=== pc_sequencer ===
pc_sequencer, port wiring:
Bar = 20 um.
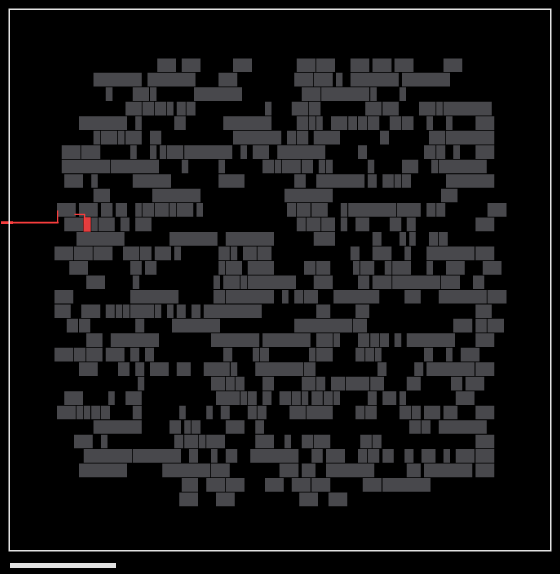

### config.mk
export PLATFORM = sky130hd
export DESIGN_NAME = pc_sequencer
export DESIGN_NICKNAME = d
export VERILOG_FILES = /design/src/rtl/pc_seq_pkg.sv /design/src/rtl/pc_sequencer_sat_counter.sv /design/src/rtl/pc_sequencer.sv
export SDC_FILE = /design/constraint.sdc
export NUM_CORES = 1
export LEC_CHECK = 0
export CELL_PAD_IN_SITES_DETAIL_PLACEMENT = 0
export CELL_PAD_IN_SITES_GLOBAL_PLACEMENT = 1
export CORE_MARGIN = 8
export CORE_UTILIZATION = 35
export DETAILED_ROUTE_END_ITERATION = 8
export GPL_ROUTABILITY_DRIVEN = 0
export PLACE_DENSITY_LB_ADDON = 0.1
export SYNTH_ARGS = -nofsm -noshare
export SYNTH_HDL_FRONTEND = slang
export SYNTH_SLANG_ARGS = --single-unit
### constraint.sdc
create_clock -name clk -period 2.5 [get_ports clk]
set_input_delay 0.375 -clock clk [delete_from_list [all_inputs] [get_ports clk]]
set_output_delay 0.375 -clock clk [all_outputs]
set_load 0.02 [all_outputs]
### src/rtl/pc_seq_pkg.sv
// ---------------------------------------------------------------------------
// pc_seq_pkg
// Shared definitions for the program-counter sequencer and its helpers:
//   seq_state_t    - run/halt lifecycle states
//   *_W_DEFAULT    - default widths for PC, branch key and counters
//   NO_TARGET      - LUT return value that marks an unmapped branch key
// ---------------------------------------------------------------------------
package pc_seq_pkg;

    typedef enum logic [1:0] {
        IDLE = 2'd0,
        RUN  = 2'd1,
        DONE = 2'd2
    } seq_state_t;

    localparam int PC_W_DEFAULT  = 12;
    localparam int KEY_W_DEFAULT = 5;
    localparam int CNT_W_DEFAULT = 16;

    // The branch LUT returns this target for keys it does not map.
    localparam int NO_TARGET = 0;

endpackage

### src/rtl/pc_sequencer_sat_counter.sv
// ---------------------------------------------------------------------------
// sat_counter
// Up-counter that sticks at all-ones instead of wrapping.
// Ports:
//   clk    - clock, rising edge
//   reset  - asynchronous, active-high clear
//   clear  - synchronous clear; wins over inc
//   inc    - count one event this cycle
//   count  - current value
// ---------------------------------------------------------------------------
module sat_counter
    import pc_seq_pkg::*;
#(
    parameter int WIDTH = CNT_W_DEFAULT
) (
    input  logic             clk,
    input  logic             reset,
    input  logic             clear,
    input  logic             inc,
    output logic [WIDTH-1:0] count
);

    // NOTE: clocked state uses non-blocking assignments so every flop
    // samples pre-edge values regardless of process evaluation order.
    always_ff @(posedge clk or posedge reset) begin
        if (reset) begin
            count <= '0;
        end else if (clear) begin
            count <= '0;
        end else if (inc && (count != '1)) begin
            count <= count + 1'b1;
        end
    end

endmodule

### src/rtl/pc_sequencer.sv
// ---------------------------------------------------------------------------
// pc_sequencer
// Program-counter sequencer for the single-cycle core. Drives the external
// branch LUT, advances or redirects the PC, owns the IDLE/RUN/DONE lifecycle
// and keeps saturating cycle and taken-branch counters.
// Ports:
//   clk, reset         - clock; asynchronous active-high reset
//   start              - begin execution at START_PC (ignored while running)
//   stall              - hold the PC this cycle
//   branch_en          - current instruction is a branch
//   branch_taken       - branch condition is true
//   branch_key         - key of the current branch
//   halt_req           - current instruction is a halt
//   branch_pos         - combinational target returned by the LUT
//   branch_lut_en      - LUT enable (combinational)
//   lut_key            - key forwarded to the LUT (combinational, 0 when idle)
//   pc                 - current instruction address
//   running, done      - lifecycle status
//   bad_key            - sticky: a taken branch resolved to NO_TARGET
//   cycle_count        - RUN cycles, saturating
//   branch_count       - redirecting taken branches, saturating
// ---------------------------------------------------------------------------
module pc_sequencer
    import pc_seq_pkg::*;
#(
    parameter int PC_W     = PC_W_DEFAULT,
    parameter int KEY_W    = KEY_W_DEFAULT,
    parameter int START_PC = 0,
    parameter int MAX_PC   = 4095,
    parameter int CNT_W    = CNT_W_DEFAULT
) (
    input  logic             clk,
    input  logic             reset,
    input  logic             start,
    input  logic             stall,
    input  logic             branch_en,
    input  logic             branch_taken,
    input  logic [KEY_W-1:0] branch_key,
    input  logic             halt_req,
    input  logic [PC_W-1:0]  branch_pos,
    output logic             branch_lut_en,
    output logic [KEY_W-1:0] lut_key,
    output logic [PC_W-1:0]  pc,
    output logic             running,
    output logic             done,
    output logic             bad_key,
    output logic [CNT_W-1:0] cycle_count,
    output logic [CNT_W-1:0] branch_count
);

    localparam logic [PC_W-1:0] START_ADDR = PC_W'(START_PC);
    localparam logic [PC_W-1:0] LAST_ADDR  = PC_W'(MAX_PC);
    localparam logic [PC_W-1:0] UNMAPPED   = PC_W'(NO_TARGET);

    seq_state_t state;
    seq_state_t state_next;

    logic launch;    // start accepted from IDLE or DONE
    logic advance;   // RUN cycle that is neither halted nor stalled
    logic redirect;  // taken branch with a mapped target
    logic unmapped;  // taken branch whose key the LUT does not know
    logic at_end;    // fall-through from the last legal address

    // ---------------- state register ----------------
    always_ff @(posedge clk or posedge reset) begin
        if (reset) begin
            state <= IDLE;
        end else begin
            state <= state_next;
        end
    end

    // ---------------- next-state logic ----------------
    always_comb begin
        // NOTE: default assignment first so no path leaves state_next
        // unassigned, which would otherwise infer a latch.
        state_next = state;
        case (state)
            IDLE, DONE: if (start)             state_next = RUN;
            RUN:        if (halt_req || at_end) state_next = DONE;
            default:                            state_next = IDLE;
        endcase
    end

    // ---------------- output / control decode ----------------
    always_comb begin
        launch        = (state != RUN) && start;
        // halt and stall both suppress the lookup, so halt's precedence
        // over branch falls out of the enable itself.
        branch_lut_en = (state == RUN) && branch_en && branch_taken
                        && !stall && !halt_req;
        lut_key       = branch_lut_en ? branch_key : '0;
        advance       = (state == RUN) && !halt_req && !stall;
        redirect      = branch_lut_en && (branch_pos != UNMAPPED);
        unmapped      = branch_lut_en && (branch_pos == UNMAPPED);
        // An unmapped taken branch is a fall-through, so it can end the run too.
        at_end        = advance && !redirect && (pc == LAST_ADDR);
    end

    assign running = (state == RUN);
    assign done    = (state == DONE);

    // ---------------- PC and sticky flag ----------------
    always_ff @(posedge clk or posedge reset) begin
        if (reset) begin
            pc      <= START_ADDR;
            bad_key <= 1'b0;
        end else begin
            if (launch) begin
                pc <= START_ADDR;
            end else if (redirect) begin
                pc <= branch_pos;
            end else if (advance && !at_end) begin
                pc <= pc + 1'b1;
            end

            if (launch) begin
                bad_key <= 1'b0;
            end else if (unmapped) begin
                bad_key <= 1'b1;
            end
        end
    end

    // ---------------- counters ----------------
    sat_counter #(.WIDTH(CNT_W)) u_cycle_count (
        .clk   (clk),
        .reset (reset),
        .clear (launch),
        .inc   (state == RUN),
        .count (cycle_count)
    );

    sat_counter #(.WIDTH(CNT_W)) u_branch_count (
        .clk   (clk),
        .reset (reset),
        .clear (launch),
        .inc   (redirect),
        .count (branch_count)
    );

endmodule
=== counter_checker_gold ===
**src/rtl/counter_checker_pkg.sv**
```systemverilog
// counter_checker_pkg
// Shared definitions for the counter checker: verdict FSM state encoding,
// default geometry of the count under check, and the width of the optional
// error counter (present only when COUNTER_CHECKER_ERRCNT_EN is defined).
package counter_checker_pkg;

  // Default geometry: a 5-bit counter checked for 251 post-reset cycles,
  // with an 8-bit cycle index (RUN_CYCLES must stay below 2**CYCLE_W).
  localparam int DEFAULT_WIDTH      = 5;
  localparam int DEFAULT_RUN_CYCLES = 251;
  localparam int DEFAULT_CYCLE_W    = 8;

  // Width of the saturating mismatch counter.
  localparam int ERR_COUNT_W = 8;

  // Verdict FSM: RUN while comparing, PASS/FAIL are terminal until reset.
  typedef enum logic [1:0] {
    RUN  = 2'd0,
    PASS = 2'd1,
    FAIL = 2'd2
  } state_e;

endpackage

```
**src/rtl/counter_checker_gold.sv**
```systemverilog
// counter_checker_gold
// Gold reference counter. It mirrors the expected behaviour of the upstream
// Counter: 0 in any reset cycle, then +1 per clock wrapping modulo 2**WIDTH.
//
// Ports:
//   clock  - rising-edge clock shared with the upstream Counter
//   reset  - synchronous, active-high reset (same net as the Counter reset)
//   gold   - expected count value for the current cycle
module counter_checker_gold
  import counter_checker_pkg::*;
#(
  parameter int WIDTH = DEFAULT_WIDTH
) (
  input  logic             clock,
  input  logic             reset,
  output logic [WIDTH-1:0] gold
);

  // Free-running reference count; natural overflow of the WIDTH-bit add
  // gives the required modulo-2**WIDTH wrap, so wrap is not a special case.
  always_ff @(posedge clock) begin
    if (reset) begin
      gold <= '0;
    end else begin
      gold <= gold + WIDTH'(1);
    end
  end

endmodule

```
**config.mk**
```make
export PLATFORM = sky130hd
export DESIGN_NAME = counter_checker_gold
export DESIGN_NICKNAME = d
export VERILOG_FILES = /design/src/rtl/counter_checker_pkg.sv /design/src/rtl/counter_checker_gold.sv
export SDC_FILE = /design/constraint.sdc
export NUM_CORES = 1
export LEC_CHECK = 0
export CORE_AREA = 10 10 47 49
export CTS_CLUSTER_DIAMETER = 200
export CTS_CLUSTER_SIZE = 12
export DETAILED_ROUTE_END_ITERATION = 8
export DIE_AREA = 0 0 57 59
export PLACE_DENSITY_LB_ADDON = 0.1
export SYNTH_ARGS = -nofsm -noshare
export SYNTH_HDL_FRONTEND = slang
export SYNTH_SLANG_ARGS = --single-unit
```
**constraint.sdc**
```tcl
create_clock -name clock -period 1.6 [get_ports clock]
set_clock_uncertainty 0.15 [all_clocks]
set_input_delay 0.16 -clock clock [delete_from_list [all_inputs] [get_ports clock]]
set_output_delay 0.16 -clock clock [all_outputs]
set_load 0.03 [all_outputs]
```
=== program_loader ===
$ cat src/rtl/program_loader.sv
// Boot loader: parses a length-prefixed, checksummed byte stream into 18-bit words,
// writes them to program RAM from address 0 and releases the CPU once the image checks out.
module program_loader #(
  parameter int MAX_WORDS = 1024
) (
  input  logic        i_clock,
  input  logic        i_reset_n,
  input  logic [7:0]  i_byte,
  input  logic        i_valid,
  output logic        o_ready,
  output logic [15:0] o_memAddr,
  output logic [17:0] o_memData,
  output logic        o_memWrite,
  output logic        o_cpuRun,
  output logic        o_error,
  output logic [15:0] o_wordCount
);

  // state  | meaning
  // HDR_HI | waiting for word-count high byte
  // HDR_LO | waiting for word-count low byte
  // W0     | waiting for instr bits 17:16 (upper six bits must be zero)
  // W1     | waiting for instr bits 15:8
  // W2     | waiting for instr bits 7:0
  // WRITE  | one-cycle RAM write, stream paused
  // CHK    | waiting for checksum byte
  // DONE   | image accepted, CPU running
  // ERROR  | load failed, CPU held in reset
  localparam logic [3:0] HDR_HI = 4'd0;
  localparam logic [3:0] HDR_LO = 4'd1;
  localparam logic [3:0] W0     = 4'd2;
  localparam logic [3:0] W1     = 4'd3;
  localparam logic [3:0] W2     = 4'd4;
  localparam logic [3:0] WRITE  = 4'd5;
  localparam logic [3:0] CHK    = 4'd6;
  localparam logic [3:0] DONE   = 4'd7;
  localparam logic [3:0] ERROR  = 4'd8;

  localparam logic [15:0] MAX_N = 16'(MAX_WORDS);

  logic [3:0]  state;
  logic [3:0]  nextState;
  logic        nextReady;
  logic [7:0]  nHi;
  logic [15:0] nWords;
  logic [7:0]  checksum;
  logic [1:0]  wordHi;
  logic [7:0]  wordMid;
  logic [15:0] headerWord;
  logic        xfer;

  assign xfer       = i_valid && o_ready;
  assign headerWord = {nHi, i_byte};

  always_comb begin
    nextState = state;
    case (state)
      HDR_HI: if (xfer) nextState = HDR_LO;
      HDR_LO: begin
        if (xfer) begin
          if (headerWord > MAX_N)        nextState = ERROR;
          else if (headerWord == 16'd0)  nextState = CHK;
          else                           nextState = W0;
        end
      end
      W0:     if (xfer) nextState = (i_byte[7:2] != 6'd0) ? ERROR : W1;
      W1:     if (xfer) nextState = W2;
      W2:     if (xfer) nextState = WRITE;
      WRITE:  nextState = ((o_wordCount + 16'd1) == nWords) ? CHK : W0;
      CHK:    if (xfer) nextState = (i_byte == checksum) ? DONE : ERROR;
      DONE:   nextState = DONE;
      ERROR:  nextState = ERROR;
      default: nextState = ERROR;
    endcase
  end

  // Ready is registered from the next state so it is already low during the WRITE cycle.
  always_comb begin
    nextReady = nextState inside {HDR_HI, HDR_LO, W0, W1, W2, CHK};
  end

  always_ff @(posedge i_clock) begin
    if (!i_reset_n) begin
      state       <= HDR_HI;
      o_ready     <= 1'b0;
      o_memAddr   <= 16'd0;
      o_memData   <= 18'd0;
      o_memWrite  <= 1'b0;
      o_cpuRun    <= 1'b0;
      o_error     <= 1'b0;
      o_wordCount <= 16'd0;
      nHi         <= 8'd0;
      nWords      <= 16'd0;
      checksum    <= 8'd0;
      wordHi      <= 2'd0;
      wordMid     <= 8'd0;
    end else begin
      state      <= nextState;
      o_ready    <= nextReady;
      o_memWrite <= 1'b0;
      o_cpuRun   <= (nextState == DONE);
      o_error    <= (nextState == ERROR);
      if (xfer && state != CHK) checksum <= checksum + i_byte;
      case (state)
        HDR_HI: if (xfer) nHi <= i_byte;
        HDR_LO: if (xfer) nWords <= headerWord;
        W0:     if (xfer) wordHi <= i_byte[1:0];
        W1:     if (xfer) wordMid <= i_byte;
        W2: begin
          if (xfer) begin
            o_memWrite <= 1'b1;
            o_memAddr  <= o_wordCount;
            o_memData  <= {wordHi, wordMid, i_byte};
          end
        end
        WRITE:  o_wordCount <= o_wordCount + 16'd1;
        default: ;
      endcase
    end
  end

endmodule

$ cat config.mk
export PLATFORM = sky130hd
export DESIGN_NAME = program_loader
export DESIGN_NICKNAME = d
export VERILOG_FILES = /design/src/rtl/program_loader.sv
export SDC_FILE = /design/constraint.sdc
export NUM_CORES = 1
export LEC_CHECK = 0
export CORE_MARGIN = 2
export CORE_UTILIZATION = 50
export CTS_CLUSTER_SIZE = 30
export DETAILED_ROUTE_END_ITERATION = 12
export PLACE_DENSITY = 0.73
export SETUP_SLACK_MARGIN = 0.15
export SLEW_MARGIN = 30
export SYNTH_ARGS = -nofsm -noshare
export SYNTH_HDL_FRONTEND = slang
export SYNTH_SLANG_ARGS = --single-unit
$ cat constraint.sdc
create_clock -name i_clock -period 2 [get_ports i_clock]
set_clock_uncertainty 0.05 [all_clocks]
set_input_delay 0.2 -clock i_clock [delete_from_list [all_inputs] [get_ports i_clock]]
set_output_delay 0.2 -clock i_clock [all_outputs]
set_load 0.01 [all_outputs]
=== multicycle_control ===
[src/rtl/multicycle_control_pkg.sv]
`default_nettype none
// ============================================================================
// Module      : mc_defs (package)
// Description : Shared definitions for the multicycle control FSM: state
//               encoding, opcode/funct constants, ALUOp codes and the
//               ALUSrcB / PCSource mux select codes.
// Revision    : 1.0 - initial release
// ============================================================================
package mc_defs;

  // state_dbg exposes this encoding directly, so the values are fixed.
  typedef enum logic [3:0] {
    IDLE    = 4'd0,
    FETCH   = 4'd1,
    DECODE  = 4'd2,
    MEMADR  = 4'd3,
    MEMRD   = 4'd4,
    MEMWB   = 4'd5,
    MEMWR   = 4'd6,
    RTEX    = 4'd7,
    ALUWB   = 4'd8,
    ADDIEX  = 4'd9,
    ADDIWB  = 4'd10,
    BEQ     = 4'd11,
    JUMP    = 4'd12,
    ILLEGAL = 4'd13
  } state_t;

  // Opcodes (IR[31:26])
  localparam logic [5:0] OP_RTYPE = 6'b000000;
  localparam logic [5:0] OP_LW    = 6'b100011;
  localparam logic [5:0] OP_SW    = 6'b101011;
  localparam logic [5:0] OP_BEQ   = 6'b000100;
  localparam logic [5:0] OP_J     = 6'b000010;
  localparam logic [5:0] OP_ADDI  = 6'b001000;

  // R-type funct codes (IR[5:0])
  localparam logic [5:0] FN_ADD = 6'b100000;
  localparam logic [5:0] FN_SUB = 6'b100010;
  localparam logic [5:0] FN_AND = 6'b100100;
  localparam logic [5:0] FN_OR  = 6'b100101;
  localparam logic [5:0] FN_SLT = 6'b101010;

  // ALUOp codes
  localparam logic [3:0] ALU_ADD = 4'b0000;
  localparam logic [3:0] ALU_SUB = 4'b0001;
  localparam logic [3:0] ALU_AND = 4'b0010;
  localparam logic [3:0] ALU_OR  = 4'b0011;
  localparam logic [3:0] ALU_SLT = 4'b0100;

  // ALUSrcB selects
  localparam logic [1:0] SRCB_REGB    = 2'b00;
  localparam logic [1:0] SRCB_FOUR    = 2'b01;
  localparam logic [1:0] SRCB_IMM     = 2'b10;
  localparam logic [1:0] SRCB_IMM_SH2 = 2'b11;

  // PCSource selects
  localparam logic [1:0] PCSRC_ALU    = 2'b00;
  localparam logic [1:0] PCSRC_ALUOUT = 2'b01;
  localparam logic [1:0] PCSRC_JUMP   = 2'b10;

endpackage
`default_nettype wire

[src/rtl/multicycle_control_alu_decode.sv]
`default_nettype none
// ============================================================================
// Module      : alu_decode
// Description : Combinational R-type funct -> ALUOp translation with a
//               funct-valid flag for unsupported encodings.
// Ports       : funct       in  6  IR[5:0]
//               alu_op      out 4  ALUOp code (ADD when funct is invalid)
//               funct_valid out 1  funct is a supported R-type operation
// Revision    : 1.0 - initial release
// ============================================================================
module alu_decode
  import mc_defs::*;
(
  input  logic [5:0] funct,
  output logic [3:0] alu_op,
  output logic       funct_valid
);

  always_comb begin
    alu_op      = ALU_ADD;
    funct_valid = 1'b1;
    case (funct)
      FN_ADD:  alu_op = ALU_ADD;
      FN_SUB:  alu_op = ALU_SUB;
      FN_AND:  alu_op = ALU_AND;
      FN_OR:   alu_op = ALU_OR;
      FN_SLT:  alu_op = ALU_SLT;
      default: funct_valid = 1'b0;
    endcase
  end

endmodule
`default_nettype wire

[src/rtl/multicycle_control.sv]
`default_nettype none
// ============================================================================
// Module      : multicycle_control
// Description : Control FSM for the multicycle datapath. Drives all datapath
//               strobes, waits on mem_ready for memory accesses, traps
//               illegal instructions (sticky until reset) and counts retired
//               instructions.
// Ports       : clk, reset (async, active-low), opcode/funct (IR fields),
//               mem_ready (memory access completes this cycle),
//               datapath strobes PCWrite..RegDst, PCSource[1:0],
//               ALUSrcB[1:0], ALUOp[3:0], state_dbg[3:0], instr_done,
//               illegal_op, instr_count[COUNT_W-1:0]
// Revision    : 1.0 - initial release
// ============================================================================
module multicycle_control
  import mc_defs::*;
#(
  parameter int COUNT_W = 32
) (
  input  logic               clk,
  input  logic               reset,
  input  logic [5:0]         opcode,
  input  logic [5:0]         funct,
  input  logic               mem_ready,
  output logic               PCWrite,
  output logic               PCWriteCond,
  output logic               IorD,
  output logic               MemRead,
  output logic               MemWrite,
  output logic               IRWrite,
  output logic               MemtoReg,
  output logic               ALUSrcA,
  output logic               RegWrite,
  output logic               RegDst,
  output logic [1:0]         PCSource,
  output logic [1:0]         ALUSrcB,
  output logic [3:0]         ALUOp,
  output logic [3:0]         state_dbg,
  output logic               instr_done,
  output logic               illegal_op,
  output logic [COUNT_W-1:0] instr_count
);

  state_t             state;
  state_t             next_state;
  logic               store_op;      // lw/sw choice captured in DECODE
  logic [3:0]         rtype_alu_op;  // R-type ALUOp captured in DECODE
  logic [3:0]         dec_alu_op;
  logic               dec_funct_valid;
  logic [COUNT_W-1:0] retired_count;

  alu_decode u_alu_decode (
    .funct       (funct),
    .alu_op      (dec_alu_op),
    .funct_valid (dec_funct_valid)
  );

  always_ff @(posedge clk or negedge reset) begin
    if (!reset) begin
      state <= IDLE;
    end else begin
      state <= next_state;
    end
  end

  // The IR fields are only trusted in DECODE; anything needed later in the
  // instruction is captured here so later IR changes cannot disturb it.
  always_ff @(posedge clk or negedge reset) begin
    if (!reset) begin
      store_op     <= 1'b0;
      rtype_alu_op <= ALU_ADD;
    end else if (state == DECODE) begin
      store_op     <= (opcode == OP_SW);
      rtype_alu_op <= dec_alu_op;
    end
  end

  always_ff @(posedge clk or negedge reset) begin
    if (!reset) begin
      retired_count <= '0;
    end else if (instr_done) begin
      retired_count <= retired_count + COUNT_W'(1);
    end
  end

  always_comb begin
    next_state  = state;
    PCWrite     = 1'b0;
    PCWriteCond = 1'b0;
    IorD        = 1'b0;
    MemRead     = 1'b0;
    MemWrite    = 1'b0;
    IRWrite     = 1'b0;
    MemtoReg    = 1'b0;
    ALUSrcA     = 1'b0;
    RegWrite    = 1'b0;
    RegDst      = 1'b0;
    PCSource    = PCSRC_ALU;
    ALUSrcB     = SRCB_REGB;
    ALUOp       = ALU_ADD;
    instr_done  = 1'b0;

    case (state)
      IDLE: next_state = FETCH;

      FETCH: begin
        MemRead = 1'b1;
        ALUSrcB = SRCB_FOUR;
        // PC and IR update only on the cycle the instruction word arrives.
        PCWrite = mem_ready;
        IRWrite = mem_ready;
        if (mem_ready) next_state = DECODE;
      end

      DECODE: begin
        // Speculative branch target computed into ALUOut.
        ALUSrcB = SRCB_IMM_SH2;
        case (opcode)
          OP_LW, OP_SW: next_state = MEMADR;
          OP_RTYPE:     next_state = dec_funct_valid ? RTEX : ILLEGAL;
          OP_ADDI:      next_state = ADDIEX;
          OP_BEQ:       next_state = BEQ;
          OP_J:         next_state = JUMP;
          default:      next_state = ILLEGAL;
        endcase
      end

      MEMADR: begin
        ALUSrcA    = 1'b1;
        ALUSrcB    = SRCB_IMM;
        next_state = store_op ? MEMWR : MEMRD;
      end

      MEMRD: begin
        MemRead = 1'b1;
        IorD    = 1'b1;
        if (mem_ready) next_state = MEMWB;
      end

      MEMWB: begin
        RegWrite   = 1'b1;
        MemtoReg   = 1'b1;
        instr_done = 1'b1;
        next_state = FETCH;
      end

      MEMWR: begin
        MemWrite   = 1'b1;
        IorD       = 1'b1;
        instr_done = mem_ready;
        if (mem_ready) next_state = FETCH;
      end

      RTEX: begin
        ALUSrcA    = 1'b1;
        ALUOp      = rtype_alu_op;
        next_state = ALUWB;
      end

      ALUWB: begin
        RegWrite   = 1'b1;
        RegDst     = 1'b1;
        instr_done = 1'b1;
        next_state = FETCH;
      end

      ADDIEX: begin
        ALUSrcA    = 1'b1;
        ALUSrcB    = SRCB_IMM;
        next_state = ADDIWB;
      end

      ADDIWB: begin
        RegWrite   = 1'b1;
        instr_done = 1'b1;
        next_state = FETCH;
      end

      BEQ: begin
        ALUSrcA     = 1'b1;
        ALUOp       = ALU_SUB;
        PCWriteCond = 1'b1;
        PCSource    = PCSRC_ALUOUT;
        instr_done  = 1'b1;
        next_state  = FETCH;
      end

      JUMP: begin
        PCWrite    = 1'b1;
        PCSource   = PCSRC_JUMP;
        instr_done = 1'b1;
        next_state = FETCH;
      end

      ILLEGAL: next_state = ILLEGAL;

      // Unused encodings are treated as a corrupted state and trapped.
      default: next_state = ILLEGAL;
    endcase
  end

  // ILLEGAL is absorbing until reset, so decoding the state is sticky.
  assign illegal_op  = (state == ILLEGAL);
  assign state_dbg   = state;
  assign instr_count = retired_count;

endmodule
`default_nettype wire
[config.mk]
export PLATFORM = sky130hd
export DESIGN_NAME = multicycle_control
export DESIGN_NICKNAME = d
export VERILOG_FILES = /design/src/rtl/multicycle_control_pkg.sv /design/src/rtl/multicycle_control_alu_decode.sv /design/src/rtl/multicycle_control.sv
export SDC_FILE = /design/constraint.sdc
export NUM_CORES = 1
export LEC_CHECK = 0
export CORE_UTILIZATION = 50
export CTS_CLUSTER_DIAMETER = 200
export DETAILED_ROUTE_END_ITERATION = 8
export PLACE_DENSITY = 0.88
export SKIP_CTS_REPAIR_TIMING = 1
export SLEW_MARGIN = 20
export SYNTH_ARGS = -nofsm -noshare
export SYNTH_HDL_FRONTEND = slang
export SYNTH_HIERARCHICAL = 1
export SYNTH_SLANG_ARGS = --single-unit
[constraint.sdc]
create_clock -name clk -period 5.34 [get_ports clk]
set_clock_uncertainty 0.05 [all_clocks]
set_input_delay 1.068 -clock clk [delete_from_list [all_inputs] [get_ports clk]]
set_output_delay 1.068 -clock clk [all_outputs]
set_load 0.02 [all_outputs]
=== eight_output_demux ===
===== src/rtl/eight_output_demux_pkg.sv =====
// Shared types and sizes for the eight-way valid/ready demultiplexer.
package eight_output_demux_pkg;

   localparam int unsigned NUM_PORTS = 8;
   localparam int unsigned SEL_W     = 3;

   typedef logic [SEL_W-1:0] port_sel_t;

   typedef enum logic {
      IDLE   = 1'b0,
      LOCKED = 1'b1
   } demux_state_t;

endpackage


===== src/rtl/eight_output_demux_out_slice.sv =====
// One-entry full-throughput valid/ready register feeding a single output stream.
module demux_out_slice #(
   parameter int unsigned WIDTH = 64
) (
   input  logic             clk,
   input  logic             rst_n,
   input  logic             load,
   input  logic [WIDTH-1:0] d_data,
   input  logic             d_last,
   output logic             valid,
   input  logic             ready,
   output logic [WIDTH-1:0] q_data,
   output logic             q_last,
   output logic             slot_ready
);

   // Slot can take a new beat when empty or when its current beat drains this cycle.
   assign slot_ready = !valid || ready;

   // A load wins over a drain, so a same-cycle drain+load keeps valid high.
   // Payload changes only on a load and is left in place when the slot empties.
   always_ff @(posedge clk or negedge rst_n) begin
      if (!rst_n) begin
         valid  <= 1'b0;
         q_data <= '0;
         q_last <= 1'b0;
      end else if (load) begin
         valid  <= 1'b1;
         q_data <= d_data;
         q_last <= d_last;
      end else if (ready) begin
         valid  <= 1'b0;
      end
   end

endmodule


===== src/rtl/eight_output_demux.sv =====
// Routes one valid/ready packet stream to one of eight outputs, holding the route for a whole packet.
module eight_output_demux
   import eight_output_demux_pkg::*;
#(
   parameter int unsigned WIDTH = 64
) (
   input  logic                 clk,
   input  logic                 rst_n,
   input  logic                 in_valid,
   output logic                 in_ready,
   input  logic [WIDTH-1:0]     in_data,
   input  port_sel_t            in_select,
   input  logic                 in_last,
   output logic [NUM_PORTS-1:0] out_valid,
   input  logic [NUM_PORTS-1:0] out_ready,
   output logic [WIDTH-1:0]     out_data [NUM_PORTS],
   output logic [NUM_PORTS-1:0] out_last,
   output logic                 busy
);

   demux_state_t          state;
   port_sel_t             lock_sel;
   port_sel_t             dest;
   logic                  accept;
   logic [NUM_PORTS-1:0]  slot_ready;
   logic [NUM_PORTS-1:0]  load;

   // in_select only matters on a packet's first beat; later beats follow the lock.
   assign dest     = (state == LOCKED) ? lock_sel : in_select;
   assign in_ready = slot_ready[dest];
   assign accept   = in_valid && in_ready;
   assign busy     = (state == LOCKED);

   // Packet lock: a multi-beat packet captures its destination until its last beat is taken.
   always_ff @(posedge clk or negedge rst_n) begin
      if (!rst_n) begin
         state    <= IDLE;
         lock_sel <= '0;
      end else if (accept) begin
         case (state)
            IDLE: begin
               if (!in_last) begin
                  lock_sel <= in_select;
                  state    <= LOCKED;
               end
            end
            LOCKED: begin
               if (in_last) begin
                  state <= IDLE;
               end
            end
            default: state <= IDLE;
         endcase
      end
   end

   for (genvar i = 0; i < NUM_PORTS; i++) begin : g_slice
      assign load[i] = accept && (dest == port_sel_t'(i));

      demux_out_slice #(.WIDTH(WIDTH)) u_slice (
         .clk        (clk),
         .rst_n      (rst_n),
         .load       (load[i]),
         .d_data     (in_data),
         .d_last     (in_last),
         .valid      (out_valid[i]),
         .ready      (out_ready[i]),
         .q_data     (out_data[i]),
         .q_last     (out_last[i]),
         .slot_ready (slot_ready[i])
      );
   end

endmodule


===== config.mk =====
export PLATFORM = sky130hd
export DESIGN_NAME = eight_output_demux
export DESIGN_NICKNAME = d
export VERILOG_FILES = /design/src/rtl/eight_output_demux_pkg.sv /design/src/rtl/eight_output_demux_out_slice.sv /design/src/rtl/eight_output_demux.sv
export SDC_FILE = /design/constraint.sdc
export NUM_CORES = 1
export LEC_CHECK = 0
export CORE_AREA = 3 3 233 235
export DETAILED_ROUTE_END_ITERATION = 7
export DIE_AREA = 0 0 236 238
export HOLD_SLACK_MARGIN = 0.08
export PLACE_DENSITY_LB_ADDON = 0.05
export SLEW_MARGIN = 15
export SYNTH_ARGS = -nofsm -noshare
export SYNTH_HDL_FRONTEND = slang
export SYNTH_SLANG_ARGS = --single-unit

===== constraint.sdc =====
create_clock -name clk -period 5.4 [get_ports clk]
set_clock_uncertainty 0.15 [all_clocks]
set_input_delay 1.08 -clock clk [delete_from_list [all_inputs] [get_ports clk]]
set_output_delay 1.08 -clock clk [all_outputs]
set_load 0.01 [all_outputs]


## Gallery

Sequential cells coloured by netlist name.
(a)
Bar = 20 um. Other sequential cells in the stronger grey, the rest of the logic in the fainter grey.
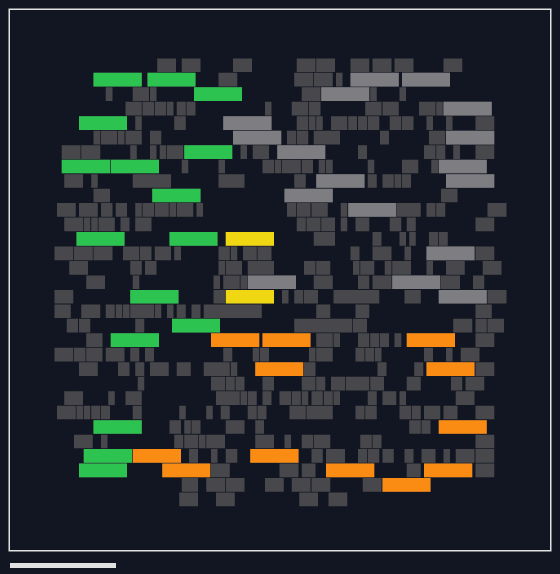
(b)
Bar = 50 um. Other sequential cells in the stronger grey, the rest of the logic in the fainter grey.
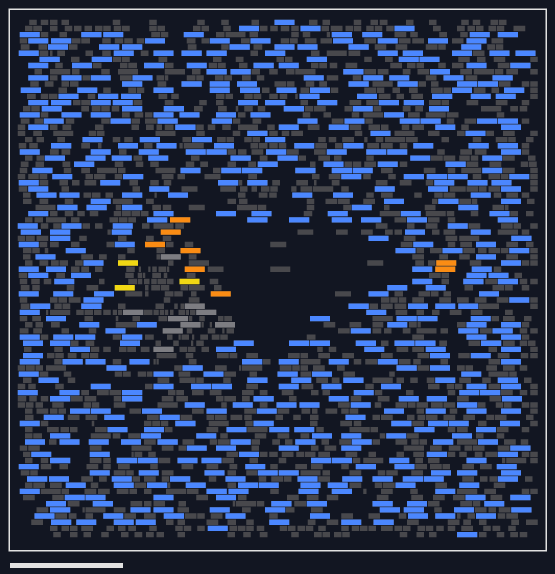
(c)
Bar = 20 um. Other sequential cells in the stronger grey, the rest of the logic in the fainter grey.
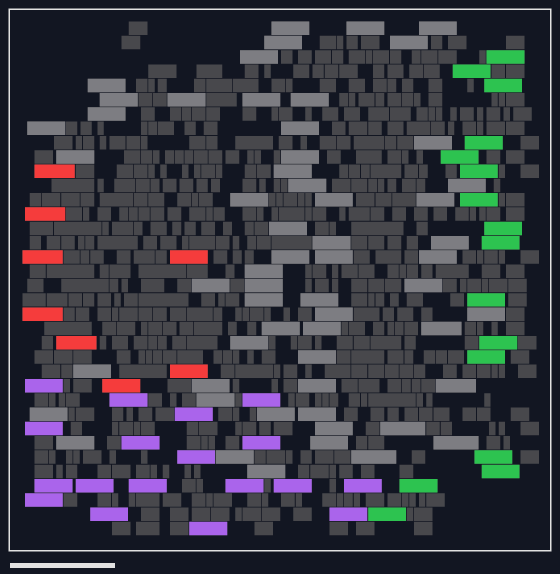
(d)
Bar = 20 um. Other sequential cells in the stronger grey, the rest of the logic in the fainter grey.
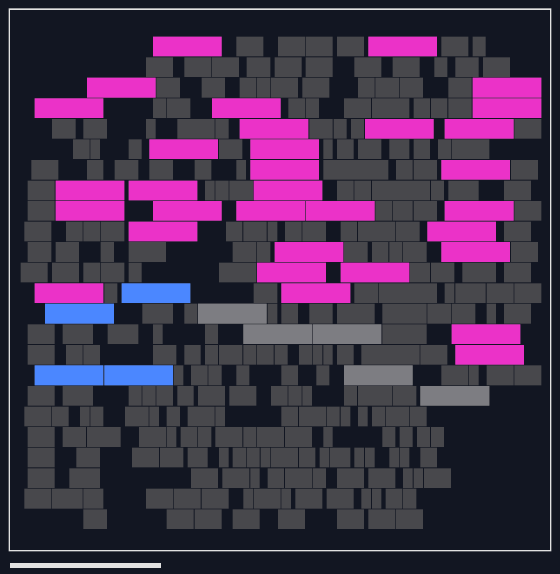
(d): multicycle_control
(c): program_loader
(b): eight_output_demux
(a): pc_sequencer

program_loader, port wiring:
Bar = 20 um.
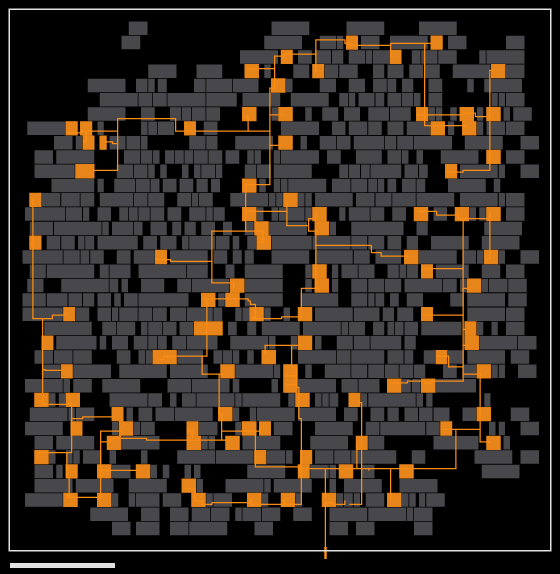
- i_reset_n: orange (bits 1; direction input; edge bottom; end cells 101; buffers 2; wire 846 um)

==> impl_metrics.ini, program_loader <==
; physical design summary
[sta]
tns_ps = -110
setup-violations-final = 1
min_period_ps = 2110
setup_ws_ps = -110

[cts]
cts-htree-levels = 3
clk_pin_slew_ps = 110

[power]
p_sw_frac = 0.276

[min_path]
worstHoldStart = i_byte[1]
hold_path_depth = 4

[run_status]
status = finished with violations
violations = negative setup slack

[layout]
final-clk-cell-share = 0.0273
nNonClkBuffers = 138
post-route-util = 0.684

[placement]
dp_cells = 803
place_ws_ps = -401
placed_area_mm2 = 0.00612

[grt]
grt_max_degree = 101

[synthesis]
aoi_share = 0.163

[floorplan]
ioPinCount = 65

[route]
drc_errors = 0
## program_loader: routing by layer
| metal | track usage | part of all wire |
|---|---|---|
| met1 | 0.304 | 0.46 |
| met2 | 0.395 | 0.49 |
| met3 | 0.0325 | 0.031 |
| met4 | 0.0921 | 0.022 |
| met5 | 0 | 0 |
## program_loader: tightest hold or removal path, stage by stage
cell            delay, ps
dlymetal6s2s_1        170
buf_4                 200
nand2_1                60
a21boi_0               60
counter_checker_gold, wiring heat map:
11 x 12 tiles, from dark blue (low) to red (high), scaled to the fullest tile. Values are wire area over tile area, all layers added.
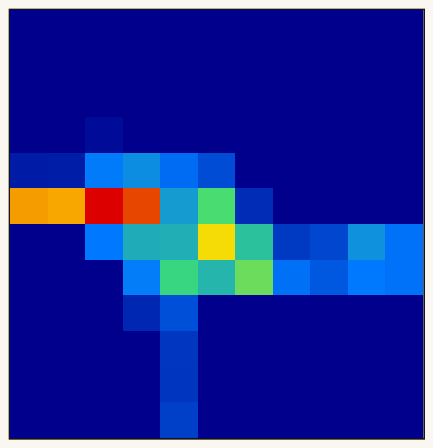
- tiles over half the peak: 5.3%
- nearly empty tiles: 73%
- densest ninth of the die: middle
- fullest tile: 0.24

==> impl_metrics.ini, counter_checker_gold <==
; physical design summary
[setup_path]
slowest_stage = dlygate4sd2_1
cp-endpoint = gold[2]
cpPeakStageDelay_ps = 420
r2r-end = gold[4]$_SDFF_PP0_

[sta]
hold_viol = 0
holdWs_ps = 311

[layout]
largest_reg_flops = 5
drive_above_1_share = 0.179
final_cell_mix = dfxtp_1, nor2_1, nor2b_1, clkbuf_4, dlygate4sd2_1

[grt]
grt_pass1_vias = 178
grt_overflow = 0
grt_max_degree = 8

[floorplan]
die_w_um = 57
initCoreUtil = 0.139
fp.dieH_um = 59

[synthesis]
yosysWarnings = 0
ys_seq_share = 0.513
netlist_area_um2 = 195
yosys.cell_types.count = 7

[cts]
clock_latency_ps = 240
cts_hold_buf = 0

[run_status]
status = finished, final reports clean

[route]
drtIter0Drc = 0
[counter_checker_gold: where the power goes]
group | internal (W) | leakage (nW) | switching (W)
clock network | 0.0000941 | 0.0150 | 0.0000493
registers | 0.000132 | 0.0409 | 0.00000549
logic | 0.0000158 | 0.112 | 0.0000219
[counter_checker_gold: per-layer routing]
layer  part of all wire  global-route usage
met5                  0                   0
met4                  0              0.0302
met3               0.21              0.0451
met2               0.37              0.0341
met1               0.42              0.0298
[counter_checker_gold: cell type report]
class,count,area [um^2]
flip-flops and latches,5,100
clock buffers,4,26.3
repair buffers,6,61.3
multi-input cells,13,95.1
fillers,167,1100
well taps,16,20.0
pc_sequencer, clock wiring as the flow saved it:
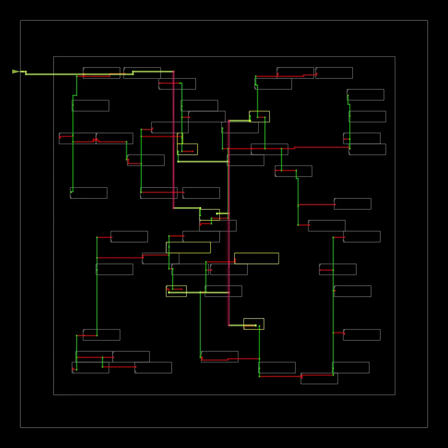
Latency at later pin: 310 ps
P_clk: 0.000670 W
cts bufs inserted: 5
clk sinks: 47
registers: 47

## Picture notes: 'port wiring' of pc_sequencer
- reset: red (bits 1; direction input; edge left; end cells 1; buffers 1; wire 14.3 um)

==> impl_metrics.ini, pc_sequencer <==
; physical design summary
[run_status]
status = finished, final reports clean

[route]
routedWlPerCell_um = 15.8
dr_total_vias = 2433
dr.pass1.iters = 4

[layout]
nNonClkBuffers = 92
lay_top_count = clkdlybuf4s50_1
logic_gate_count = 226

[synthesis]
edf_count = 0
syn_nets = 316
synth-main-ff-cell = dfrtp_1
ys_sh_mux = 0.0117
adder_share = 0.0147

[placement]
placed_area_mm2 = 0.00354
dp_hpwl_um = 5760
portBuffers = 76

[cts]
cts_tree = built
max-clock-path-buffers = 2

[setup_path]
crit_fanout = 8
ff2ff_path_depth = 8
cp.depth = 8

[floorplan]
die-area_mm2 = 0.0103
fp.dieH_um = 102
core_area_mm2 = 0.00718

[power]
clockPowerShare = 0.345
p_int_w = 0.00139
power_frac_seq = 0.444
p_sw_w = 0.000558

[grt]
met1_usage = 0.197
grt_pass1_wl_um = 12600
pc_sequencer: flip-flops by register name (all words and copies together), names as in the netlist:
register and count:
bad_key 1, u_branch_count.count 16, state 2, pc 12, u_cycle_count.count 16
pc_sequencer: power by group through the flow:
stage	clock network [W]	logic (W)	registers, W
2_1_floorplan	0	0.000164	0.000911
3_3_place_gp	0	0.000416	0.000876
3_5_place_dp	0	0.000418	0.000877
4_1_cts	0.000693	0.000420	0.000863
5_1_grt	0.000718	0.000454	0.000874
6_report	0.000670	0.000411	0.000863
eight_output_demux, signal wires by layer:
Only two layers are drawn.
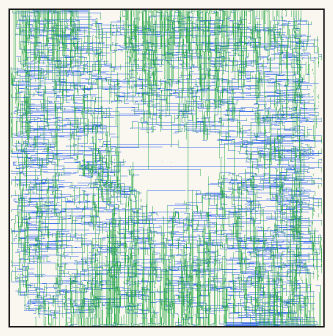
- M1: blue (wire length 26.8 mm)
- M2: green (wire length 32.0 mm)

==> impl_metrics.ini, eight_output_demux <==
; physical design summary
[route]
drc_errors = 0

[synthesis]
yosysChipArea_mm2 = 0.0214
yosys.cell_types.count = 27
logic_family = multiplexers
ys_seq_share = 0.621
ys_sh_simple = 0.00940

[grt]
antenna_found_initial = 3

[setup_path]
ff2ff_path_depth = 6
slowest_stage = clkdlybuf4s50_1

[cts]
cts_buffers = 57

[min_path]
hold_path_depth = 1

[power]
leakagePower_nw = 13.0

[layout]
regMostFlops = g_slice.u_slice.q_data
logic_gate_count = 566
largest_cell_class = sequential cells

[floorplan]
n_tap_cell = 688

[placement]
dp_hpwl_um = 45600

[run_status]
status = finished, final reports clean
==> eight_output_demux: critical path, delay by kind of cell <==
kind	cells	cell delay [ps]
buffers and inverters	2	1080
AND/OR/NAND/NOR	4	870
AND-OR/OR-AND	1	440
==> eight_output_demux: power by group <==
part | switching (W) | total, W | internal, W
Sequential | 0.00116 | 0.00717 | 0.00601
Combinational | 0.00367 | 0.00963 | 0.00596
Clock | 0.00159 | 0.00380 | 0.00221
==> eight_output_demux: metal layers <==
metal	GRT usage	vias up
met5	0	-
met4	0.0623	0
met3	0.0801	87
met2	0.379	409
met1	0.288	6666
li1	-	5397
multicycle_control, clock wiring as the flow saved it:
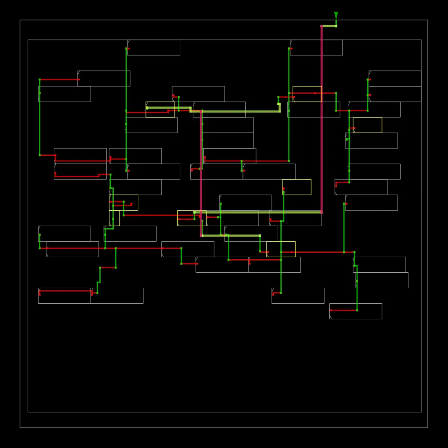
P_clk: 0.000219 W
clk sinks: 41
registers: 41
Latency at later pin: 290 ps
cts bufs inserted: 5

multicycle_control, close-up of the layout:
Region (0, 31) to (40, 71) um. Cells in grey, sequential cells in the stronger grey; small squares are vias.
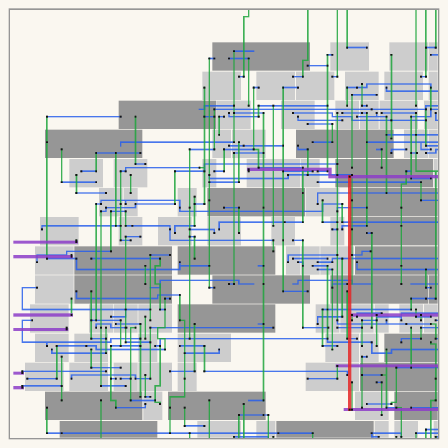
- M2: green
- M1: blue
- M3: purple
- M4: red
- sequential cells in the window: 21
- most frequent: dfrtp_1 (21), xnor2_1 (16), clkdlybuf4s50_1 (13)
- netlist names of flops here include: instr_count (18), rtype_alu_op (2)
- cells with their middle in the window: 82

==> impl_metrics.ini, multicycle_control <==
; physical design summary
[synthesis]
yosys.area.top_type_share = 0.425

[grt]
grt_pass1_vias = 1827

[floorplan]
die_w_um = 71.5
fp.dieH_um = 71.5
die-area_mm2 = 0.00511

[layout]
final_cell_mix = clkdlybuf4s50_1, dfrtp_1, xnor2_1, nand3_1, nor2_1
comb_share = 0.406
seq_share = 0.320
fill_cells = 353
final-clk-cell-share = 0.0317
ff_latch_area_mm2 = 0.00103
lay_top_count = clkdlybuf4s50_1

[cts]
cts-htree-levels = 2

[job]
warnings = 26

[run_status]
status = finished, final reports clean

[power]
p_seq_w = 0.000454
p_sw_w = 0.000495
p_per_area_mw_per_mm2 = 385
multicycle_control: per-stage QoR:
step / setup WS [ps] / util / area, um^2
after global routing: 1300 / 0.711 / 3200
after CTS: 1350 / 0.711 / 3200
after detailed placement: 1350 / 0.688 / 3100
after global placement: 1360 / 0.688 / 3100
final: 1350 / 0.711 / 3200
after floorplan: 2490 / - / 2410
multicycle_control: critical path: cells and delay by family:
kind / cells / cell delay (ps)
buffers and inverters: 3 / 1200
and+or+nand+nor: 2 / 300
AOI/OAI and AO/OA: 1 / 290

=== arp_reply_tx ===
arp_reply_tx, signal wires by layer:
Only two layers are drawn.
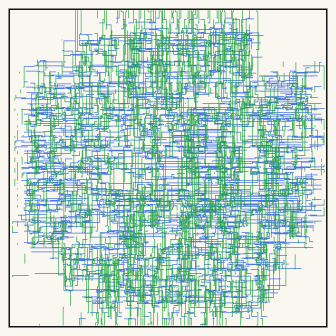

==> src/rtl/arp_reply_tx.sv <==
// ARP reply framer: one request -> 42/60-byte Ethernet II ARP reply, first byte valid the cycle after launch.
// Byte held until data_ack_tx; one request can wait in pending while busy, further ones are dropped.
module arp_reply_tx #(
  parameter bit PAD_TO_MIN = 1'b1,
  parameter int IFG_CYCLES = 12
) (
  input  logic        clk,
  input  logic        areset_n,
  input  logic [47:0] my_mac,
  input  logic [31:0] my_ip,
  input  logic        send_req,
  input  logic [47:0] req_mac,
  input  logic [31:0] req_ip,
  output logic        data_valid,
  output logic [7:0]  data_tx,
  input  logic        data_ack_tx,
  output logic        busy,
  output logic        frame_done,
  output logic        req_drop
);

  localparam int FRAME_LEN = PAD_TO_MIN ? 60 : 42;
  localparam logic [5:0] LAST_IDX = 6'(FRAME_LEN - 1);
  localparam int GW = (IFG_CYCLES > 1) ? $clog2(IFG_CYCLES) : 1;
  localparam logic [GW-1:0] GAP_LOAD = GW'((IFG_CYCLES > 0) ? IFG_CYCLES - 1 : 0);

  typedef enum logic [1:0] {S_IDLE, S_SEND, S_GAP} state_t;

  state_t        state, state_nxt;
  logic          pend_vld;
  logic [47:0]   pend_mac;
  logic [31:0]   pend_ip;
  logic [47:0]   f_dmac, f_smac;
  logic [31:0]   f_sip, f_dip;
  logic [5:0]    idx;
  logic [GW-1:0] gap_cnt;
  logic          launch, last_ack;
  logic [47:0]   l_mac;
  logic [31:0]   l_ip;

  function automatic logic [7:0] frame_byte(input logic [5:0]  i,
                                            input logic [47:0] dmac,
                                            input logic [47:0] smac,
                                            input logic [31:0] sip,
                                            input logic [31:0] dip);
    logic [335:0] hdr;
    logic [8:0]   sel;
    hdr = {dmac, smac, 16'h0806, 16'h0001, 16'h0800, 8'h06, 8'h04, 16'h0002,
           smac, sip, dmac, dip};
    sel = 9'(8 * (41 - int'(i)));
    frame_byte = (i < 6'd42) ? hdr[sel +: 8] : 8'h00;
  endfunction

  // A held request always launches before a newly arriving one.
  assign launch   = (state == S_IDLE) && (pend_vld || send_req);
  assign last_ack = (state == S_SEND) && data_ack_tx && (idx == LAST_IDX);
  assign l_mac    = pend_vld ? pend_mac : req_mac;
  assign l_ip     = pend_vld ? pend_ip  : req_ip;
  assign busy     = (state != S_IDLE) || pend_vld;

  always_ff @(posedge clk) begin
    if (!areset_n) state <= S_IDLE;
    else           state <= state_nxt;
  end

  always_comb begin
    state_nxt = state;
    case (state)
      S_IDLE: if (launch) state_nxt = S_SEND;
      S_SEND: if (last_ack) state_nxt = (IFG_CYCLES == 0) ? S_IDLE : S_GAP;
      S_GAP:  if (gap_cnt == '0) state_nxt = S_IDLE;
      default: state_nxt = S_IDLE;
    endcase
  end

  always_ff @(posedge clk) begin
    if (!areset_n) begin
      pend_vld   <= 1'b0;
      pend_mac   <= '0;
      pend_ip    <= '0;
      f_dmac     <= '0;
      f_smac     <= '0;
      f_sip      <= '0;
      f_dip      <= '0;
      idx        <= '0;
      gap_cnt    <= '0;
      data_valid <= 1'b0;
      data_tx    <= 8'h00;
      frame_done <= 1'b0;
      req_drop   <= 1'b0;
    end else begin
      frame_done <= last_ack;
      req_drop   <= (state != S_IDLE) && send_req && pend_vld;

      if (state == S_IDLE && pend_vld) begin
        pend_vld <= send_req;
        if (send_req) begin
          pend_mac <= req_mac;
          pend_ip  <= req_ip;
        end
      end else if (state != S_IDLE && send_req && !pend_vld) begin
        pend_vld <= 1'b1;
        pend_mac <= req_mac;
        pend_ip  <= req_ip;
      end

      if (launch) begin
        f_dmac     <= l_mac;
        f_dip      <= l_ip;
        f_smac     <= my_mac;
        f_sip      <= my_ip;
        idx        <= '0;
        data_valid <= 1'b1;
        data_tx    <= frame_byte(6'd0, l_mac, my_mac, my_ip, l_ip);
      end else if (state == S_SEND && data_ack_tx) begin
        if (idx == LAST_IDX) begin
          data_valid <= 1'b0;
          data_tx    <= 8'h00;
        end else begin
          idx     <= idx + 6'd1;
          data_tx <= frame_byte(idx + 6'd1, f_dmac, f_smac, f_sip, f_dip);
        end
      end

      if (last_ack)                          gap_cnt <= GAP_LOAD;
      else if (state == S_GAP && gap_cnt != '0) gap_cnt <= gap_cnt - 1'b1;
    end
  end

endmodule

==> config.mk <==
export PLATFORM = sky130hd
export DESIGN_NAME = arp_reply_tx
export DESIGN_NICKNAME = d
export VERILOG_FILES = /design/src/rtl/arp_reply_tx.sv
export SDC_FILE = /design/constraint.sdc
export NUM_CORES = 1
export LEC_CHECK = 0
export CAP_MARGIN = 20
export CORE_MARGIN = 2
export CORE_UTILIZATION = 50
export CTS_CLUSTER_DIAMETER = 120
export DETAILED_ROUTE_END_ITERATION = 10
export HOLD_SLACK_MARGIN = 0.08
export PLACE_DENSITY = 0.8
export REMOVE_ABC_BUFFERS = 1
export SYNTH_ARGS = -nofsm -noshare
export SYNTH_HDL_FRONTEND = slang
export SYNTH_SLANG_ARGS = --single-unit
==> constraint.sdc <==
create_clock -name clk -period 3.2 [get_ports clk]
set_clock_uncertainty 0.05 [all_clocks]
set_input_delay 0.8 -clock clk [delete_from_list [all_inputs] [get_ports clk]]
set_output_delay 0.8 -clock clk [all_outputs]
set_load 0.005 [all_outputs]
=== sraccum_flat ===
$ cat src/rtl/sraccum_if.sv
// Stream bundle for sraccum: operand input channel and result output channel.
interface sraccum_if #(
  parameter int unsigned COUNT_W = 8
) ();
  logic               in_valid;
  logic               in_ready;
  logic [31:0]        in_data;
  logic               in_last;
  logic               out_valid;
  logic               out_ready;
  logic [31:0]        out_sum;
  logic [COUNT_W-1:0] out_count;
  logic               out_err;

  modport slave (
    input  in_valid, in_data, in_last, out_ready,
    output in_ready, out_valid, out_sum, out_count, out_err
  );

  modport master (
    output in_valid, in_data, in_last, out_ready,
    input  in_ready, out_valid, out_sum, out_count, out_err
  );
endinterface

$ cat src/rtl/sraccum.sv
// Streaming single-precision same-sign accumulator with valid/ready result port.
// Optional SRACCUM_SIGNCHK_EN: reject (and flag) terms whose sign differs from the acc.
module sraccum #(
  parameter int unsigned COUNT_W = 8
) (
  input logic       clk,
  input logic       rst_n,
  sraccum_if.slave  bus
);
  typedef enum logic [1:0] {StIdle, StAccum, StDone} state_e;

  localparam logic [31:0] NaN = 32'hFFFF_FFFF;

  state_e             r_state;
  logic [31:0]        r_acc;
  logic [COUNT_W-1:0] r_cnt;
  logic               r_err;

  state_e             w_state_nxt;
  logic [31:0]        w_acc_nxt;
  logic [COUNT_W-1:0] w_cnt_nxt;
  logic               w_err_nxt;
  logic               w_accept;

  // Adder datapath
  logic [7:0]  w_ea, w_eb, w_emax, w_diff, w_eres;
  logic        w_a_zero, w_b_zero, w_a_big;
  logic [23:0] w_mbig, w_msmall;
  logic [24:0] w_msum;
  logic [22:0] w_mres;
  logic [31:0] w_sum;
  logic        w_ovf;
  logic        w_sign_bad;

  assign w_accept     = bus.in_valid && bus.in_ready;
  assign bus.in_ready = (r_state != StDone);
  assign bus.out_valid = (r_state == StDone);
  assign bus.out_sum   = r_acc;
  assign bus.out_count = r_cnt;
  assign bus.out_err   = r_err;

  always_comb begin
    w_ea     = r_acc[30:23];
    w_eb     = bus.in_data[30:23];
    w_a_zero = (w_ea == 8'd0);
    w_b_zero = (w_eb == 8'd0);
    w_a_big  = (w_ea >= w_eb);
    w_emax   = w_a_big ? w_ea : w_eb;
    w_diff   = w_a_big ? (w_ea - w_eb) : (w_eb - w_ea);
    w_mbig   = w_a_big ? {1'b1, r_acc[22:0]} : {1'b1, bus.in_data[22:0]};
    w_msmall = w_a_big ? {1'b1, bus.in_data[22:0]} : {1'b1, r_acc[22:0]};
    w_msum   = {1'b0, w_mbig} + {1'b0, (w_msmall >> w_diff)};
    w_eres   = w_emax;
    w_mres   = w_msum[22:0];
    w_ovf    = 1'b0;
    w_sum    = r_acc;
    if (w_a_zero) begin
      w_sum = bus.in_data;
    end else if (w_b_zero) begin
      w_sum = r_acc;
    end else if (w_diff > 8'd22) begin
      w_sum = w_a_big ? r_acc : bus.in_data;
    end else begin
      if (w_msum[24]) begin
        w_eres = w_emax + 8'd1;
        w_mres = w_msum[23:1];
      end
      // 8-bit exponent wraps past 255, so a smaller result exponent also means overflow
      w_ovf = (w_eres == 8'hFF) || (w_eres < w_emax);
      w_sum = {r_acc[31], w_eres, w_mres};
    end
  end

`ifdef SRACCUM_SIGNCHK_EN
  assign w_sign_bad = (r_acc[31] != bus.in_data[31]) && !w_a_zero && !w_b_zero;
`else
  assign w_sign_bad = 1'b0;
`endif

  always_comb begin
    w_state_nxt = r_state;
    w_acc_nxt   = r_acc;
    w_cnt_nxt   = r_cnt;
    w_err_nxt   = r_err;
    unique case (r_state)
      StIdle: begin
        if (w_accept) begin
          w_acc_nxt   = bus.in_data;
          w_cnt_nxt   = COUNT_W'(1);
          w_err_nxt   = 1'b0;
          w_state_nxt = bus.in_last ? StDone : StAccum;
        end
      end
      StAccum: begin
        if (w_accept) begin
          w_cnt_nxt = (r_cnt == '1) ? r_cnt : r_cnt + COUNT_W'(1);
          if (r_acc == NaN) begin
            w_acc_nxt = r_acc;
          end else if (w_sign_bad) begin
            w_err_nxt = 1'b1;
          end else if (w_ovf) begin
            w_acc_nxt = NaN;
            w_err_nxt = 1'b1;
          end else begin
            w_acc_nxt = w_sum;
          end
          if (bus.in_last) w_state_nxt = StDone;
        end
      end
      StDone: begin
        if (bus.out_ready) w_state_nxt = StIdle;
      end
      default: w_state_nxt = StIdle;
    endcase
  end

  always_ff @(posedge clk) begin
    if (!rst_n) begin
      r_state <= StIdle;
      r_acc   <= 32'd0;
      r_cnt   <= '0;
      r_err   <= 1'b0;
    end else begin
      r_state <= w_state_nxt;
      r_acc   <= w_acc_nxt;
      r_cnt   <= w_cnt_nxt;
      r_err   <= w_err_nxt;
    end
  end
endmodule

$ cat src/flat_wrapper.sv
// flat-port wrapper written by rule: the top's interface ports become plain ports
module sraccum_flat 
#(
  parameter int unsigned COUNT_W = 8
)
  (clk, rst_n, bus_in_valid, bus_in_data, bus_in_last, bus_out_ready, bus_in_ready, bus_out_valid, bus_out_sum, bus_out_count, bus_out_err);
  sraccum_if #(.COUNT_W(COUNT_W)) bus_i ();
  input logic clk;
  input logic rst_n;
  input wire logic [$bits(bus_i.in_valid)-1:0] bus_in_valid;
  input wire logic [$bits(bus_i.in_data)-1:0] bus_in_data;
  input wire logic [$bits(bus_i.in_last)-1:0] bus_in_last;
  input wire logic [$bits(bus_i.out_ready)-1:0] bus_out_ready;
  output wire logic [$bits(bus_i.in_ready)-1:0] bus_in_ready;
  output wire logic [$bits(bus_i.out_valid)-1:0] bus_out_valid;
  output wire logic [$bits(bus_i.out_sum)-1:0] bus_out_sum;
  output wire logic [$bits(bus_i.out_count)-1:0] bus_out_count;
  output wire logic [$bits(bus_i.out_err)-1:0] bus_out_err;
  assign bus_i.in_valid = bus_in_valid;
  assign bus_i.in_data = bus_in_data;
  assign bus_i.in_last = bus_in_last;
  assign bus_i.out_ready = bus_out_ready;
  assign bus_in_ready = bus_i.in_ready;
  assign bus_out_valid = bus_i.out_valid;
  assign bus_out_sum = bus_i.out_sum;
  assign bus_out_count = bus_i.out_count;
  assign bus_out_err = bus_i.out_err;
  sraccum #(.COUNT_W(COUNT_W)) u_core (.clk(clk), .rst_n(rst_n), .bus(bus_i));
endmodule
$ cat config.mk
export PLATFORM = sky130hd
export DESIGN_NAME = sraccum_flat
export DESIGN_NICKNAME = d
export VERILOG_FILES = /design/src/rtl/sraccum_if.sv /design/src/rtl/sraccum.sv /design/src/flat_wrapper.sv
export SDC_FILE = /design/constraint.sdc
export NUM_CORES = 1
export LEC_CHECK = 0
export CELL_PAD_IN_SITES_DETAIL_PLACEMENT = 1
export CELL_PAD_IN_SITES_GLOBAL_PLACEMENT = 1
export CORE_MARGIN = 2
export CORE_UTILIZATION = 37
export DETAILED_ROUTE_END_ITERATION = 7
export PLACE_DENSITY = 0.8
export RECOVER_POWER = 25
export SLEW_MARGIN = 20
export SYNTH_ARGS = -nofsm -noshare
export SYNTH_HDL_FRONTEND = slang
export SYNTH_SLANG_ARGS = --single-unit
export TNS_END_PERCENT = 1
$ cat constraint.sdc
create_clock -name clk -period 15.45 [get_ports clk]
set_input_delay 2.3175 -clock clk [delete_from_list [all_inputs] [get_ports clk]]
set_output_delay 2.3175 -clock clk [all_outputs]
set_load 0.02 [all_outputs]
=== alu_control_fsm_flat ===
==> config.mk <==
export PLATFORM = sky130hd
export DESIGN_NAME = alu_control_fsm_flat
export DESIGN_NICKNAME = d
export VERILOG_FILES = /design/src/rtl/ctrl_pkg.sv /design/src/rtl/alu_control_fsm_if.sv /design/src/rtl/ctrl_instr_decode.sv /design/src/rtl/alu_control_fsm.sv /design/src/flat_wrapper.sv
export SDC_FILE = /design/constraint.sdc
export NUM_CORES = 1
export LEC_CHECK = 0
export ABC_AREA = 1
export CAP_MARGIN = 25
export CORE_MARGIN = 1
export CORE_UTILIZATION = 43
export CTS_CLUSTER_DIAMETER = 60
export DETAILED_ROUTE_END_ITERATION = 16
export PLACE_DENSITY = 0.7
export SLEW_MARGIN = 20
export SYNTH_ARGS = -nofsm -noshare
export SYNTH_HDL_FRONTEND = slang
export SYNTH_SLANG_ARGS = --single-unit
==> constraint.sdc <==
create_clock -name clk -period 6.38 [get_ports clk]
set_clock_uncertainty 0.15 [all_clocks]
set_input_delay 0.957 -clock clk [delete_from_list [all_inputs] [get_ports clk]]
set_output_delay 0.957 -clock clk [all_outputs]
set_load 0.01 [all_outputs]
==> src/rtl/ctrl_pkg.sv <==
// rtl/ctrl_pkg.sv - shared types, ALU opcodes and instruction field positions for alu_control_fsm
package ctrl_pkg;

    typedef enum logic [2:0] {
        ST_FETCH     = 3'd0,
        ST_DECODE    = 3'd1,
        ST_EXECUTE   = 3'd2,
        ST_WRITEBACK = 3'd3,
        ST_HALT      = 3'd4
    } state_t;

    typedef enum logic [1:0] {
        CLS_ALU_RR  = 2'b00,
        CLS_ALU_RI  = 2'b01,
        CLS_BEQ     = 2'b10,
        CLS_SPECIAL = 2'b11
    } cls_t;

    localparam logic [2:0] ALU_ADD = 3'b000;
    localparam logic [2:0] ALU_SUB = 3'b001;
    localparam logic [2:0] ALU_AND = 3'b010;
    localparam logic [2:0] ALU_OR  = 3'b011;
    localparam logic [2:0] ALU_EOR = 3'b100;
    localparam logic [2:0] ALU_BIC = 3'b101;
    localparam logic [2:0] ALU_RSB = 3'b110;
    localparam logic [2:0] ALU_BEQ = 3'b111;

    // op 111 in class 11 is HALT when the halt feature is built in
    localparam logic [2:0] OP_HALT = 3'b111;

    localparam int CLS_HI = 15;
    localparam int CLS_LO = 14;
    localparam int OP_HI  = 13;
    localparam int OP_LO  = 11;
    localparam int RD_HI  = 10;
    localparam int RD_LO  = 9;
    localparam int RS_HI  = 8;
    localparam int RS_LO  = 7;
    localparam int IMM_HI = 7;
    localparam int IMM_LO = 0;

endpackage

==> src/rtl/alu_control_fsm_if.sv <==
// rtl/alu_control_fsm_if.sv - instruction memory req/ack fetch interface
interface alu_control_fsm_if #(
    parameter int PC_W = 8
);
    logic            imem_req;
    logic [PC_W-1:0] imem_addr;
    logic            imem_ack;
    logic [15:0]     imem_rdata;

    modport master (
        output imem_req,
        output imem_addr,
        input  imem_ack,
        input  imem_rdata
    );

    modport slave (
        input  imem_req,
        input  imem_addr,
        output imem_ack,
        output imem_rdata
    );
endinterface

==> src/rtl/ctrl_instr_decode.sv <==
// rtl/ctrl_instr_decode.sv - combinational field split and class decode of the latched instruction
module ctrl_instr_decode
    import ctrl_pkg::*;
(
    input  logic [15:0] instr,
    output cls_t        cls,
    output logic [2:0]  op,
    output logic [1:0]  rd,
    output logic [1:0]  rs,
    output logic [7:0]  imm,
    output logic [2:0]  alu_op,
    output logic        use_imm
);

    assign cls = cls_t'(instr[CLS_HI:CLS_LO]);
    assign op  = instr[OP_HI:OP_LO];
    assign rd  = instr[RD_HI:RD_LO];
    assign rs  = instr[RS_HI:RS_LO];
    assign imm = instr[IMM_HI:IMM_LO];

    // branches always drive the compare opcode regardless of the op field
    assign alu_op  = (cls == CLS_BEQ) ? ALU_BEQ : op;
    assign use_imm = (cls == CLS_ALU_RI);

endmodule

==> src/rtl/alu_control_fsm.sv <==
// rtl/alu_control_fsm.sv - multi-cycle fetch/decode/execute/writeback control unit; optional HALT via CTRL_HALT_EN
module alu_control_fsm
    import ctrl_pkg::*;
#(
    parameter int              PC_W     = 8,
    parameter logic [PC_W-1:0] RESET_PC = '0
)(
    input  logic                 clk,
    input  logic                 rst_n,
    alu_control_fsm_if.master    bus,
    output logic [2:0]           alu_control,
    output logic                 alu_b_sel,
    output logic [7:0]           imm_out,
    output logic [1:0]           rf_raddr_a,
    output logic [1:0]           rf_raddr_b,
    output logic [1:0]           rf_waddr,
    output logic                 rf_we,
    input  logic                 equality,
    output logic                 halted
);

    state_t          state, next_state;
    logic [PC_W-1:0] pc, next_pc;
    logic [15:0]     instr;
    logic            req_q, next_req;

    cls_t            cls;
    logic [2:0]      op;
    logic [1:0]      rd;
    logic [1:0]      rs;
    logic [7:0]      imm;
    logic [2:0]      alu_op;
    logic            use_imm;
    logic            is_halt;
    logic [PC_W-1:0] pc_inc;
    logic [PC_W-1:0] pc_branch;
    logic            fetch_done;

    ctrl_instr_decode u_decode (
        .instr   (instr),
        .cls     (cls),
        .op      (op),
        .rd      (rd),
        .rs      (rs),
        .imm     (imm),
        .alu_op  (alu_op),
        .use_imm (use_imm)
    );

`ifdef CTRL_HALT_EN
    assign is_halt = (cls == CLS_SPECIAL) && (op == OP_HALT);
    assign halted  = (state == ST_HALT);
`else
    assign is_halt = 1'b0;
    assign halted  = 1'b0;
`endif

    // request is registered so it stays low during reset and rises one cycle after release
    assign bus.imem_req  = req_q;
    assign bus.imem_addr = pc;
    assign imm_out       = imm;

    // only an ack against an outstanding request completes a fetch
    assign fetch_done = (state == ST_FETCH) && req_q && bus.imem_ack;

    // PC arithmetic wraps modulo 2^PC_W; the offset is sign-extended from imm
    assign pc_inc    = pc + PC_W'(1);
    assign pc_branch = pc_inc + PC_W'($signed(imm));

    // state, PC, request flag and latched instruction
    always_ff @(posedge clk or negedge rst_n) begin
        if (!rst_n) begin
            state <= ST_FETCH;
            pc    <= RESET_PC;
            instr <= '0;
            req_q <= 1'b0;
        end else begin
            state <= next_state;
            pc    <= next_pc;
            req_q <= next_req;
            if (fetch_done) begin
                instr <= bus.imem_rdata;
            end
        end
    end

    // next-state, next-PC and per-state datapath controls
    always_comb begin
        next_state  = state;
        next_pc     = pc;
        next_req    = 1'b0;
        alu_control = ALU_ADD;
        alu_b_sel   = 1'b0;
        rf_raddr_a  = 2'b00;
        rf_raddr_b  = 2'b00;
        rf_waddr    = 2'b00;
        rf_we       = 1'b0;

        case (state)
            ST_FETCH: begin
                if (fetch_done) begin
                    next_state = ST_DECODE;
                end else begin
                    next_req = 1'b1;
                end
            end

            ST_DECODE: begin
                rf_raddr_a = rd;
                rf_raddr_b = rs;
                if (is_halt) begin
                    next_state = ST_HALT;
                end else if (cls == CLS_SPECIAL) begin
                    next_pc    = pc_inc;
                    next_state = ST_FETCH;
                    next_req   = 1'b1;
                end else begin
                    next_state = ST_EXECUTE;
                end
            end

            ST_EXECUTE: begin
                alu_control = alu_op;
                alu_b_sel   = use_imm;
                rf_raddr_a  = rd;
                rf_raddr_b  = rs;
                if (cls == CLS_BEQ) begin
                    next_pc    = equality ? pc_branch : pc_inc;
                    next_state = ST_FETCH;
                    next_req   = 1'b1;
                end else if (op == ALU_BEQ) begin
                    // compare-only ALU op: no register write
                    next_pc    = pc_inc;
                    next_state = ST_FETCH;
                    next_req   = 1'b1;
                end else begin
                    next_state = ST_WRITEBACK;
                end
            end

            ST_WRITEBACK: begin
                alu_control = alu_op;
                alu_b_sel   = use_imm;
                rf_raddr_a  = rd;
                rf_raddr_b  = rs;
                rf_waddr    = rd;
                rf_we       = 1'b1;
                next_pc     = pc_inc;
                next_state  = ST_FETCH;
                next_req    = 1'b1;
            end

            ST_HALT: begin
                next_state = ST_HALT;
            end

            default: begin
                next_state = ST_FETCH;
            end
        endcase
    end

endmodule

==> src/flat_wrapper.sv <==
// flat-port wrapper written by rule: the top's interface ports become plain ports
module alu_control_fsm_flat import ctrl_pkg::*;
#(
    parameter int              PC_W     = 8,
    parameter logic [PC_W-1:0] RESET_PC = '0
)
  (clk, rst_n, alu_control, alu_b_sel, imm_out, rf_raddr_a, rf_raddr_b, rf_waddr, rf_we, equality, halted, bus_imem_req, bus_imem_addr, bus_imem_ack, bus_imem_rdata);
  alu_control_fsm_if #(.PC_W(PC_W)) bus_i ();
  input  logic clk;
  input  logic rst_n;
  output logic [2:0] alu_control;
  output logic alu_b_sel;
  output logic [7:0] imm_out;
  output logic [1:0] rf_raddr_a;
  output logic [1:0] rf_raddr_b;
  output logic [1:0] rf_waddr;
  output logic rf_we;
  input  logic equality;
  output logic halted;
  output wire logic [$bits(bus_i.imem_req)-1:0] bus_imem_req;
  output wire logic [$bits(bus_i.imem_addr)-1:0] bus_imem_addr;
  input wire logic [$bits(bus_i.imem_ack)-1:0] bus_imem_ack;
  input wire logic [$bits(bus_i.imem_rdata)-1:0] bus_imem_rdata;
  assign bus_imem_req = bus_i.imem_req;
  assign bus_imem_addr = bus_i.imem_addr;
  assign bus_i.imem_ack = bus_imem_ack;
  assign bus_i.imem_rdata = bus_imem_rdata;
  alu_control_fsm #(.PC_W(PC_W), .RESET_PC(RESET_PC)) u_core (.clk(clk), .rst_n(rst_n), .bus(bus_i), .alu_control(alu_control), .alu_b_sel(alu_b_sel), .imm_out(imm_out), .rf_raddr_a(rf_raddr_a), .rf_raddr_b(rf_raddr_b), .rf_waddr(rf_waddr), .rf_we(rf_we), .equality(equality), .halted(halted));
endmodule
=== mem_access_ctrl ===
**src/rtl/mem_access_ctrl.sv**
```systemverilog
// MEM-stage sequencer: runs a req/ack handshake to a multi-cycle data memory,
// stalls the pipeline while an access is outstanding and resolves branches.
module mem_access_ctrl #(
    parameter int ADDR_W  = 32,
    parameter int DATA_W  = 32,
    parameter int TIMEOUT = 16
) (
    input  logic              clk,
    input  logic              rst_n,
    input  logic [2:0]        m_ctl,
    input  logic              zero,
    input  logic [31:0]       alu_result,
    input  logic [DATA_W-1:0] wdata,
    output logic              mem_req,
    output logic              mem_we,
    output logic [ADDR_W-1:0] mem_addr,
    output logic [DATA_W-1:0] mem_wdata,
    input  logic              mem_ack,
    input  logic [DATA_W-1:0] mem_rdata,
    output logic [DATA_W-1:0] rdata,
    output logic              stall,
    output logic              pc_src,
    output logic              flush,
    output logic              align_err,
    output logic              bus_err
);

    localparam int CNT_W = $clog2(TIMEOUT);
    localparam logic [CNT_W-1:0] CNT_LAST = CNT_W'(TIMEOUT - 1);

    localparam logic [1:0] S_IDLE   = 2'd0;
    localparam logic [1:0] S_ACCESS = 2'd1;
    localparam logic [1:0] S_DONE   = 2'd2;

    logic [1:0]        state_reg, state_next;
    logic [CNT_W-1:0]  cnt_reg, cnt_next;
    logic              we_reg, we_next;
    logic [ADDR_W-1:0] addr_reg, addr_next;
    logic [DATA_W-1:0] wdata_reg, wdata_next;
    logic [DATA_W-1:0] rdata_reg, rdata_next;
    logic              align_err_reg, align_err_next;
    logic              bus_err_reg, bus_err_next;

    logic acc;
    logic mis;

    assign acc = m_ctl[1] | m_ctl[0];
    assign mis = acc & (alu_result[1:0] != 2'b00);

    always_comb begin
        state_next     = state_reg;
        cnt_next       = cnt_reg;
        we_next        = we_reg;
        addr_next      = addr_reg;
        wdata_next     = wdata_reg;
        rdata_next     = rdata_reg;
        align_err_next = 1'b0;
        bus_err_next   = 1'b0;

        case (state_reg)
            S_IDLE: begin
                if (acc && !mis) begin
                    state_next = S_ACCESS;
                    cnt_next   = '0;
                    // Write wins when both memread and memwrite are set.
                    we_next    = m_ctl[0];
                    addr_next  = alu_result[ADDR_W-1:0];
                    wdata_next = wdata;
                end else if (acc && mis) begin
                    align_err_next = 1'b1;
                end
            end
            S_ACCESS: begin
                if (mem_ack) begin
                    state_next = S_DONE;
                    if (!we_reg) begin
                        rdata_next = mem_rdata;
                    end
                end else if (cnt_reg == CNT_LAST) begin
                    state_next   = S_DONE;
                    bus_err_next = 1'b1;
                    if (!we_reg) begin
                        rdata_next = '0;
                    end
                end else begin
                    cnt_next = cnt_reg + 1'b1;
                end
            end
            S_DONE: begin
                state_next = S_IDLE;
            end
            default: begin
                state_next = S_IDLE;
            end
        endcase
    end

    always_ff @(posedge clk) begin
        if (!rst_n) begin
            state_reg     <= S_IDLE;
            cnt_reg       <= '0;
            we_reg        <= 1'b0;
            addr_reg      <= '0;
            wdata_reg     <= '0;
            rdata_reg     <= '0;
            align_err_reg <= 1'b0;
            bus_err_reg   <= 1'b0;
        end else begin
            state_reg     <= state_next;
            cnt_reg       <= cnt_next;
            we_reg        <= we_next;
            addr_reg      <= addr_next;
            wdata_reg     <= wdata_next;
            rdata_reg     <= rdata_next;
            align_err_reg <= align_err_next;
            bus_err_reg   <= bus_err_next;
        end
    end

    // mem_req is a decode of registered state, so it can never see a same-cycle ack.
    assign mem_req   = (state_reg == S_ACCESS);
    assign mem_we    = we_reg;
    assign mem_addr  = addr_reg;
    assign mem_wdata = wdata_reg;
    assign rdata     = rdata_reg;
    assign align_err = align_err_reg;
    assign bus_err   = bus_err_reg;

    always_comb begin
        stall = 1'b0;
        case (state_reg)
            S_IDLE:   stall = acc & ~mis;
            S_ACCESS: stall = 1'b1;
            default:  stall = 1'b0;
        endcase
    end

    assign pc_src = m_ctl[2] & zero & (state_reg == S_IDLE);
    assign flush  = pc_src;

endmodule

```
**config.mk**
```make
export PLATFORM = sky130hd
export DESIGN_NAME = mem_access_ctrl
export DESIGN_NICKNAME = d
export VERILOG_FILES = /design/src/rtl/mem_access_ctrl.sv
export SDC_FILE = /design/constraint.sdc
export NUM_CORES = 1
export LEC_CHECK = 0
export CAP_MARGIN = 15
export CORE_MARGIN = 3
export CORE_UTILIZATION = 25
export DETAILED_ROUTE_END_ITERATION = 10
export GPL_ROUTABILITY_DRIVEN = 0
export PLACE_DENSITY = 0.52
export SLEW_MARGIN = 5
export SYNTH_ARGS = -nofsm -noshare
export SYNTH_HDL_FRONTEND = slang
export SYNTH_SLANG_ARGS = --single-unit
```
**constraint.sdc**
```tcl
create_clock -name clk -period 2.32 [get_ports clk]
set_clock_uncertainty 0.1 [all_clocks]
set_input_delay 0.464 -clock clk [delete_from_list [all_inputs] [get_ports clk]]
set_output_delay 0.464 -clock clk [all_outputs]
set_load 0.02 [all_outputs]
```
alu_control_fsm_flat, signal wires by layer:
Only two layers are drawn.
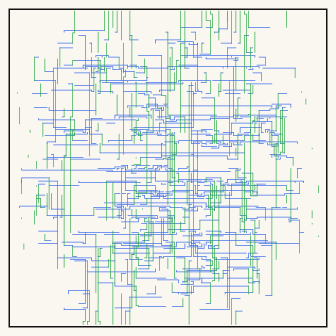
- M2: green (wire length 1660 um)
- M1: blue (wire length 1880 um)

==> impl_metrics.ini, alu_control_fsm_flat <==
; physical design summary
[synthesis]
top_area_cell = dfrtp_1
syn_area_per_cell_um2 = 8.24

[cts]
cts_tree = built

[run_status]
status = finished, final reports clean

[sta]
fmax_mhz = 356

[layout]
flop-count = 28
buf_share = 0.200
final-clk-cell-share = 0.0230

[floorplan]
ioPinCount = 49
placementRows = 23

[setup_path]
start_kind = flip-flop
ff2ff_path_depth = 18
cpPeakStageDelay_ps = 530

[min_path]
min_path_type = flip-flop to flip-flop

[route]
drtIter0Drc = 64

[power]
p_sw_w = 0.000619
==> alu_control_fsm_flat: cell families (layout without fill, tap and decap cells) <==
| group | Yosys count | in the layout |
|---|---|---|
| compound gates | 33 | 33 |
| buf+inv | 42 | 81 |
| xor+xnor | 5 | 5 |
| other cells | 1 | 1 |
| mux | 11 | 11 |
| flops | 28 | 28 |
| simple gates | 101 | 101 |
| fa+ha+maj | 10 | 10 |
==> alu_control_fsm_flat: state kept, by name (all words and copies together), names as in the netlist <==
register	count
u_core.state	3
u_core.instr	16
u_core.bus.imem_req	1
u_core.bus.imem_addr	8
arp_reply_tx, close-up of the layout:
Region (20, 100) to (60, 140) um. Cells in grey, sequential cells in the stronger grey; small squares are vias.
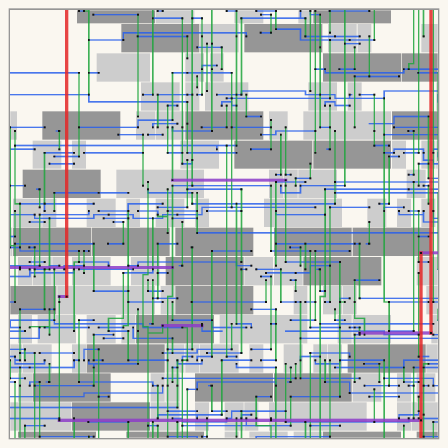
- M3: purple
- M1: blue
- M4: red
- M2: green
- most frequent: dfxtp_1 (25), nand2_1 (21), nor2_1 (17)
- netlist names of flops here include: f_dip (9), pend_ip (6), f_dmac (5)
- cells with their middle in the window: 105
- sequential cells in the window: 25

arp_reply_tx, port wiring:
Bar = 50 um.
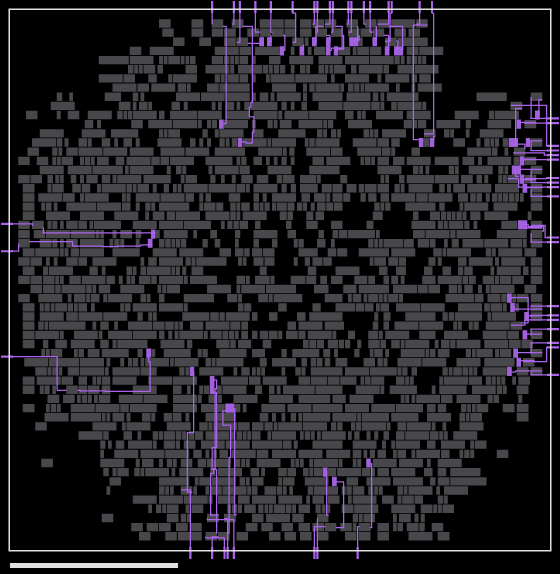
- my_mac: purple (bits 48; direction input; edge 19 right, 18 top, 8 bottom, 3 left; end cells 48; buffers 48; wire 1140 um)

Notes on 'signal wires by layer' of arp_reply_tx above:
- M1: blue (wire length 13700 um)
- M2: green (wire length 14900 um)

==> impl_metrics.ini, arp_reply_tx <==
; physical design summary
[sta]
min_period_ps = 2840
worst_pin_slew_ps = 872
rsz0062_at_grt = no

[synthesis]
netlist_area_mm2 = 0.0122
ys_seq_share = 0.432
synth_cells = 1420
yosys.area.top_type_share = 0.432

[placement]
portBuffers = 175
place_ws_ps = 367

[cts]
clk_pin_slew_ps = 60

[grt]
grt_overflow = 0
global_route.usage.met2 = 0.398
met1_usage = 0.328

[layout]
nNonClkInverters = 10
comb_share = 0.417
area_delta_synth_final_pct = 25.1
seq_share = 0.346

[setup_path]
cp.depth = 8
r2r-end = data_tx[0]$_SDFFE_PN0P_

[power]
p_seq_w = 0.00368
p_total_w = 0.00832

[route]
wl_um = 31600

[floorplan]
fp.dieH_um = 160
die-area_mm2 = 0.0257

[run_status]
status = finished, final reports clean
==> arp_reply_tx: kinds of logic after synthesis <==
group	count (synthesis)	share of synthesized area
adder cells (fa/ha/maj)	5	0.00512
flip-flops	264	0.432
AND-OR/OR-AND	330	0.163
AND/OR/NAND/NOR	529	0.175
XOR/XNOR	16	0.0166
multiplexers	146	0.161
buffers and inverters	130	0.0477
==> arp_reply_tx: state kept, by name, summed over array words and instances (netlist names) <==
signal      cells
pend_vld        1
f_dip          32
f_dmac         48
idx             6
pend_mac       48
f_sip          32
state           2
frame_done      1
pend_ip        32
data_valid      1
gap_cnt         4
f_smac         48
data_tx         8
req_drop        1
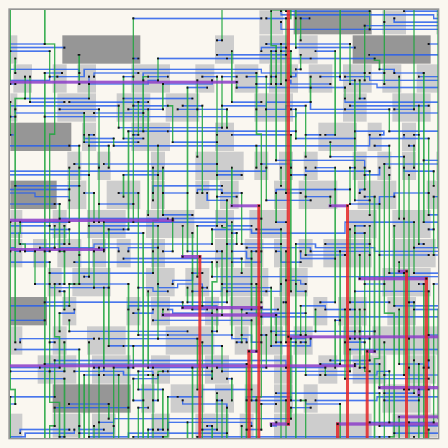
sraccum_flat: close-up of the layout
Region (14, 82) to (54, 122) um. Cells in grey, sequential cells in the stronger grey; small squares are vias.
- M1: blue
- M3: purple
- M2: green
- M4: red
- netlist names of flops here include: u_core.bus.out_sum (5), u_core.r_state (1)
- cells with their middle in the window: 120
- most frequent: nand2_1 (25), mux2i_1 (14), a21oi_1 (13)
- sequential cells in the window: 6

==> impl_metrics.ini, sraccum_flat <==
; physical design summary
[layout]
multiInputGateArea_mm2 = 0.00528
post-route-util = 0.442

[sta]
setup_ws_ps = 3700
slew_violations = 31
worst_pin_slew_ps = 1520

[job]
drv_cap = 1
warnings = 33

[synthesis]
top_cells_by_count = nand2_1, mux2i_1, nor2_1
netlist_area_mm2 = 0.00646

[run_status]
violations = max-capacitance violations, max-slew violations
status = finished with violations

[grt]
grt-busiest-layer = met2

[cts]
clock_sinks = 43

[setup_path]
worstSetupEndpointType = flip-flop

[power]
power_frac_seq = 0.207

[floorplan]
initCoreUtil = 0.376
==> sraccum_flat: kinds of logic (layout without fill, tap and decap cells) <==
| logic type | after synthesis | in the layout | synth area share |
|---|---|---|---|
| AND-OR/OR-AND | 238 | 238 | 0.241 |
| XOR/XNOR | 33 | 33 | 0.0459 |
| adder cells (fa/ha/maj) | 50 | 50 | 0.100 |
| buffers and inverters | 87 | 135 | 0.0558 |
| flip-flops | 43 | 43 | 0.133 |
| multiplexers | 96 | 96 | 0.150 |
| AND/OR/NAND/NOR | 387 | 387 | 0.274 |
mem_access_ctrl, close-up of the layout:
Region (13, 80) to (53, 120) um. Cells in grey, sequential cells in the stronger grey; small squares are vias.
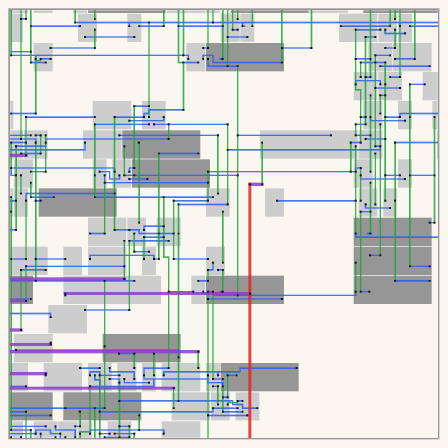
- M3: purple
- M1: blue
- M4: red
- M2: green
- cells with their middle in the window: 70
- sequential cells in the window: 12
- most frequent: nand2_1 (13), clkdlybuf4s50_1 (13)
- netlist names of flops here include: rdata (12)

==> impl_metrics.ini, mem_access_ctrl <==
; physical design summary
[sta]
tns_ps = 0
rsz0062_at_grt = no
max_slew_margin = 0.720

[power]
clockPowerShare = 0.378
p_clk_w = 0.00153
p_sw_frac = 0.239
leakagePower_nw = 2.67
p_per_area_mw_per_mm2 = 611

[layout]
multiInputGateArea_mm2 = 0.00174
drive_above_1_share = 0.0580
diodes = 0
lay_top_count = clkdlybuf4s50_1
stdcell_count = 814
logic_gate_count = 263

[floorplan]
die_w_um = 133
fp.dieH_um = 133

[setup_path]
start_kind = primary input
crit_fanout = 2
r2r-end = cnt_reg[0]$_SDFFE_PN0P_
crit_family = buffers and inverters

[synthesis]
yosysWarnings = 0
area_leaders = dfxtp_1, mux2i_1, nor2b_1
xor_share = 0

[placement]
portBuffers = 205

[cts]
post_cts_buffers = 0

[job]
drv_cap = 0

[min_path]
min_path_type = flip-flop to flip-flop

[run_status]
status = finished, final reports clean
[mem_access_ctrl: routing by layer]
metal  part of all wire  GRT usage  up-vias
met2               0.43      0.201      143
met3               0.10     0.0631       14
li1                   -          -     1758
met1               0.45      0.157     1601
met4              0.018     0.0457        0
met5                  0          0        -
[mem_access_ctrl: Yosys cell counts, drive strengths merged]
master  count
dfxtp     105
mux2i      62
nor2b      62
nand2      39
o21ai      36
nand4      25
clkbuf     18
buf        14
nand3      10
nor2        6
nor3        5
and3        4
a21oi       2
and2        2
nand3b      2
nor3b       2
a21boi      1
a21o        1
a31oi       1
ha          1
inv         1
nand2b      1
o22ai       1

=== host_cmd_master ===
## src/rtl/host_cmd_master_pkg.sv

```systemverilog
// host_cmd_master_pkg: shared encodings for the host command initiator.
// Command type codes, protocol opcodes, FSM state enums and small helpers
// that map a command type to its opcode byte and to its frame count.
package host_cmd_master_pkg;

    typedef enum logic [1:0] {
        CMD_WR      = 2'd0,
        CMD_RD      = 2'd1,
        CMD_ALU_OP  = 2'd2,
        CMD_ALU_NOP = 2'd3
    } cmd_type_e;

    localparam logic [7:0] OP_WR      = 8'hAA;
    localparam logic [7:0] OP_RD      = 8'hBB;
    localparam logic [7:0] OP_ALU_OP  = 8'hCC;
    localparam logic [7:0] OP_ALU_NOP = 8'hDD;

    typedef enum logic [2:0] {
        SER_IDLE,
        SER_START,
        SER_DATA,
        SER_PARITY,
        SER_STOP
    } ser_state_e;

    typedef enum logic [1:0] {
        M_IDLE,
        M_SEND,
        M_GAP
    } mst_state_e;

    // Leading command byte of each command type.
    function automatic logic [7:0] cmd_opcode(input cmd_type_e t);
        logic [7:0] op;
        case (t)
            CMD_WR:     op = OP_WR;
            CMD_RD:     op = OP_RD;
            CMD_ALU_OP: op = OP_ALU_OP;
            default:    op = OP_ALU_NOP;
        endcase
        return op;
    endfunction

    // Number of frames (opcode included) a command expands into.
    function automatic logic [2:0] cmd_len(input cmd_type_e t);
        logic [2:0] n;
        case (t)
            CMD_WR:     n = 3'd3;
            CMD_RD:     n = 3'd2;
            CMD_ALU_OP: n = 3'd4;
            default:    n = 3'd2;
        endcase
        return n;
    endfunction

endpackage

```

## src/rtl/host_cmd_master_frame_tx.sv

```systemverilog
// uart_frame_tx: one UART frame per start pulse, MSB first:
// start(0), DATA_WIDTH data bits, optional parity, stop(1).
// A start presented during the last stop cycle chains the next frame
// with no idle cycle in between. Payload, prescale and parity settings
// are captured when the frame starts.
module uart_frame_tx
    import host_cmd_master_pkg::*;
#(
    parameter int DATA_WIDTH     = 8,
    parameter int PRESCALE_WIDTH = 6
) (
    input  logic                      i_clk,
    input  logic                      i_rst_n,
    input  logic                      i_start,
    input  logic [DATA_WIDTH-1:0]     i_data,
    input  logic [PRESCALE_WIDTH-1:0] i_prescale,
    input  logic                      i_par_en,
    input  logic                      i_par_typ,
    output logic                      o_tx,
    output logic                      o_done
);

    localparam int BW = (DATA_WIDTH > 1) ? $clog2(DATA_WIDTH) : 1;
    localparam logic [BW-1:0] LAST_BIT = BW'(DATA_WIDTH - 1);

    ser_state_e                r_state;
    logic [PRESCALE_WIDTH-1:0] r_cnt;
    logic [PRESCALE_WIDTH-1:0] r_max;
    logic [BW-1:0]             r_bit;
    logic [DATA_WIDTH-1:0]     r_shift;
    logic                      r_par_en;
    logic                      r_par_bit;
    logic                      r_tx;

    logic w_tick;
    logic w_load;

    assign w_tick = (r_cnt == r_max);
    assign w_load = i_start &&
                    ((r_state == SER_IDLE) || ((r_state == SER_STOP) && w_tick));

    assign o_tx   = r_tx;
    assign o_done = (r_state == SER_STOP) && w_tick;

    // Frame FSM: bit-period counter, bit sequencing and registered line value.
    always_ff @(posedge i_clk) begin
        if (!i_rst_n) begin
            r_state   <= SER_IDLE;
            r_cnt     <= '0;
            r_max     <= '0;
            r_bit     <= '0;
            r_shift   <= '0;
            r_par_en  <= 1'b0;
            r_par_bit <= 1'b0;
            r_tx      <= 1'b1;
        end else if (w_load) begin
            r_state   <= SER_START;
            r_tx      <= 1'b0;
            r_cnt     <= '0;
            // a prescale of 0 behaves as 1 cycle per bit
            r_max     <= (i_prescale == '0) ? '0 : i_prescale - 1'b1;
            r_shift   <= i_data;
            r_bit     <= '0;
            r_par_en  <= i_par_en;
            r_par_bit <= (^i_data) ^ i_par_typ;
        end else if (r_state != SER_IDLE) begin
            if (!w_tick) begin
                r_cnt <= r_cnt + 1'b1;
            end else begin
                r_cnt <= '0;
                case (r_state)
                    SER_START: begin
                        r_state <= SER_DATA;
                        r_bit   <= '0;
                        r_tx    <= r_shift[DATA_WIDTH-1];
                    end
                    SER_DATA: begin
                        if (r_bit == LAST_BIT) begin
                            if (r_par_en) begin
                                r_state <= SER_PARITY;
                                r_tx    <= r_par_bit;
                            end else begin
                                r_state <= SER_STOP;
                                r_tx    <= 1'b1;
                            end
                        end else begin
                            r_bit   <= r_bit + 1'b1;
                            r_shift <= {r_shift[DATA_WIDTH-2:0], 1'b0};
                            r_tx    <= r_shift[DATA_WIDTH-2];
                        end
                    end
                    SER_PARITY: begin
                        r_state <= SER_STOP;
                        r_tx    <= 1'b1;
                    end
                    default: begin
                        r_state <= SER_IDLE;
                        r_tx    <= 1'b1;
                    end
                endcase
            end
        end
    end

endmodule

```

## src/rtl/host_cmd_master.sv

```systemverilog
// host_cmd_master: accepts one command per handshake, expands it into its
// opcode/argument byte sequence and drives each byte through uart_frame_tx.
// Optional feature macro: INTER_FRAME_GAP_EN inserts GAP_BITS idle bit
// periods after every frame of a command (including the last one).
module host_cmd_master
    import host_cmd_master_pkg::*;
#(
    parameter int DATA_WIDTH     = 8,
    parameter int ADDR_WIDTH     = 4,
    parameter int PRESCALE_WIDTH = 6,
    parameter int GAP_BITS       = 1
) (
    input  logic                      i_clk,
    input  logic                      i_rst_n,
    input  logic                      i_cmd_valid,
    output logic                      o_cmd_ready,
    input  logic [1:0]                i_cmd_type,
    input  logic [ADDR_WIDTH-1:0]     i_cmd_addr,
    input  logic [DATA_WIDTH-1:0]     i_cmd_data_a,
    input  logic [DATA_WIDTH-1:0]     i_cmd_data_b,
    input  logic [3:0]                i_cmd_func,
    input  logic [PRESCALE_WIDTH-1:0] i_prescale,
    input  logic                      i_par_en,
    input  logic                      i_par_typ,
    output logic                      o_tx_out,
    output logic                      o_busy,
    output logic                      o_frame_done
);

    mst_state_e                r_state;
    cmd_type_e                 r_type;
    logic [ADDR_WIDTH-1:0]     r_addr;
    logic [DATA_WIDTH-1:0]     r_data_a;
    logic [DATA_WIDTH-1:0]     r_data_b;
    logic [3:0]                r_func;
    logic [PRESCALE_WIDTH-1:0] r_prescale;
    logic                      r_par_en;
    logic                      r_par_typ;
    logic [2:0]                r_idx;      // index of the next byte to send
    logic                      r_ready;
    logic                      r_busy;

    logic                      w_accept;
    logic                      w_done;
    logic                      w_last;
    logic                      w_next;
    logic                      w_ser_start;
    logic [DATA_WIDTH-1:0]     w_byte;
    logic [DATA_WIDTH-1:0]     w_ser_data;
    logic [PRESCALE_WIDTH-1:0] w_ser_ps;
    logic                      w_ser_par_en;
    logic                      w_ser_par_typ;

    assign w_accept = i_cmd_valid && r_ready;
    assign w_last   = (r_idx == cmd_len(r_type));

`ifdef INTER_FRAME_GAP_EN
    localparam int GW = PRESCALE_WIDTH + $clog2(GAP_BITS + 1) + 1;

    logic [GW-1:0]             r_gap_cnt;
    logic [PRESCALE_WIDTH-1:0] w_ps_eff;
    logic [GW-1:0]             w_gap_len;
    logic                      w_gap_end;

    assign w_ps_eff  = (r_prescale == '0) ? PRESCALE_WIDTH'(1) : r_prescale;
    assign w_gap_len = GW'(GAP_BITS) * GW'(w_ps_eff);
    assign w_gap_end = ((r_gap_cnt + 1'b1) >= w_gap_len);
    assign w_next    = (r_state == M_GAP) && w_gap_end && !w_last;
`else
    assign w_next    = (r_state == M_SEND) && w_done && !w_last;
`endif

    assign w_ser_start = w_accept || w_next;

    // Argument byte for the current index of the held command.
    always_comb begin
        w_byte = '0;
        case (r_type)
            CMD_WR: begin
                if (r_idx == 3'd1) w_byte = DATA_WIDTH'(r_addr);
                else               w_byte = r_data_a;
            end
            CMD_RD: begin
                w_byte = DATA_WIDTH'(r_addr);
            end
            CMD_ALU_OP: begin
                if (r_idx == 3'd1)      w_byte = r_data_a;
                else if (r_idx == 3'd2) w_byte = r_data_b;
                else                    w_byte = DATA_WIDTH'(r_func);
            end
            default: begin
                w_byte = DATA_WIDTH'(r_func);
            end
        endcase
    end

    // The opcode frame starts on the acceptance edge itself, so it is fed
    // straight from the inputs; later frames come from the held command.
    assign w_ser_data    = w_accept ? DATA_WIDTH'(cmd_opcode(cmd_type_e'(i_cmd_type))) : w_byte;
    assign w_ser_ps      = w_accept ? i_prescale : r_prescale;
    assign w_ser_par_en  = w_accept ? i_par_en   : r_par_en;
    assign w_ser_par_typ = w_accept ? i_par_typ  : r_par_typ;

    uart_frame_tx #(
        .DATA_WIDTH     (DATA_WIDTH),
        .PRESCALE_WIDTH (PRESCALE_WIDTH)
    ) u_frame_tx (
        .i_clk      (i_clk),
        .i_rst_n    (i_rst_n),
        .i_start    (w_ser_start),
        .i_data     (w_ser_data),
        .i_prescale (w_ser_ps),
        .i_par_en   (w_ser_par_en),
        .i_par_typ  (w_ser_par_typ),
        .o_tx       (o_tx_out),
        .o_done     (w_done)
    );

    assign o_cmd_ready  = r_ready;
    assign o_busy       = r_busy;
    assign o_frame_done = w_done;

    // Master FSM: command capture, byte sequencing and optional gap timing.
    always_ff @(posedge i_clk) begin
        if (!i_rst_n) begin
            r_state    <= M_IDLE;
            r_type     <= CMD_WR;
            r_addr     <= '0;
            r_data_a   <= '0;
            r_data_b   <= '0;
            r_func     <= '0;
            r_prescale <= '0;
            r_par_en   <= 1'b0;
            r_par_typ  <= 1'b0;
            r_idx      <= '0;
            r_ready    <= 1'b1;
            r_busy     <= 1'b0;
`ifdef INTER_FRAME_GAP_EN
            r_gap_cnt  <= '0;
`endif
        end else begin
            case (r_state)
                M_IDLE: begin
                    if (i_cmd_valid) begin
                        r_type     <= cmd_type_e'(i_cmd_type);
                        r_addr     <= i_cmd_addr;
                        r_data_a   <= i_cmd_data_a;
                        r_data_b   <= i_cmd_data_b;
                        r_func     <= i_cmd_func;
                        r_prescale <= i_prescale;
                        r_par_en   <= i_par_en;
                        r_par_typ  <= i_par_typ;
                        r_idx      <= 3'd1;
                        r_state    <= M_SEND;
                        r_ready    <= 1'b0;
                        r_busy     <= 1'b1;
                    end
                end
                M_SEND: begin
                    if (w_done) begin
`ifdef INTER_FRAME_GAP_EN
                        r_state   <= M_GAP;
                        r_gap_cnt <= '0;
`else
                        if (w_last) begin
                            r_state <= M_IDLE;
                            r_ready <= 1'b1;
                            r_busy  <= 1'b0;
                        end else begin
                            r_idx <= r_idx + 1'b1;
                        end
`endif
                    end
                end
`ifdef INTER_FRAME_GAP_EN
                M_GAP: begin
                    if (w_gap_end) begin
                        if (w_last) begin
                            r_state <= M_IDLE;
                            r_ready <= 1'b1;
                            r_busy  <= 1'b0;
                        end else begin
                            r_idx   <= r_idx + 1'b1;
                            r_state <= M_SEND;
                        end
                    end else begin
                        r_gap_cnt <= r_gap_cnt + 1'b1;
                    end
                end
`endif
                default: begin
                    r_state <= M_IDLE;
                    r_ready <= 1'b1;
                    r_busy  <= 1'b0;
                end
            endcase
        end
    end

endmodule

```

## config.mk

```make
export PLATFORM = sky130hd
export DESIGN_NAME = host_cmd_master
export DESIGN_NICKNAME = d
export VERILOG_FILES = /design/src/rtl/host_cmd_master_pkg.sv /design/src/rtl/host_cmd_master_frame_tx.sv /design/src/rtl/host_cmd_master.sv
export SDC_FILE = /design/constraint.sdc
export NUM_CORES = 1
export LEC_CHECK = 0
export CELL_PAD_IN_SITES_DETAIL_PLACEMENT = 0
export CELL_PAD_IN_SITES_GLOBAL_PLACEMENT = 1
export CORE_MARGIN = 3
export CORE_UTILIZATION = 42
export DETAILED_ROUTE_END_ITERATION = 6
export GPL_TIMING_DRIVEN = 0
export PLACE_DENSITY = 0.78
export SYNTH_ARGS = -nofsm -noshare
export SYNTH_HDL_FRONTEND = slang
export SYNTH_HIERARCHICAL = 1
export SYNTH_SLANG_ARGS = --single-unit
```

## constraint.sdc

```tcl
create_clock -name i_clk -period 3.48 [get_ports i_clk]
set_input_delay 0.522 -clock i_clk [delete_from_list [all_inputs] [get_ports i_clk]]
set_output_delay 0.522 -clock i_clk [all_outputs]
set_load 0.02 [all_outputs]
```

=== puf_eval_ctrl ===
$ cat src/rtl/puf_eval_ctrl.sv
// Arbiter-PUF evaluation controller: launches NUM_EVAL races per challenge and majority-votes the response.
// Optional race timeout enabled by defining PUF_TIMEOUT_EN.
module puf_eval_ctrl #(
  parameter int unsigned CHAL_W        = 3,
  parameter int unsigned NUM_EVAL      = 5,
  parameter int unsigned SETTLE_CYCLES = 4,
  parameter int unsigned RACE_CYCLES   = 16,
  parameter int unsigned RELAX_CYCLES  = 4
) (
  input  logic              clk,
  input  logic              rst,
  input  logic              ichal_valid,
  output logic              ochal_ready,
  input  logic [CHAL_W-1:0] ichallange,
  output logic [CHAL_W-1:0] ochallange,
  output logic              opulse,
  input  logic              iout_1,
  input  logic              iout_2,
  output logic              oresp_valid,
  input  logic              iresp_ready,
  output logic              oresp,
  output logic [3:0]        oconf,
  output logic              otimeout,
  output logic              obusy
);

  localparam int unsigned MAX_SR  = (SETTLE_CYCLES > RELAX_CYCLES) ? SETTLE_CYCLES : RELAX_CYCLES;
  localparam int unsigned MAX_CYC = (RACE_CYCLES > MAX_SR) ? RACE_CYCLES : MAX_SR;
  localparam int unsigned CNT_W   = $clog2(MAX_CYC + 1);

  localparam logic [CNT_W-1:0] SETTLE_LAST = CNT_W'(SETTLE_CYCLES - 1);
  localparam logic [CNT_W-1:0] RELAX_LAST  = CNT_W'(RELAX_CYCLES - 1);
`ifdef PUF_TIMEOUT_EN
  localparam logic [CNT_W-1:0] RACE_LAST   = CNT_W'(RACE_CYCLES - 1);
`endif
  localparam logic [3:0] EVAL_LAST = 4'(NUM_EVAL - 1);
  localparam logic [3:0] HALF      = 4'(NUM_EVAL / 2);
  localparam logic [3:0] NEVAL4    = 4'(NUM_EVAL);

  typedef enum logic [2:0] {
    IDLE,
    SETUP,
    LAUNCH,
    RELAX,
    DONE
  } state_t;

  state_t           state, state_nxt;
  logic [CNT_W-1:0] cnt, cnt_nxt;
  logic [3:0]       ones, ones_nxt;
  logic [3:0]       evals, evals_nxt;
  logic             chal_load;
  logic             resp_load;
  logic [1:0]       sync_1, sync_2;
  logic             s1, s2;
`ifdef PUF_TIMEOUT_EN
  logic             timeout_set;
  logic             timeout_q;
`endif

  // Delay-line outputs are asynchronous; only the second flop is ever observed.
  always_ff @(posedge clk or posedge rst) begin
    if (rst) begin
      sync_1 <= '0;
      sync_2 <= '0;
    end else begin
      sync_1 <= {sync_1[0], iout_1};
      sync_2 <= {sync_2[0], iout_2};
    end
  end

  assign s1 = sync_1[1];
  assign s2 = sync_2[1];

  always_ff @(posedge clk or posedge rst) begin
    if (rst) state <= IDLE;
    else     state <= state_nxt;
  end

  always_comb begin
    state_nxt = state;
    cnt_nxt   = cnt;
    ones_nxt  = ones;
    evals_nxt = evals;
    chal_load = 1'b0;
    resp_load = 1'b0;
`ifdef PUF_TIMEOUT_EN
    timeout_set = 1'b0;
`endif
    case (state)
      IDLE: begin
        if (ichal_valid) begin
          chal_load = 1'b1;
          cnt_nxt   = '0;
          ones_nxt  = '0;
          evals_nxt = '0;
          state_nxt = SETUP;
        end
      end
      SETUP: begin
        if (cnt == SETTLE_LAST) begin
          cnt_nxt   = '0;
          state_nxt = LAUNCH;
        end else begin
          cnt_nxt = cnt + 1'b1;
        end
      end
      LAUNCH: begin
        // A tie (both seen on the same cycle) falls through as a 0 vote.
        if (s1 || s2) begin
          if (s1 && !s2) ones_nxt = ones + 4'd1;
          cnt_nxt   = '0;
          state_nxt = RELAX;
        end
`ifdef PUF_TIMEOUT_EN
        else if (cnt == RACE_LAST) begin
          timeout_set = 1'b1;
          cnt_nxt     = '0;
          state_nxt   = RELAX;
        end else begin
          cnt_nxt = cnt + 1'b1;
        end
`endif
      end
      RELAX: begin
        // Counter saturates so the exit also waits for both lines to fall.
        if (cnt == RELAX_LAST && !s1 && !s2) begin
          cnt_nxt   = '0;
          evals_nxt = evals + 4'd1;
          if (evals == EVAL_LAST) begin
            resp_load = 1'b1;
            state_nxt = DONE;
          end else begin
            state_nxt = SETUP;
          end
        end else if (cnt != RELAX_LAST) begin
          cnt_nxt = cnt + 1'b1;
        end
      end
      DONE: begin
        if (iresp_ready) state_nxt = IDLE;
      end
      default: state_nxt = IDLE;
    endcase
  end

  always_ff @(posedge clk or posedge rst) begin
    if (rst) begin
      cnt         <= '0;
      ones        <= '0;
      evals       <= '0;
      ochallange  <= '0;
      opulse      <= 1'b0;
      oresp_valid <= 1'b0;
      oresp       <= 1'b0;
      oconf       <= '0;
    end else begin
      cnt         <= cnt_nxt;
      ones        <= ones_nxt;
      evals       <= evals_nxt;
      opulse      <= (state_nxt == LAUNCH);
      oresp_valid <= (state_nxt == DONE);
      if (chal_load) ochallange <= ichallange;
      if (resp_load) begin
        oresp <= (ones > HALF);
        oconf <= (ones > HALF) ? ones : (NEVAL4 - ones);
      end
    end
  end

`ifdef PUF_TIMEOUT_EN
  always_ff @(posedge clk or posedge rst) begin
    if (rst)              timeout_q <= 1'b0;
    else if (chal_load)   timeout_q <= 1'b0;
    else if (timeout_set) timeout_q <= 1'b1;
  end

  assign otimeout = timeout_q;
`else
  assign otimeout = 1'b0;
`endif

  assign ochal_ready = (state == IDLE);
  assign obusy       = (state != IDLE);

endmodule

$ cat config.mk
export PLATFORM = sky130hd
export DESIGN_NAME = puf_eval_ctrl
export DESIGN_NICKNAME = d
export VERILOG_FILES = /design/src/rtl/puf_eval_ctrl.sv
export SDC_FILE = /design/constraint.sdc
export NUM_CORES = 1
export LEC_CHECK = 0
export CORE_MARGIN = 1.5
export CORE_UTILIZATION = 40
export CTS_CLUSTER_SIZE = 40
export DETAILED_ROUTE_END_ITERATION = 7
export GPL_TIMING_DRIVEN = 0
export PLACE_DENSITY = 0.66
export SLEW_MARGIN = 25
export SYNTH_ARGS = -nofsm -noshare
export SYNTH_HDL_FRONTEND = slang
export SYNTH_SLANG_ARGS = --single-unit
$ cat constraint.sdc
create_clock -name clk -period 1.95 [get_ports clk]
set_input_delay 0.39 -clock clk [delete_from_list [all_inputs] [get_ports clk]]
set_output_delay 0.39 -clock clk [all_outputs]
set_load 0.02 [all_outputs]
=== split ===
## src/rtl/split.sv

```systemverilog
// split: two-channel stream de-serializer.
// Receives one frame of 2*ROMSIZE signed words (all channel-1 words, then all
// channel-2 words) and replays it as ROMSIZE parallel pairs, one per clock.
//
// Ports:
//   clk    in   system clock, all state updates on posedge
//   rst    in   asynchronous active-high reset
//   x_i    in   signed input word, sampled when write=1 and ready=1
//   write  in   input word valid
//   x_o1   out  channel-1 word of the current pair (registered)
//   x_o2   out  channel-2 word of the current pair (registered)
//   dv     out  pair valid (registered)
//   ready  out  block accepts input (combinational, LOAD1 or LOAD2)
//   done   out  one-cycle pulse after the last pair of a frame (registered)
//   err    out  sticky flag: a write arrived while ready=0
module split #(
  parameter int unsigned ROMSIZE = 2
) (
  input  logic               clk,
  input  logic               rst,
  input  logic signed [31:0] x_i,
  input  logic               write,
  output logic signed [31:0] x_o1,
  output logic signed [31:0] x_o2,
  output logic               dv,
  output logic               ready,
  output logic               done,
  output logic               err
);

  localparam int unsigned DATA_W = 32;
  localparam int unsigned POS_W  = 5;
  // Index width is kept at least 1 so ROMSIZE=1 still has a legal select.
  localparam int unsigned IDX_W  = (ROMSIZE > 1) ? $clog2(ROMSIZE) : 1;
  localparam int unsigned DEPTH  = 1 << IDX_W;

  localparam logic [POS_W-1:0] POS_LAST = POS_W'(ROMSIZE - 1);
  localparam logic [POS_W-1:0] POS_END  = POS_W'(ROMSIZE);
  localparam logic [POS_W-1:0] POS_ONE  = POS_W'(1);

  typedef enum logic [1:0] {
    LOAD1 = 2'd0,
    LOAD2 = 2'd1,
    EMIT  = 2'd2
  } state_t;

  state_t state;
  state_t state_nx;

  logic [POS_W-1:0] pos;
  logic [POS_W-1:0] pos_nx;
  logic [IDX_W-1:0] idx;

  // Frame storage; contents are don't-care until written, so no reset.
  logic signed [DATA_W-1:0] buf1 [DEPTH];
  logic signed [DATA_W-1:0] buf2 [DEPTH];

  logic                     we1;
  logic                     we2;
  logic signed [DATA_W-1:0] x_o1_nx;
  logic signed [DATA_W-1:0] x_o2_nx;
  logic                     dv_nx;
  logic                     done_nx;
  logic                     err_nx;

  assign idx   = pos[IDX_W-1:0];
  assign ready = (state == LOAD1) || (state == LOAD2);

  // State register.
  always_ff @(posedge clk or posedge rst) begin
    if (rst) begin
      state <= LOAD1;
    end else begin
      state <= state_nx;
    end
  end

  // Next-state logic.
  always_comb begin
    state_nx = state;
    unique case (state)
      LOAD1: if (write && (pos == POS_LAST)) state_nx = LOAD2;
      LOAD2: if (write && (pos == POS_LAST)) state_nx = EMIT;
      EMIT:  if (pos == POS_END)             state_nx = LOAD1;
      default: state_nx = LOAD1;
    endcase
  end

  // Output / datapath next values.
  always_comb begin
    pos_nx  = pos;
    we1     = 1'b0;
    we2     = 1'b0;
    x_o1_nx = x_o1;
    x_o2_nx = x_o2;
    dv_nx   = 1'b0;
    done_nx = 1'b0;
    // A write outside LOAD1/LOAD2 is dropped and only latches the error.
    err_nx  = err | (write & ~ready);
    unique case (state)
      LOAD1: begin
        if (write) begin
          we1    = 1'b1;
          pos_nx = (pos == POS_LAST) ? '0 : pos + POS_ONE;
        end
      end
      LOAD2: begin
        if (write) begin
          we2    = 1'b1;
          pos_nx = (pos == POS_LAST) ? '0 : pos + POS_ONE;
        end
      end
      EMIT: begin
        if (pos < POS_END) begin
          x_o1_nx = buf1[idx];
          x_o2_nx = buf2[idx];
          dv_nx   = 1'b1;
          pos_nx  = pos + POS_ONE;
        end else begin
          done_nx = 1'b1;
          pos_nx  = '0;
        end
      end
      default: begin
        pos_nx = '0;
      end
    endcase
  end

  // Position counter and registered outputs.
  always_ff @(posedge clk or posedge rst) begin
    if (rst) begin
      pos  <= '0;
      x_o1 <= '0;
      x_o2 <= '0;
      dv   <= 1'b0;
      done <= 1'b0;
      err  <= 1'b0;
    end else begin
      pos  <= pos_nx;
      x_o1 <= x_o1_nx;
      x_o2 <= x_o2_nx;
      dv   <= dv_nx;
      done <= done_nx;
      err  <= err_nx;
    end
  end

  // Frame storage writes.
  always_ff @(posedge clk) begin
    if (we1) buf1[idx] <= x_i;
    if (we2) buf2[idx] <= x_i;
  end

endmodule

```

## config.mk

```make
export PLATFORM = sky130hd
export DESIGN_NAME = split
export DESIGN_NICKNAME = d
export VERILOG_FILES = /design/src/rtl/split.sv
export SDC_FILE = /design/constraint.sdc
export NUM_CORES = 1
export LEC_CHECK = 0
export ABC_AREA = 1
export CORE_ASPECT_RATIO = 1.5
export CORE_MARGIN = 5
export CORE_UTILIZATION = 54
export CTS_CLUSTER_DIAMETER = 50
export CTS_CLUSTER_SIZE = 24
export DETAILED_ROUTE_END_ITERATION = 7
export GPL_TIMING_DRIVEN = 0
export PLACE_DENSITY = 0.86
export RECOVER_POWER = 25
export SETUP_SLACK_MARGIN = 0.4
export SKIP_CTS_REPAIR_TIMING = 1
export SLEW_MARGIN = 20
export SYNTH_ARGS = -nofsm -noshare
export SYNTH_HDL_FRONTEND = slang
export SYNTH_SLANG_ARGS = --single-unit
```

## constraint.sdc

```tcl
create_clock -name clk -period 3.1 [get_ports clk]
set_input_delay 0.31 -clock clk [delete_from_list [all_inputs] [get_ports clk]]
set_output_delay 0.31 -clock clk [all_outputs]
set_load 0.05 [all_outputs]
```

puf_eval_ctrl, clock wiring as the flow saved it:
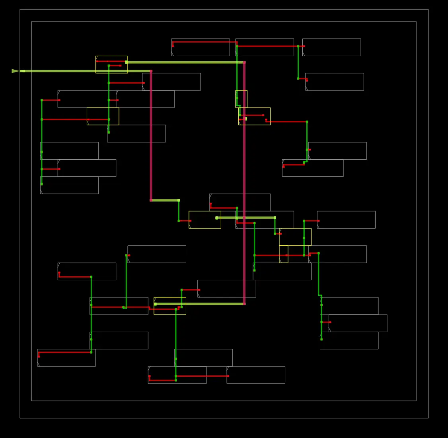
# clk buffers: 7
clk sinks: 30

puf_eval_ctrl, port wiring:
Bar = 20 um.
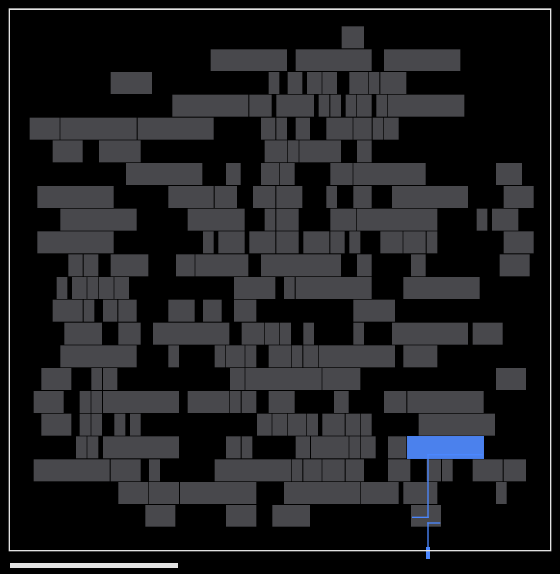
- oresp: blue (bits 1; direction output; edge bottom; end cells 1; buffers 1; wire 20.0 um)

==> impl_metrics.ini, puf_eval_ctrl <==
; physical design summary
[run_status]
status = finished, final reports clean

[cts]
cts-root-buf = clkbuf_8
clk_pin_slew_ps = 60

[setup_path]
crit_chain = ha_1, nor4b_4, buf_4, nand3_4, or3_1, a21oi_1
cpPeakStageDelay_ps = 410
start_kind = flip-flop

[floorplan]
initCoreUtil = 0.416
fp.dieH_um = 64.5

[synthesis]
synth-main-ff-cell = dfrtp_1
yosysChipArea_mm2 = 0.00151
yosys.cell_types.count = 40
aoi_share = 0.163

[power]
p_total_w = 0.00238

[placement]
place_ws_ps = -175

[route]
dr_total_vias = 1162
drtIter0Drc = 47

[sta]
max_slew_margin = 0.522
puf_eval_ctrl: how the worst max path moves through the flow:
stage,to,slack (ps),depth (start not counted)
after floorplan,oconf[1]$_DFFE_PP0P_,170,4
after global routing,oconf[3]$_DFFE_PP0P_,-30,5
after CTS,ochal_ready,130,5
after global placement,oconf[3]$_DFFE_PP0P_,-110,5
final,evals[3]$_DFFE_PP0P_,140,6
after detailed placement,oconf[3]$_DFFE_PP0P_,-170,5
split, close-up of the layout:
Region (7, 97) to (47, 137) um. Cells in grey, sequential cells in the stronger grey; small squares are vias.
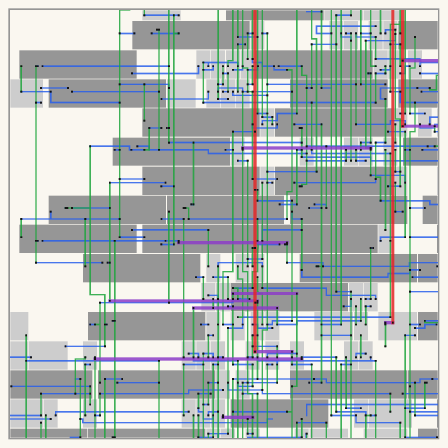
- M1: blue
- M2: green
- M4: red
- M3: purple
- netlist names of flops here include: buf2 (11), buf1 (10), x_o2 (2)
- sequential cells in the window: 24
- cells with their middle in the window: 86
- most frequent: nand2_1 (55), edfxtp_1 (21), dlygate4sd3_1 (4)

==> impl_metrics.ini, split <==
; physical design summary
[run_status]
status = finished, final reports clean

[layout]
top_regs = buf1 x64, buf2 x64
logic_gate_count = 441
buf_share = 0.141
multiInputGateArea_mm2 = 0.00176
area_delta_synth_final_pct = 23.4
nets = 846

[setup_path]
worstSetupEndpointType = output pin
ff2ff_path_depth = 5

[placement]
placed_area_mm2 = 0.00907

[sta]
rsz0062_at_grt = no
finalCritPeriodShare = 0.749
fmax_mhz = 431
setup-violations-final = 0

[route]
drtAntennaViolNets = 0
topRoutingLayerUsed = met5
viasPerCell = 5.19

[power]
powerComb_w = 0.00446
p_clk_w = 0.00166
clockPowerShare = 0.164

[floorplan]
die_w_um = 107
n_tap_cell = 192

[synthesis]
ys_sh_simple = 0.216
xor_share = 0
top_cells_by_count = nand2_1, edfxtp_1, dfrtp_1
synth_cells = 686

[cts]
clock_sinks = 202
cts_tree = built

[job]
drv_cap = 0
==> split: cell usage in the layout, fill, tap and decap left out, types with 6 or more instances in the layout <==
master             n
nand2_1          402
edfxtp_1         128
dfrtp_1           74
clkdlybuf4s50_1   71
dlygate4sd3_1     31
buf_2             14
clkbuf_16         13
nor2_1             9
clkbuf_1           9
buf_6              8
nand3_1            8
inv_1              7
o21ai_0            6
==> split: critical path: stages, from the launching register on <==
cell,delay [ps]
dfrtp_1,410
inv_1,80
buf_2,210
clkdlybuf4s50_1,840
host_cmd_master, clock wiring as the flow saved it:
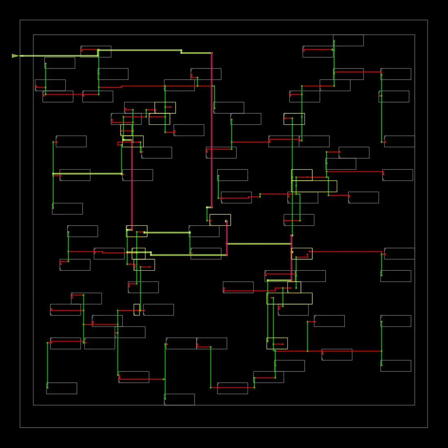
P_clk: 0.000746 W
cts bufs inserted: 9
clk sinks: 68
registers: 68

host_cmd_master, port wiring:
Bar = 20 um.
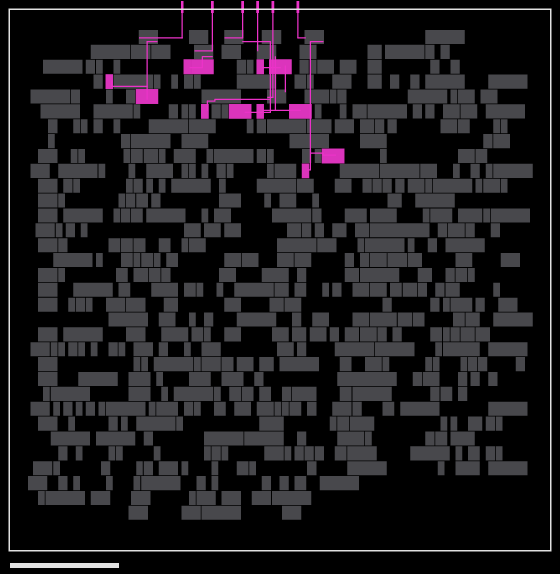
- i_prescale: magenta (bits 6; direction input; edge top; end cells 12; buffers 6; wire 180 um)

==> impl_metrics.ini, host_cmd_master <==
; physical design summary
[layout]
drive_above_1_share = 0.102
diodes = 0
top_regs = r_data_a x8, r_data_b x8, u_frame_tx/r_shift x8
nNonClkInverters = 14
ff_latch_area_mm2 = 0.00136
multiInputGateArea_mm2 = 0.00212
final-clk-cell-share = 0.0512

[synthesis]
syn_nets = 500
xor_share = 0.0533
adder_share = 0.0277
netlist_area_mm2 = 0.00362
area_leaders = dfxtp_1, nand2_1, a21oi_1
yosys.cell_types.count = 55
ys_sh_simple = 0.212

[power]
vdd_drop_max_mv = 0.259

[cts]
cts-root-buf = clkbuf_8
max-clock-path-buffers = 2

[sta]
finalCritPeriodShare = 0.936

[placement]
placed_area_mm2 = 0.00415

[setup_path]
r2r-end = u_frame_tx/r_shift[2]$_SDFFE_PN0P_
cpPeakStageDelay_ps = 550

[grt]
met3_usage = 0.0326
grt_pass1_vias = 3215

[floorplan]
initCoreUtil = 0.436

[run_status]
status = finished, final reports clean

[job]
warnings = 29
==> host_cmd_master: what timing repair did <==
action                                  in CTS  in global routing
hold buffers                                 0                  0
setup buffers                                1                  1
gates cloned                                 0                  0
gates resized                                5                 11
pin swaps                                    0                  1
endpoints found under the setup margin       9                 22
==> host_cmd_master: per-stage QoR <==
step	utilization	setup WS [ps]	hold WS (ps)	instances
floorplan	-	222	433	455
global placement	0.500	-658	438	600
detailed placement	0.500	-671	443	600
CTS	0.530	28.4	455	617
global route	0.533	14.4	478	617
finish	0.533	224	455	617

## Gallery

Signal wires by layer.
Only two layers are drawn.
picture 1
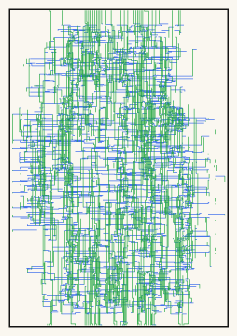
picture 2
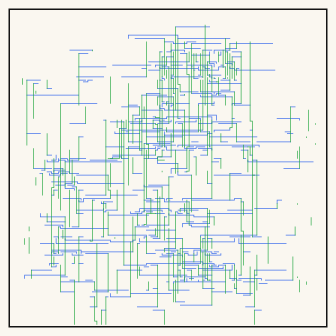
picture 3
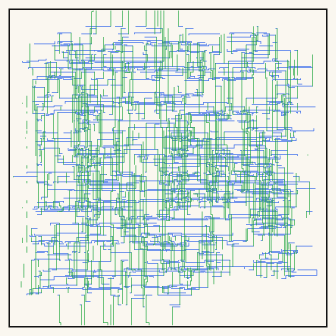
Picture 1 is split.
Picture 3 is host_cmd_master.
Picture 2 is puf_eval_ctrl.
The one with the most wire is picture 1.


=== iter_divider ===
iter_divider, close-up of the layout:
Region (19, 185) to (59, 225) um. Cells in grey, sequential cells in the stronger grey; small squares are vias.
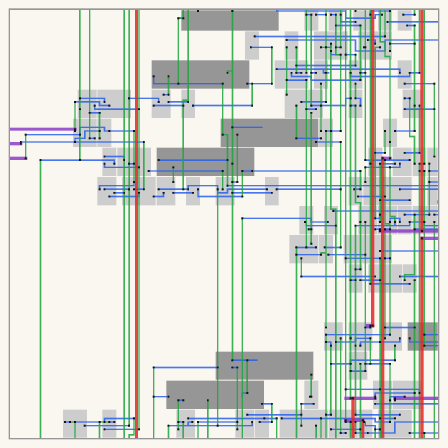
iter_divider, port wiring:
Bar = 50 um.
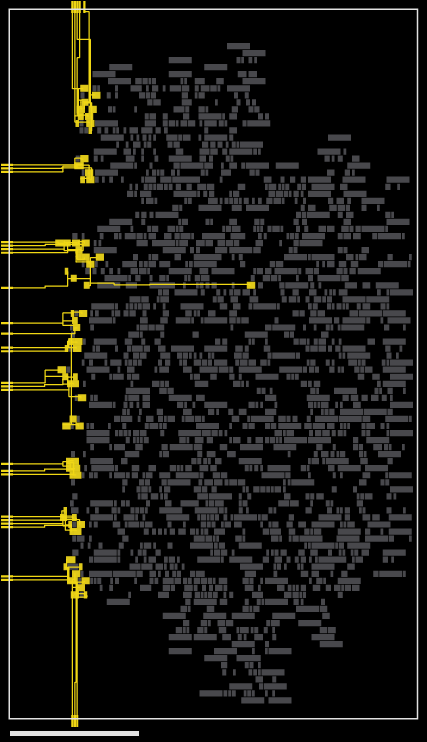
[src/rtl/div_pkg.sv]
// Shared types and helpers for the iterative divider.
package div_pkg;

   typedef enum logic [1:0] {IDLE, CALC, DONE} div_state_t;

   function automatic int CNT_W(input int n);
      return $clog2(n) + 1;
   endfunction

endpackage

[src/rtl/zero_check.sv]
// Combinational all-zero detector with both polarities.
module zero_check #(
   parameter int N = 32
) (
   input  logic [N-1:0] value,
   output logic         zero,
   output logic         nzero
);

   assign zero  = ~|value;
   assign nzero = |value;

endmodule

[src/rtl/iter_divider.sv]
// Multi-cycle restoring divider for DIV/DIVU: one quotient bit per cycle,
// valid/ready on both request and result sides.
module iter_divider
   import div_pkg::*;
#(
   parameter int N = 32
) (
   input  logic         clk,
   input  logic         rst_n,
   input  logic         start_valid,
   output logic         start_ready,
   input  logic         signed_op,
   input  logic [N-1:0] dividend,
   input  logic [N-1:0] divisor,
   output logic         res_valid,
   input  logic         res_ready,
   output logic [N-1:0] quotient,
   output logic [N-1:0] remainder,
   output logic         div_by_zero,
   output logic         busy
);

   localparam int CW = CNT_W(N);

   div_state_t    state;
   logic [N-1:0]  rem;
   logic [N-1:0]  quo;
   logic [N-1:0]  dmag;
   logic [CW-1:0] count;
   logic          q_neg;
   logic          r_neg;
   logic          divisor_zero;

   logic [N:0]    rsh;
   logic [N:0]    trial;
   logic [N-1:0]  rem_nxt;
   logic [N-1:0]  quo_nxt;

   function automatic logic [N-1:0] mag(input logic signed [N-1:0] v, input logic s);
      return (s && v[N-1]) ? -v : v;
   endfunction

   function automatic logic [N-1:0] neg_if(input logic signed [N-1:0] v, input logic n);
      return n ? -v : v;
   endfunction

   zero_check #(.N(N)) u_zero_check (
      .value (divisor),
      .zero  (divisor_zero),
      .nzero ()
   );

   // The partial remainder stays below dmag, so N+1 bits hold both the
   // shifted value and the signed trial difference without overflow.
   always_comb begin
      rsh   = {rem, quo[N-1]};
      trial = rsh - {1'b0, dmag};
      if (!trial[N]) begin
         rem_nxt = trial[N-1:0];
         quo_nxt = {quo[N-2:0], 1'b1};
      end else begin
         rem_nxt = rsh[N-1:0];
         quo_nxt = {quo[N-2:0], 1'b0};
      end
   end

   always_ff @(posedge clk or negedge rst_n) begin
      if (!rst_n) begin
         state       <= IDLE;
         start_ready <= 1'b1;
         res_valid   <= 1'b0;
         busy        <= 1'b0;
         quotient    <= '0;
         remainder   <= '0;
         div_by_zero <= 1'b0;
         rem         <= '0;
         quo         <= '0;
         dmag        <= '0;
         count       <= '0;
         q_neg       <= 1'b0;
         r_neg       <= 1'b0;
      end else begin
         case (state)
            IDLE: begin
               if (start_valid) begin
                  q_neg       <= signed_op & (dividend[N-1] ^ divisor[N-1]);
                  r_neg       <= signed_op & dividend[N-1];
                  start_ready <= 1'b0;
                  busy        <= 1'b1;
                  if (divisor_zero) begin
                     state       <= DONE;
                     quotient    <= '1;
                     remainder   <= dividend;
                     div_by_zero <= 1'b1;
                     res_valid   <= 1'b1;
                  end else begin
                     state       <= CALC;
                     rem         <= '0;
                     quo         <= mag(dividend, signed_op);
                     dmag        <= mag(divisor, signed_op);
                     count       <= CW'(N);
                     div_by_zero <= 1'b0;
                  end
               end
            end
            CALC: begin
               rem   <= rem_nxt;
               quo   <= quo_nxt;
               count <= count - CW'(1);
               if (count == CW'(1)) begin
                  state     <= DONE;
                  res_valid <= 1'b1;
                  quotient  <= neg_if(quo_nxt, q_neg);
                  remainder <= neg_if(rem_nxt, r_neg);
               end
            end
            DONE: begin
               if (res_ready) begin
                  state       <= IDLE;
                  res_valid   <= 1'b0;
                  start_ready <= 1'b1;
                  busy        <= 1'b0;
               end
            end
            default: state <= IDLE;
         endcase
      end
   end

endmodule

[config.mk]
export PLATFORM = sky130hd
export DESIGN_NAME = iter_divider
export DESIGN_NICKNAME = d
export VERILOG_FILES = /design/src/rtl/div_pkg.sv /design/src/rtl/zero_check.sv /design/src/rtl/iter_divider.sv
export SDC_FILE = /design/constraint.sdc
export NUM_CORES = 1
export LEC_CHECK = 0
export CAP_MARGIN = 20
export CORE_ASPECT_RATIO = 1.75
export CORE_UTILIZATION = 30
export CTS_CLUSTER_DIAMETER = 30
export DETAILED_ROUTE_END_ITERATION = 8
export DONT_BUFFER_PORTS = 1
export PLACE_DENSITY = 0.53
export RECOVER_POWER = 50
export SYNTH_ARGS = -nofsm -noshare
export SYNTH_HDL_FRONTEND = slang
export SYNTH_SLANG_ARGS = --single-unit
[constraint.sdc]
create_clock -name clk -period 5.7 [get_ports clk]
set_input_delay 1.14 -clock clk [delete_from_list [all_inputs] [get_ports clk]]
set_output_delay 1.14 -clock clk [all_outputs]
set_load 0.05 [all_outputs]
==> impl_metrics.ini <==
; physical design summary
[sta]
slew_violations = 0
setup_ws_ps = 417
holdWs_ps = 385

[grt]
global_route.usage.met2 = 0.361
grt_overflow = 0

[layout]
ff_latch_area_mm2 = 0.00436
final-clk-cell-share = 0.0455

[setup_path]
crit_start = quo[31]$_DFFE_PN0P_
ff2ff_path_depth = 19
crit_buf_inv = 3
cpPeakStageDelay_ps = 560

[floorplan]
initCoreUtil = 0.304

[route]
met3_length_um = 2120
wl_um = 40500
topRoutingLayerUsed = met4

[placement]
place.gp.congestion = 0.904
dp_hpwl_um = 31300

[synthesis]
syn_nets = 1681
synth_flop_count = 174
ys_sh_simple = 0.192
yosysCellCount = 1570
synth_cells = 1570
yosysChipArea_mm2 = 0.0127

[run_status]
status = finished, final reports clean

[cts]
cts-root-buf = clkbuf_16
post_cts_buffers = 0

[job]
warnings = 31
About 'close-up of the layout' of iter_divider:
- M2: green
- M3: purple
- M1: blue
- M4: red
- cells with their middle in the window: 73
- sequential cells in the window: 6
- netlist names of flops here include: dmag (6)
- most frequent: inv_1 (11), nand2_1 (11)

About 'port wiring' of iter_divider:
- divisor: yellow (bits 32; direction input; edge 24 left, 5 top, 3 bottom; end cells 69; buffers 0; wire 1340 um)

[synthesized netlist by cell type (19+ instances only)]
cell type	n	area share
nand2_1	184	0.055
nor2_1	184	0.055
dfrtp_1	173	0.34
a21oi_1	128	0.051
o21ai_0	113	0.045
clkbuf_1	77	0.023
xor2_1	72	0.050
xnor2_1	67	0.046
inv_1	62	0.018
o31ai_1	47	0.028
ha_1	41	0.041
mux2i_1	41	0.032
a31oi_1	33	0.016
o22ai_1	31	0.015
nor3_1	29	0.011
or3_1	20	0.0099
a211oi_1	19	0.011
nand3_1	19	0.0075


## Gallery

Signal wires by layer.
Only two layers are drawn.
panel A
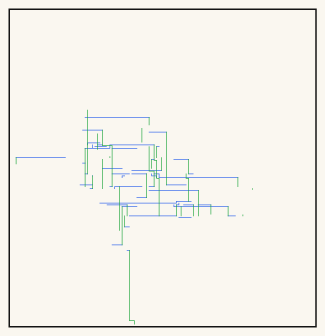
panel B
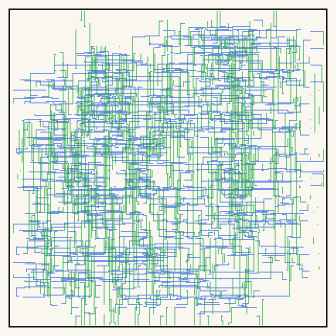
panel C
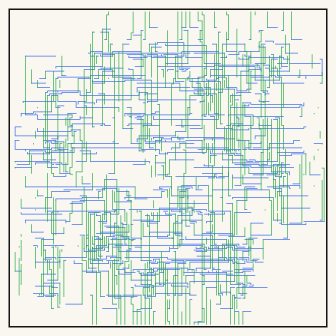
panel D
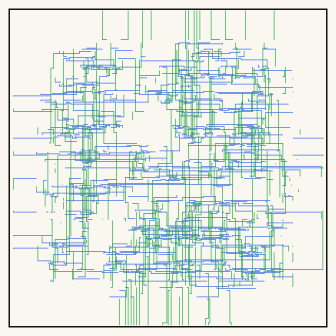
panel E
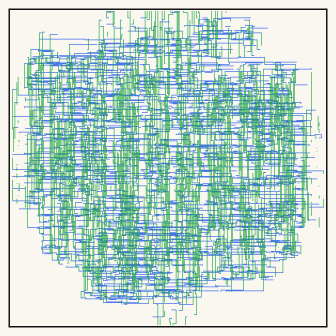
panel F
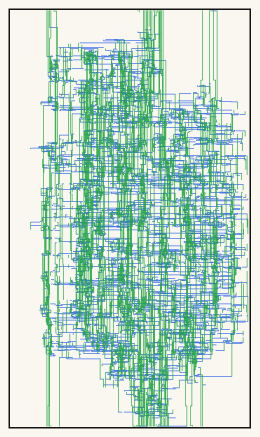
For sraccum_flat, see panel E.
For pc_sequencer, see panel D.
For program_loader, see panel B.
For counter_checker_gold, see panel A.
For multicycle_control, see panel C.
For iter_divider, see panel F.


==> gallery <==
Sequential cells coloured by netlist name.
Plate I
Bar = 20 um. Other sequential cells in the stronger grey, the rest of the logic in the fainter grey.
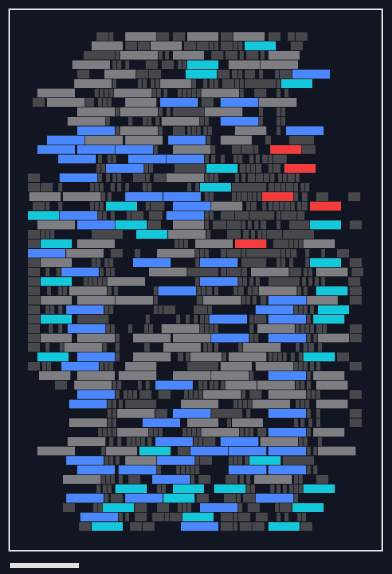
Plate II
Bar = 20 um. Other sequential cells in the stronger grey, the rest of the logic in the fainter grey.
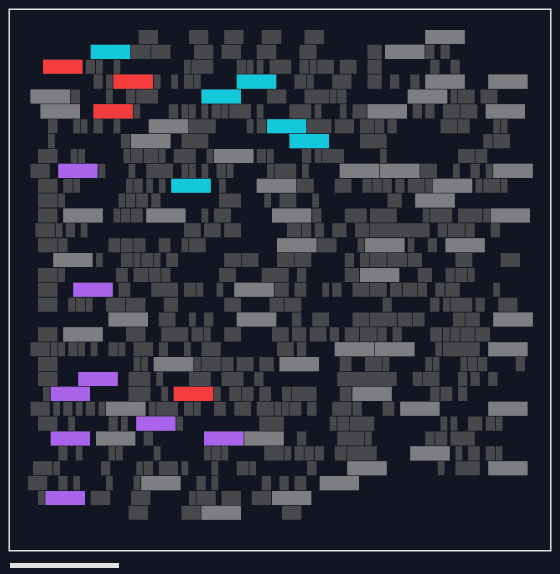
Plate III
Bar = 50 um. Other sequential cells in the stronger grey, the rest of the logic in the fainter grey.
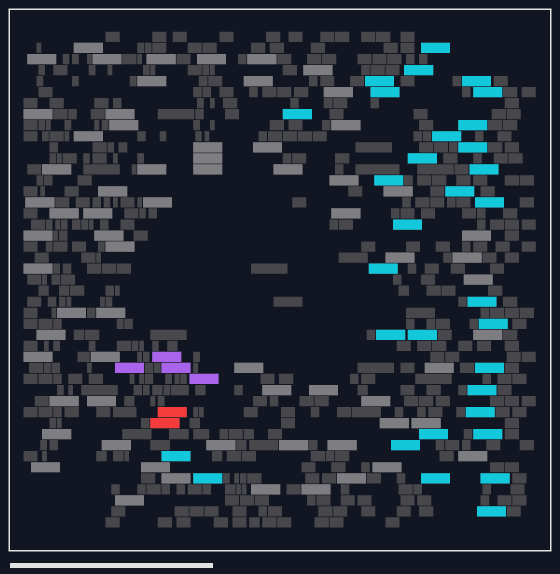
Plate IV
Bar = 50 um. Other sequential cells in the stronger grey, the rest of the logic in the fainter grey.
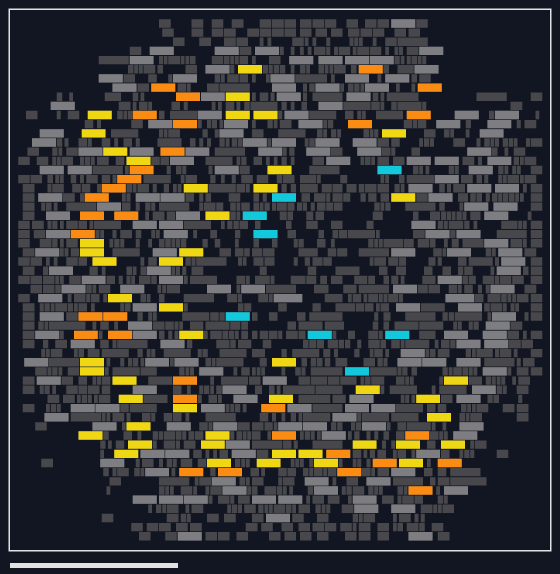
Plate V
Bar = 50 um. Other sequential cells in the stronger grey, the rest of the logic in the fainter grey.
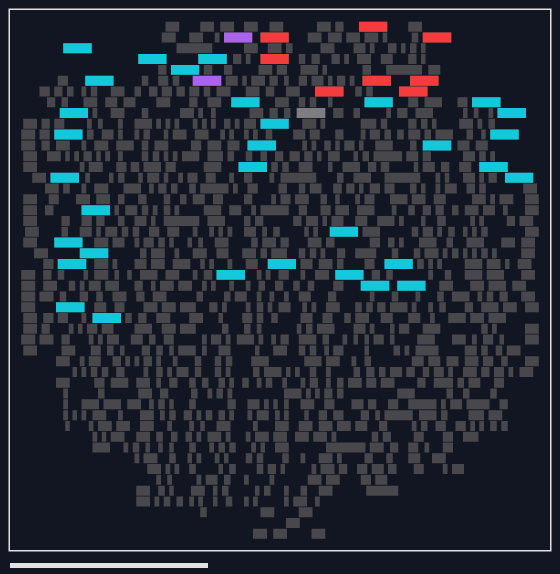
Plate VI
Bar = 20 um. Other sequential cells in the stronger grey, the rest of the logic in the fainter grey.
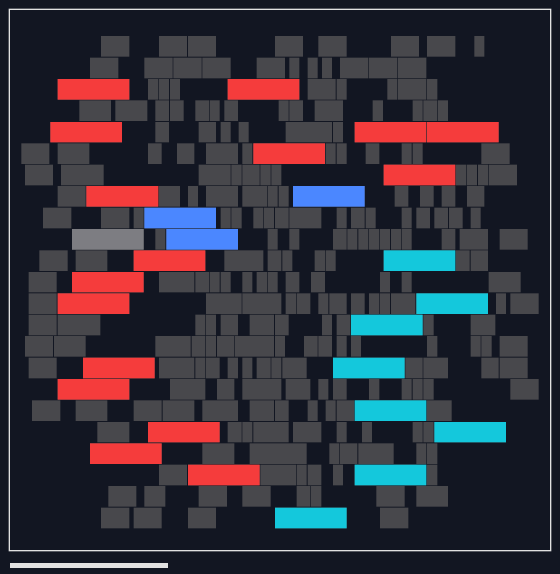
mem_access_ctrl -> Plate III
alu_control_fsm_flat -> Plate VI
split -> Plate I
host_cmd_master -> Plate II
sraccum_flat -> Plate V
arp_reply_tx -> Plate IV
- smallest die: Plate VI
- largest die: Plate IV

Power figures rest on the tool's default switching activity, not on a simulated workload.
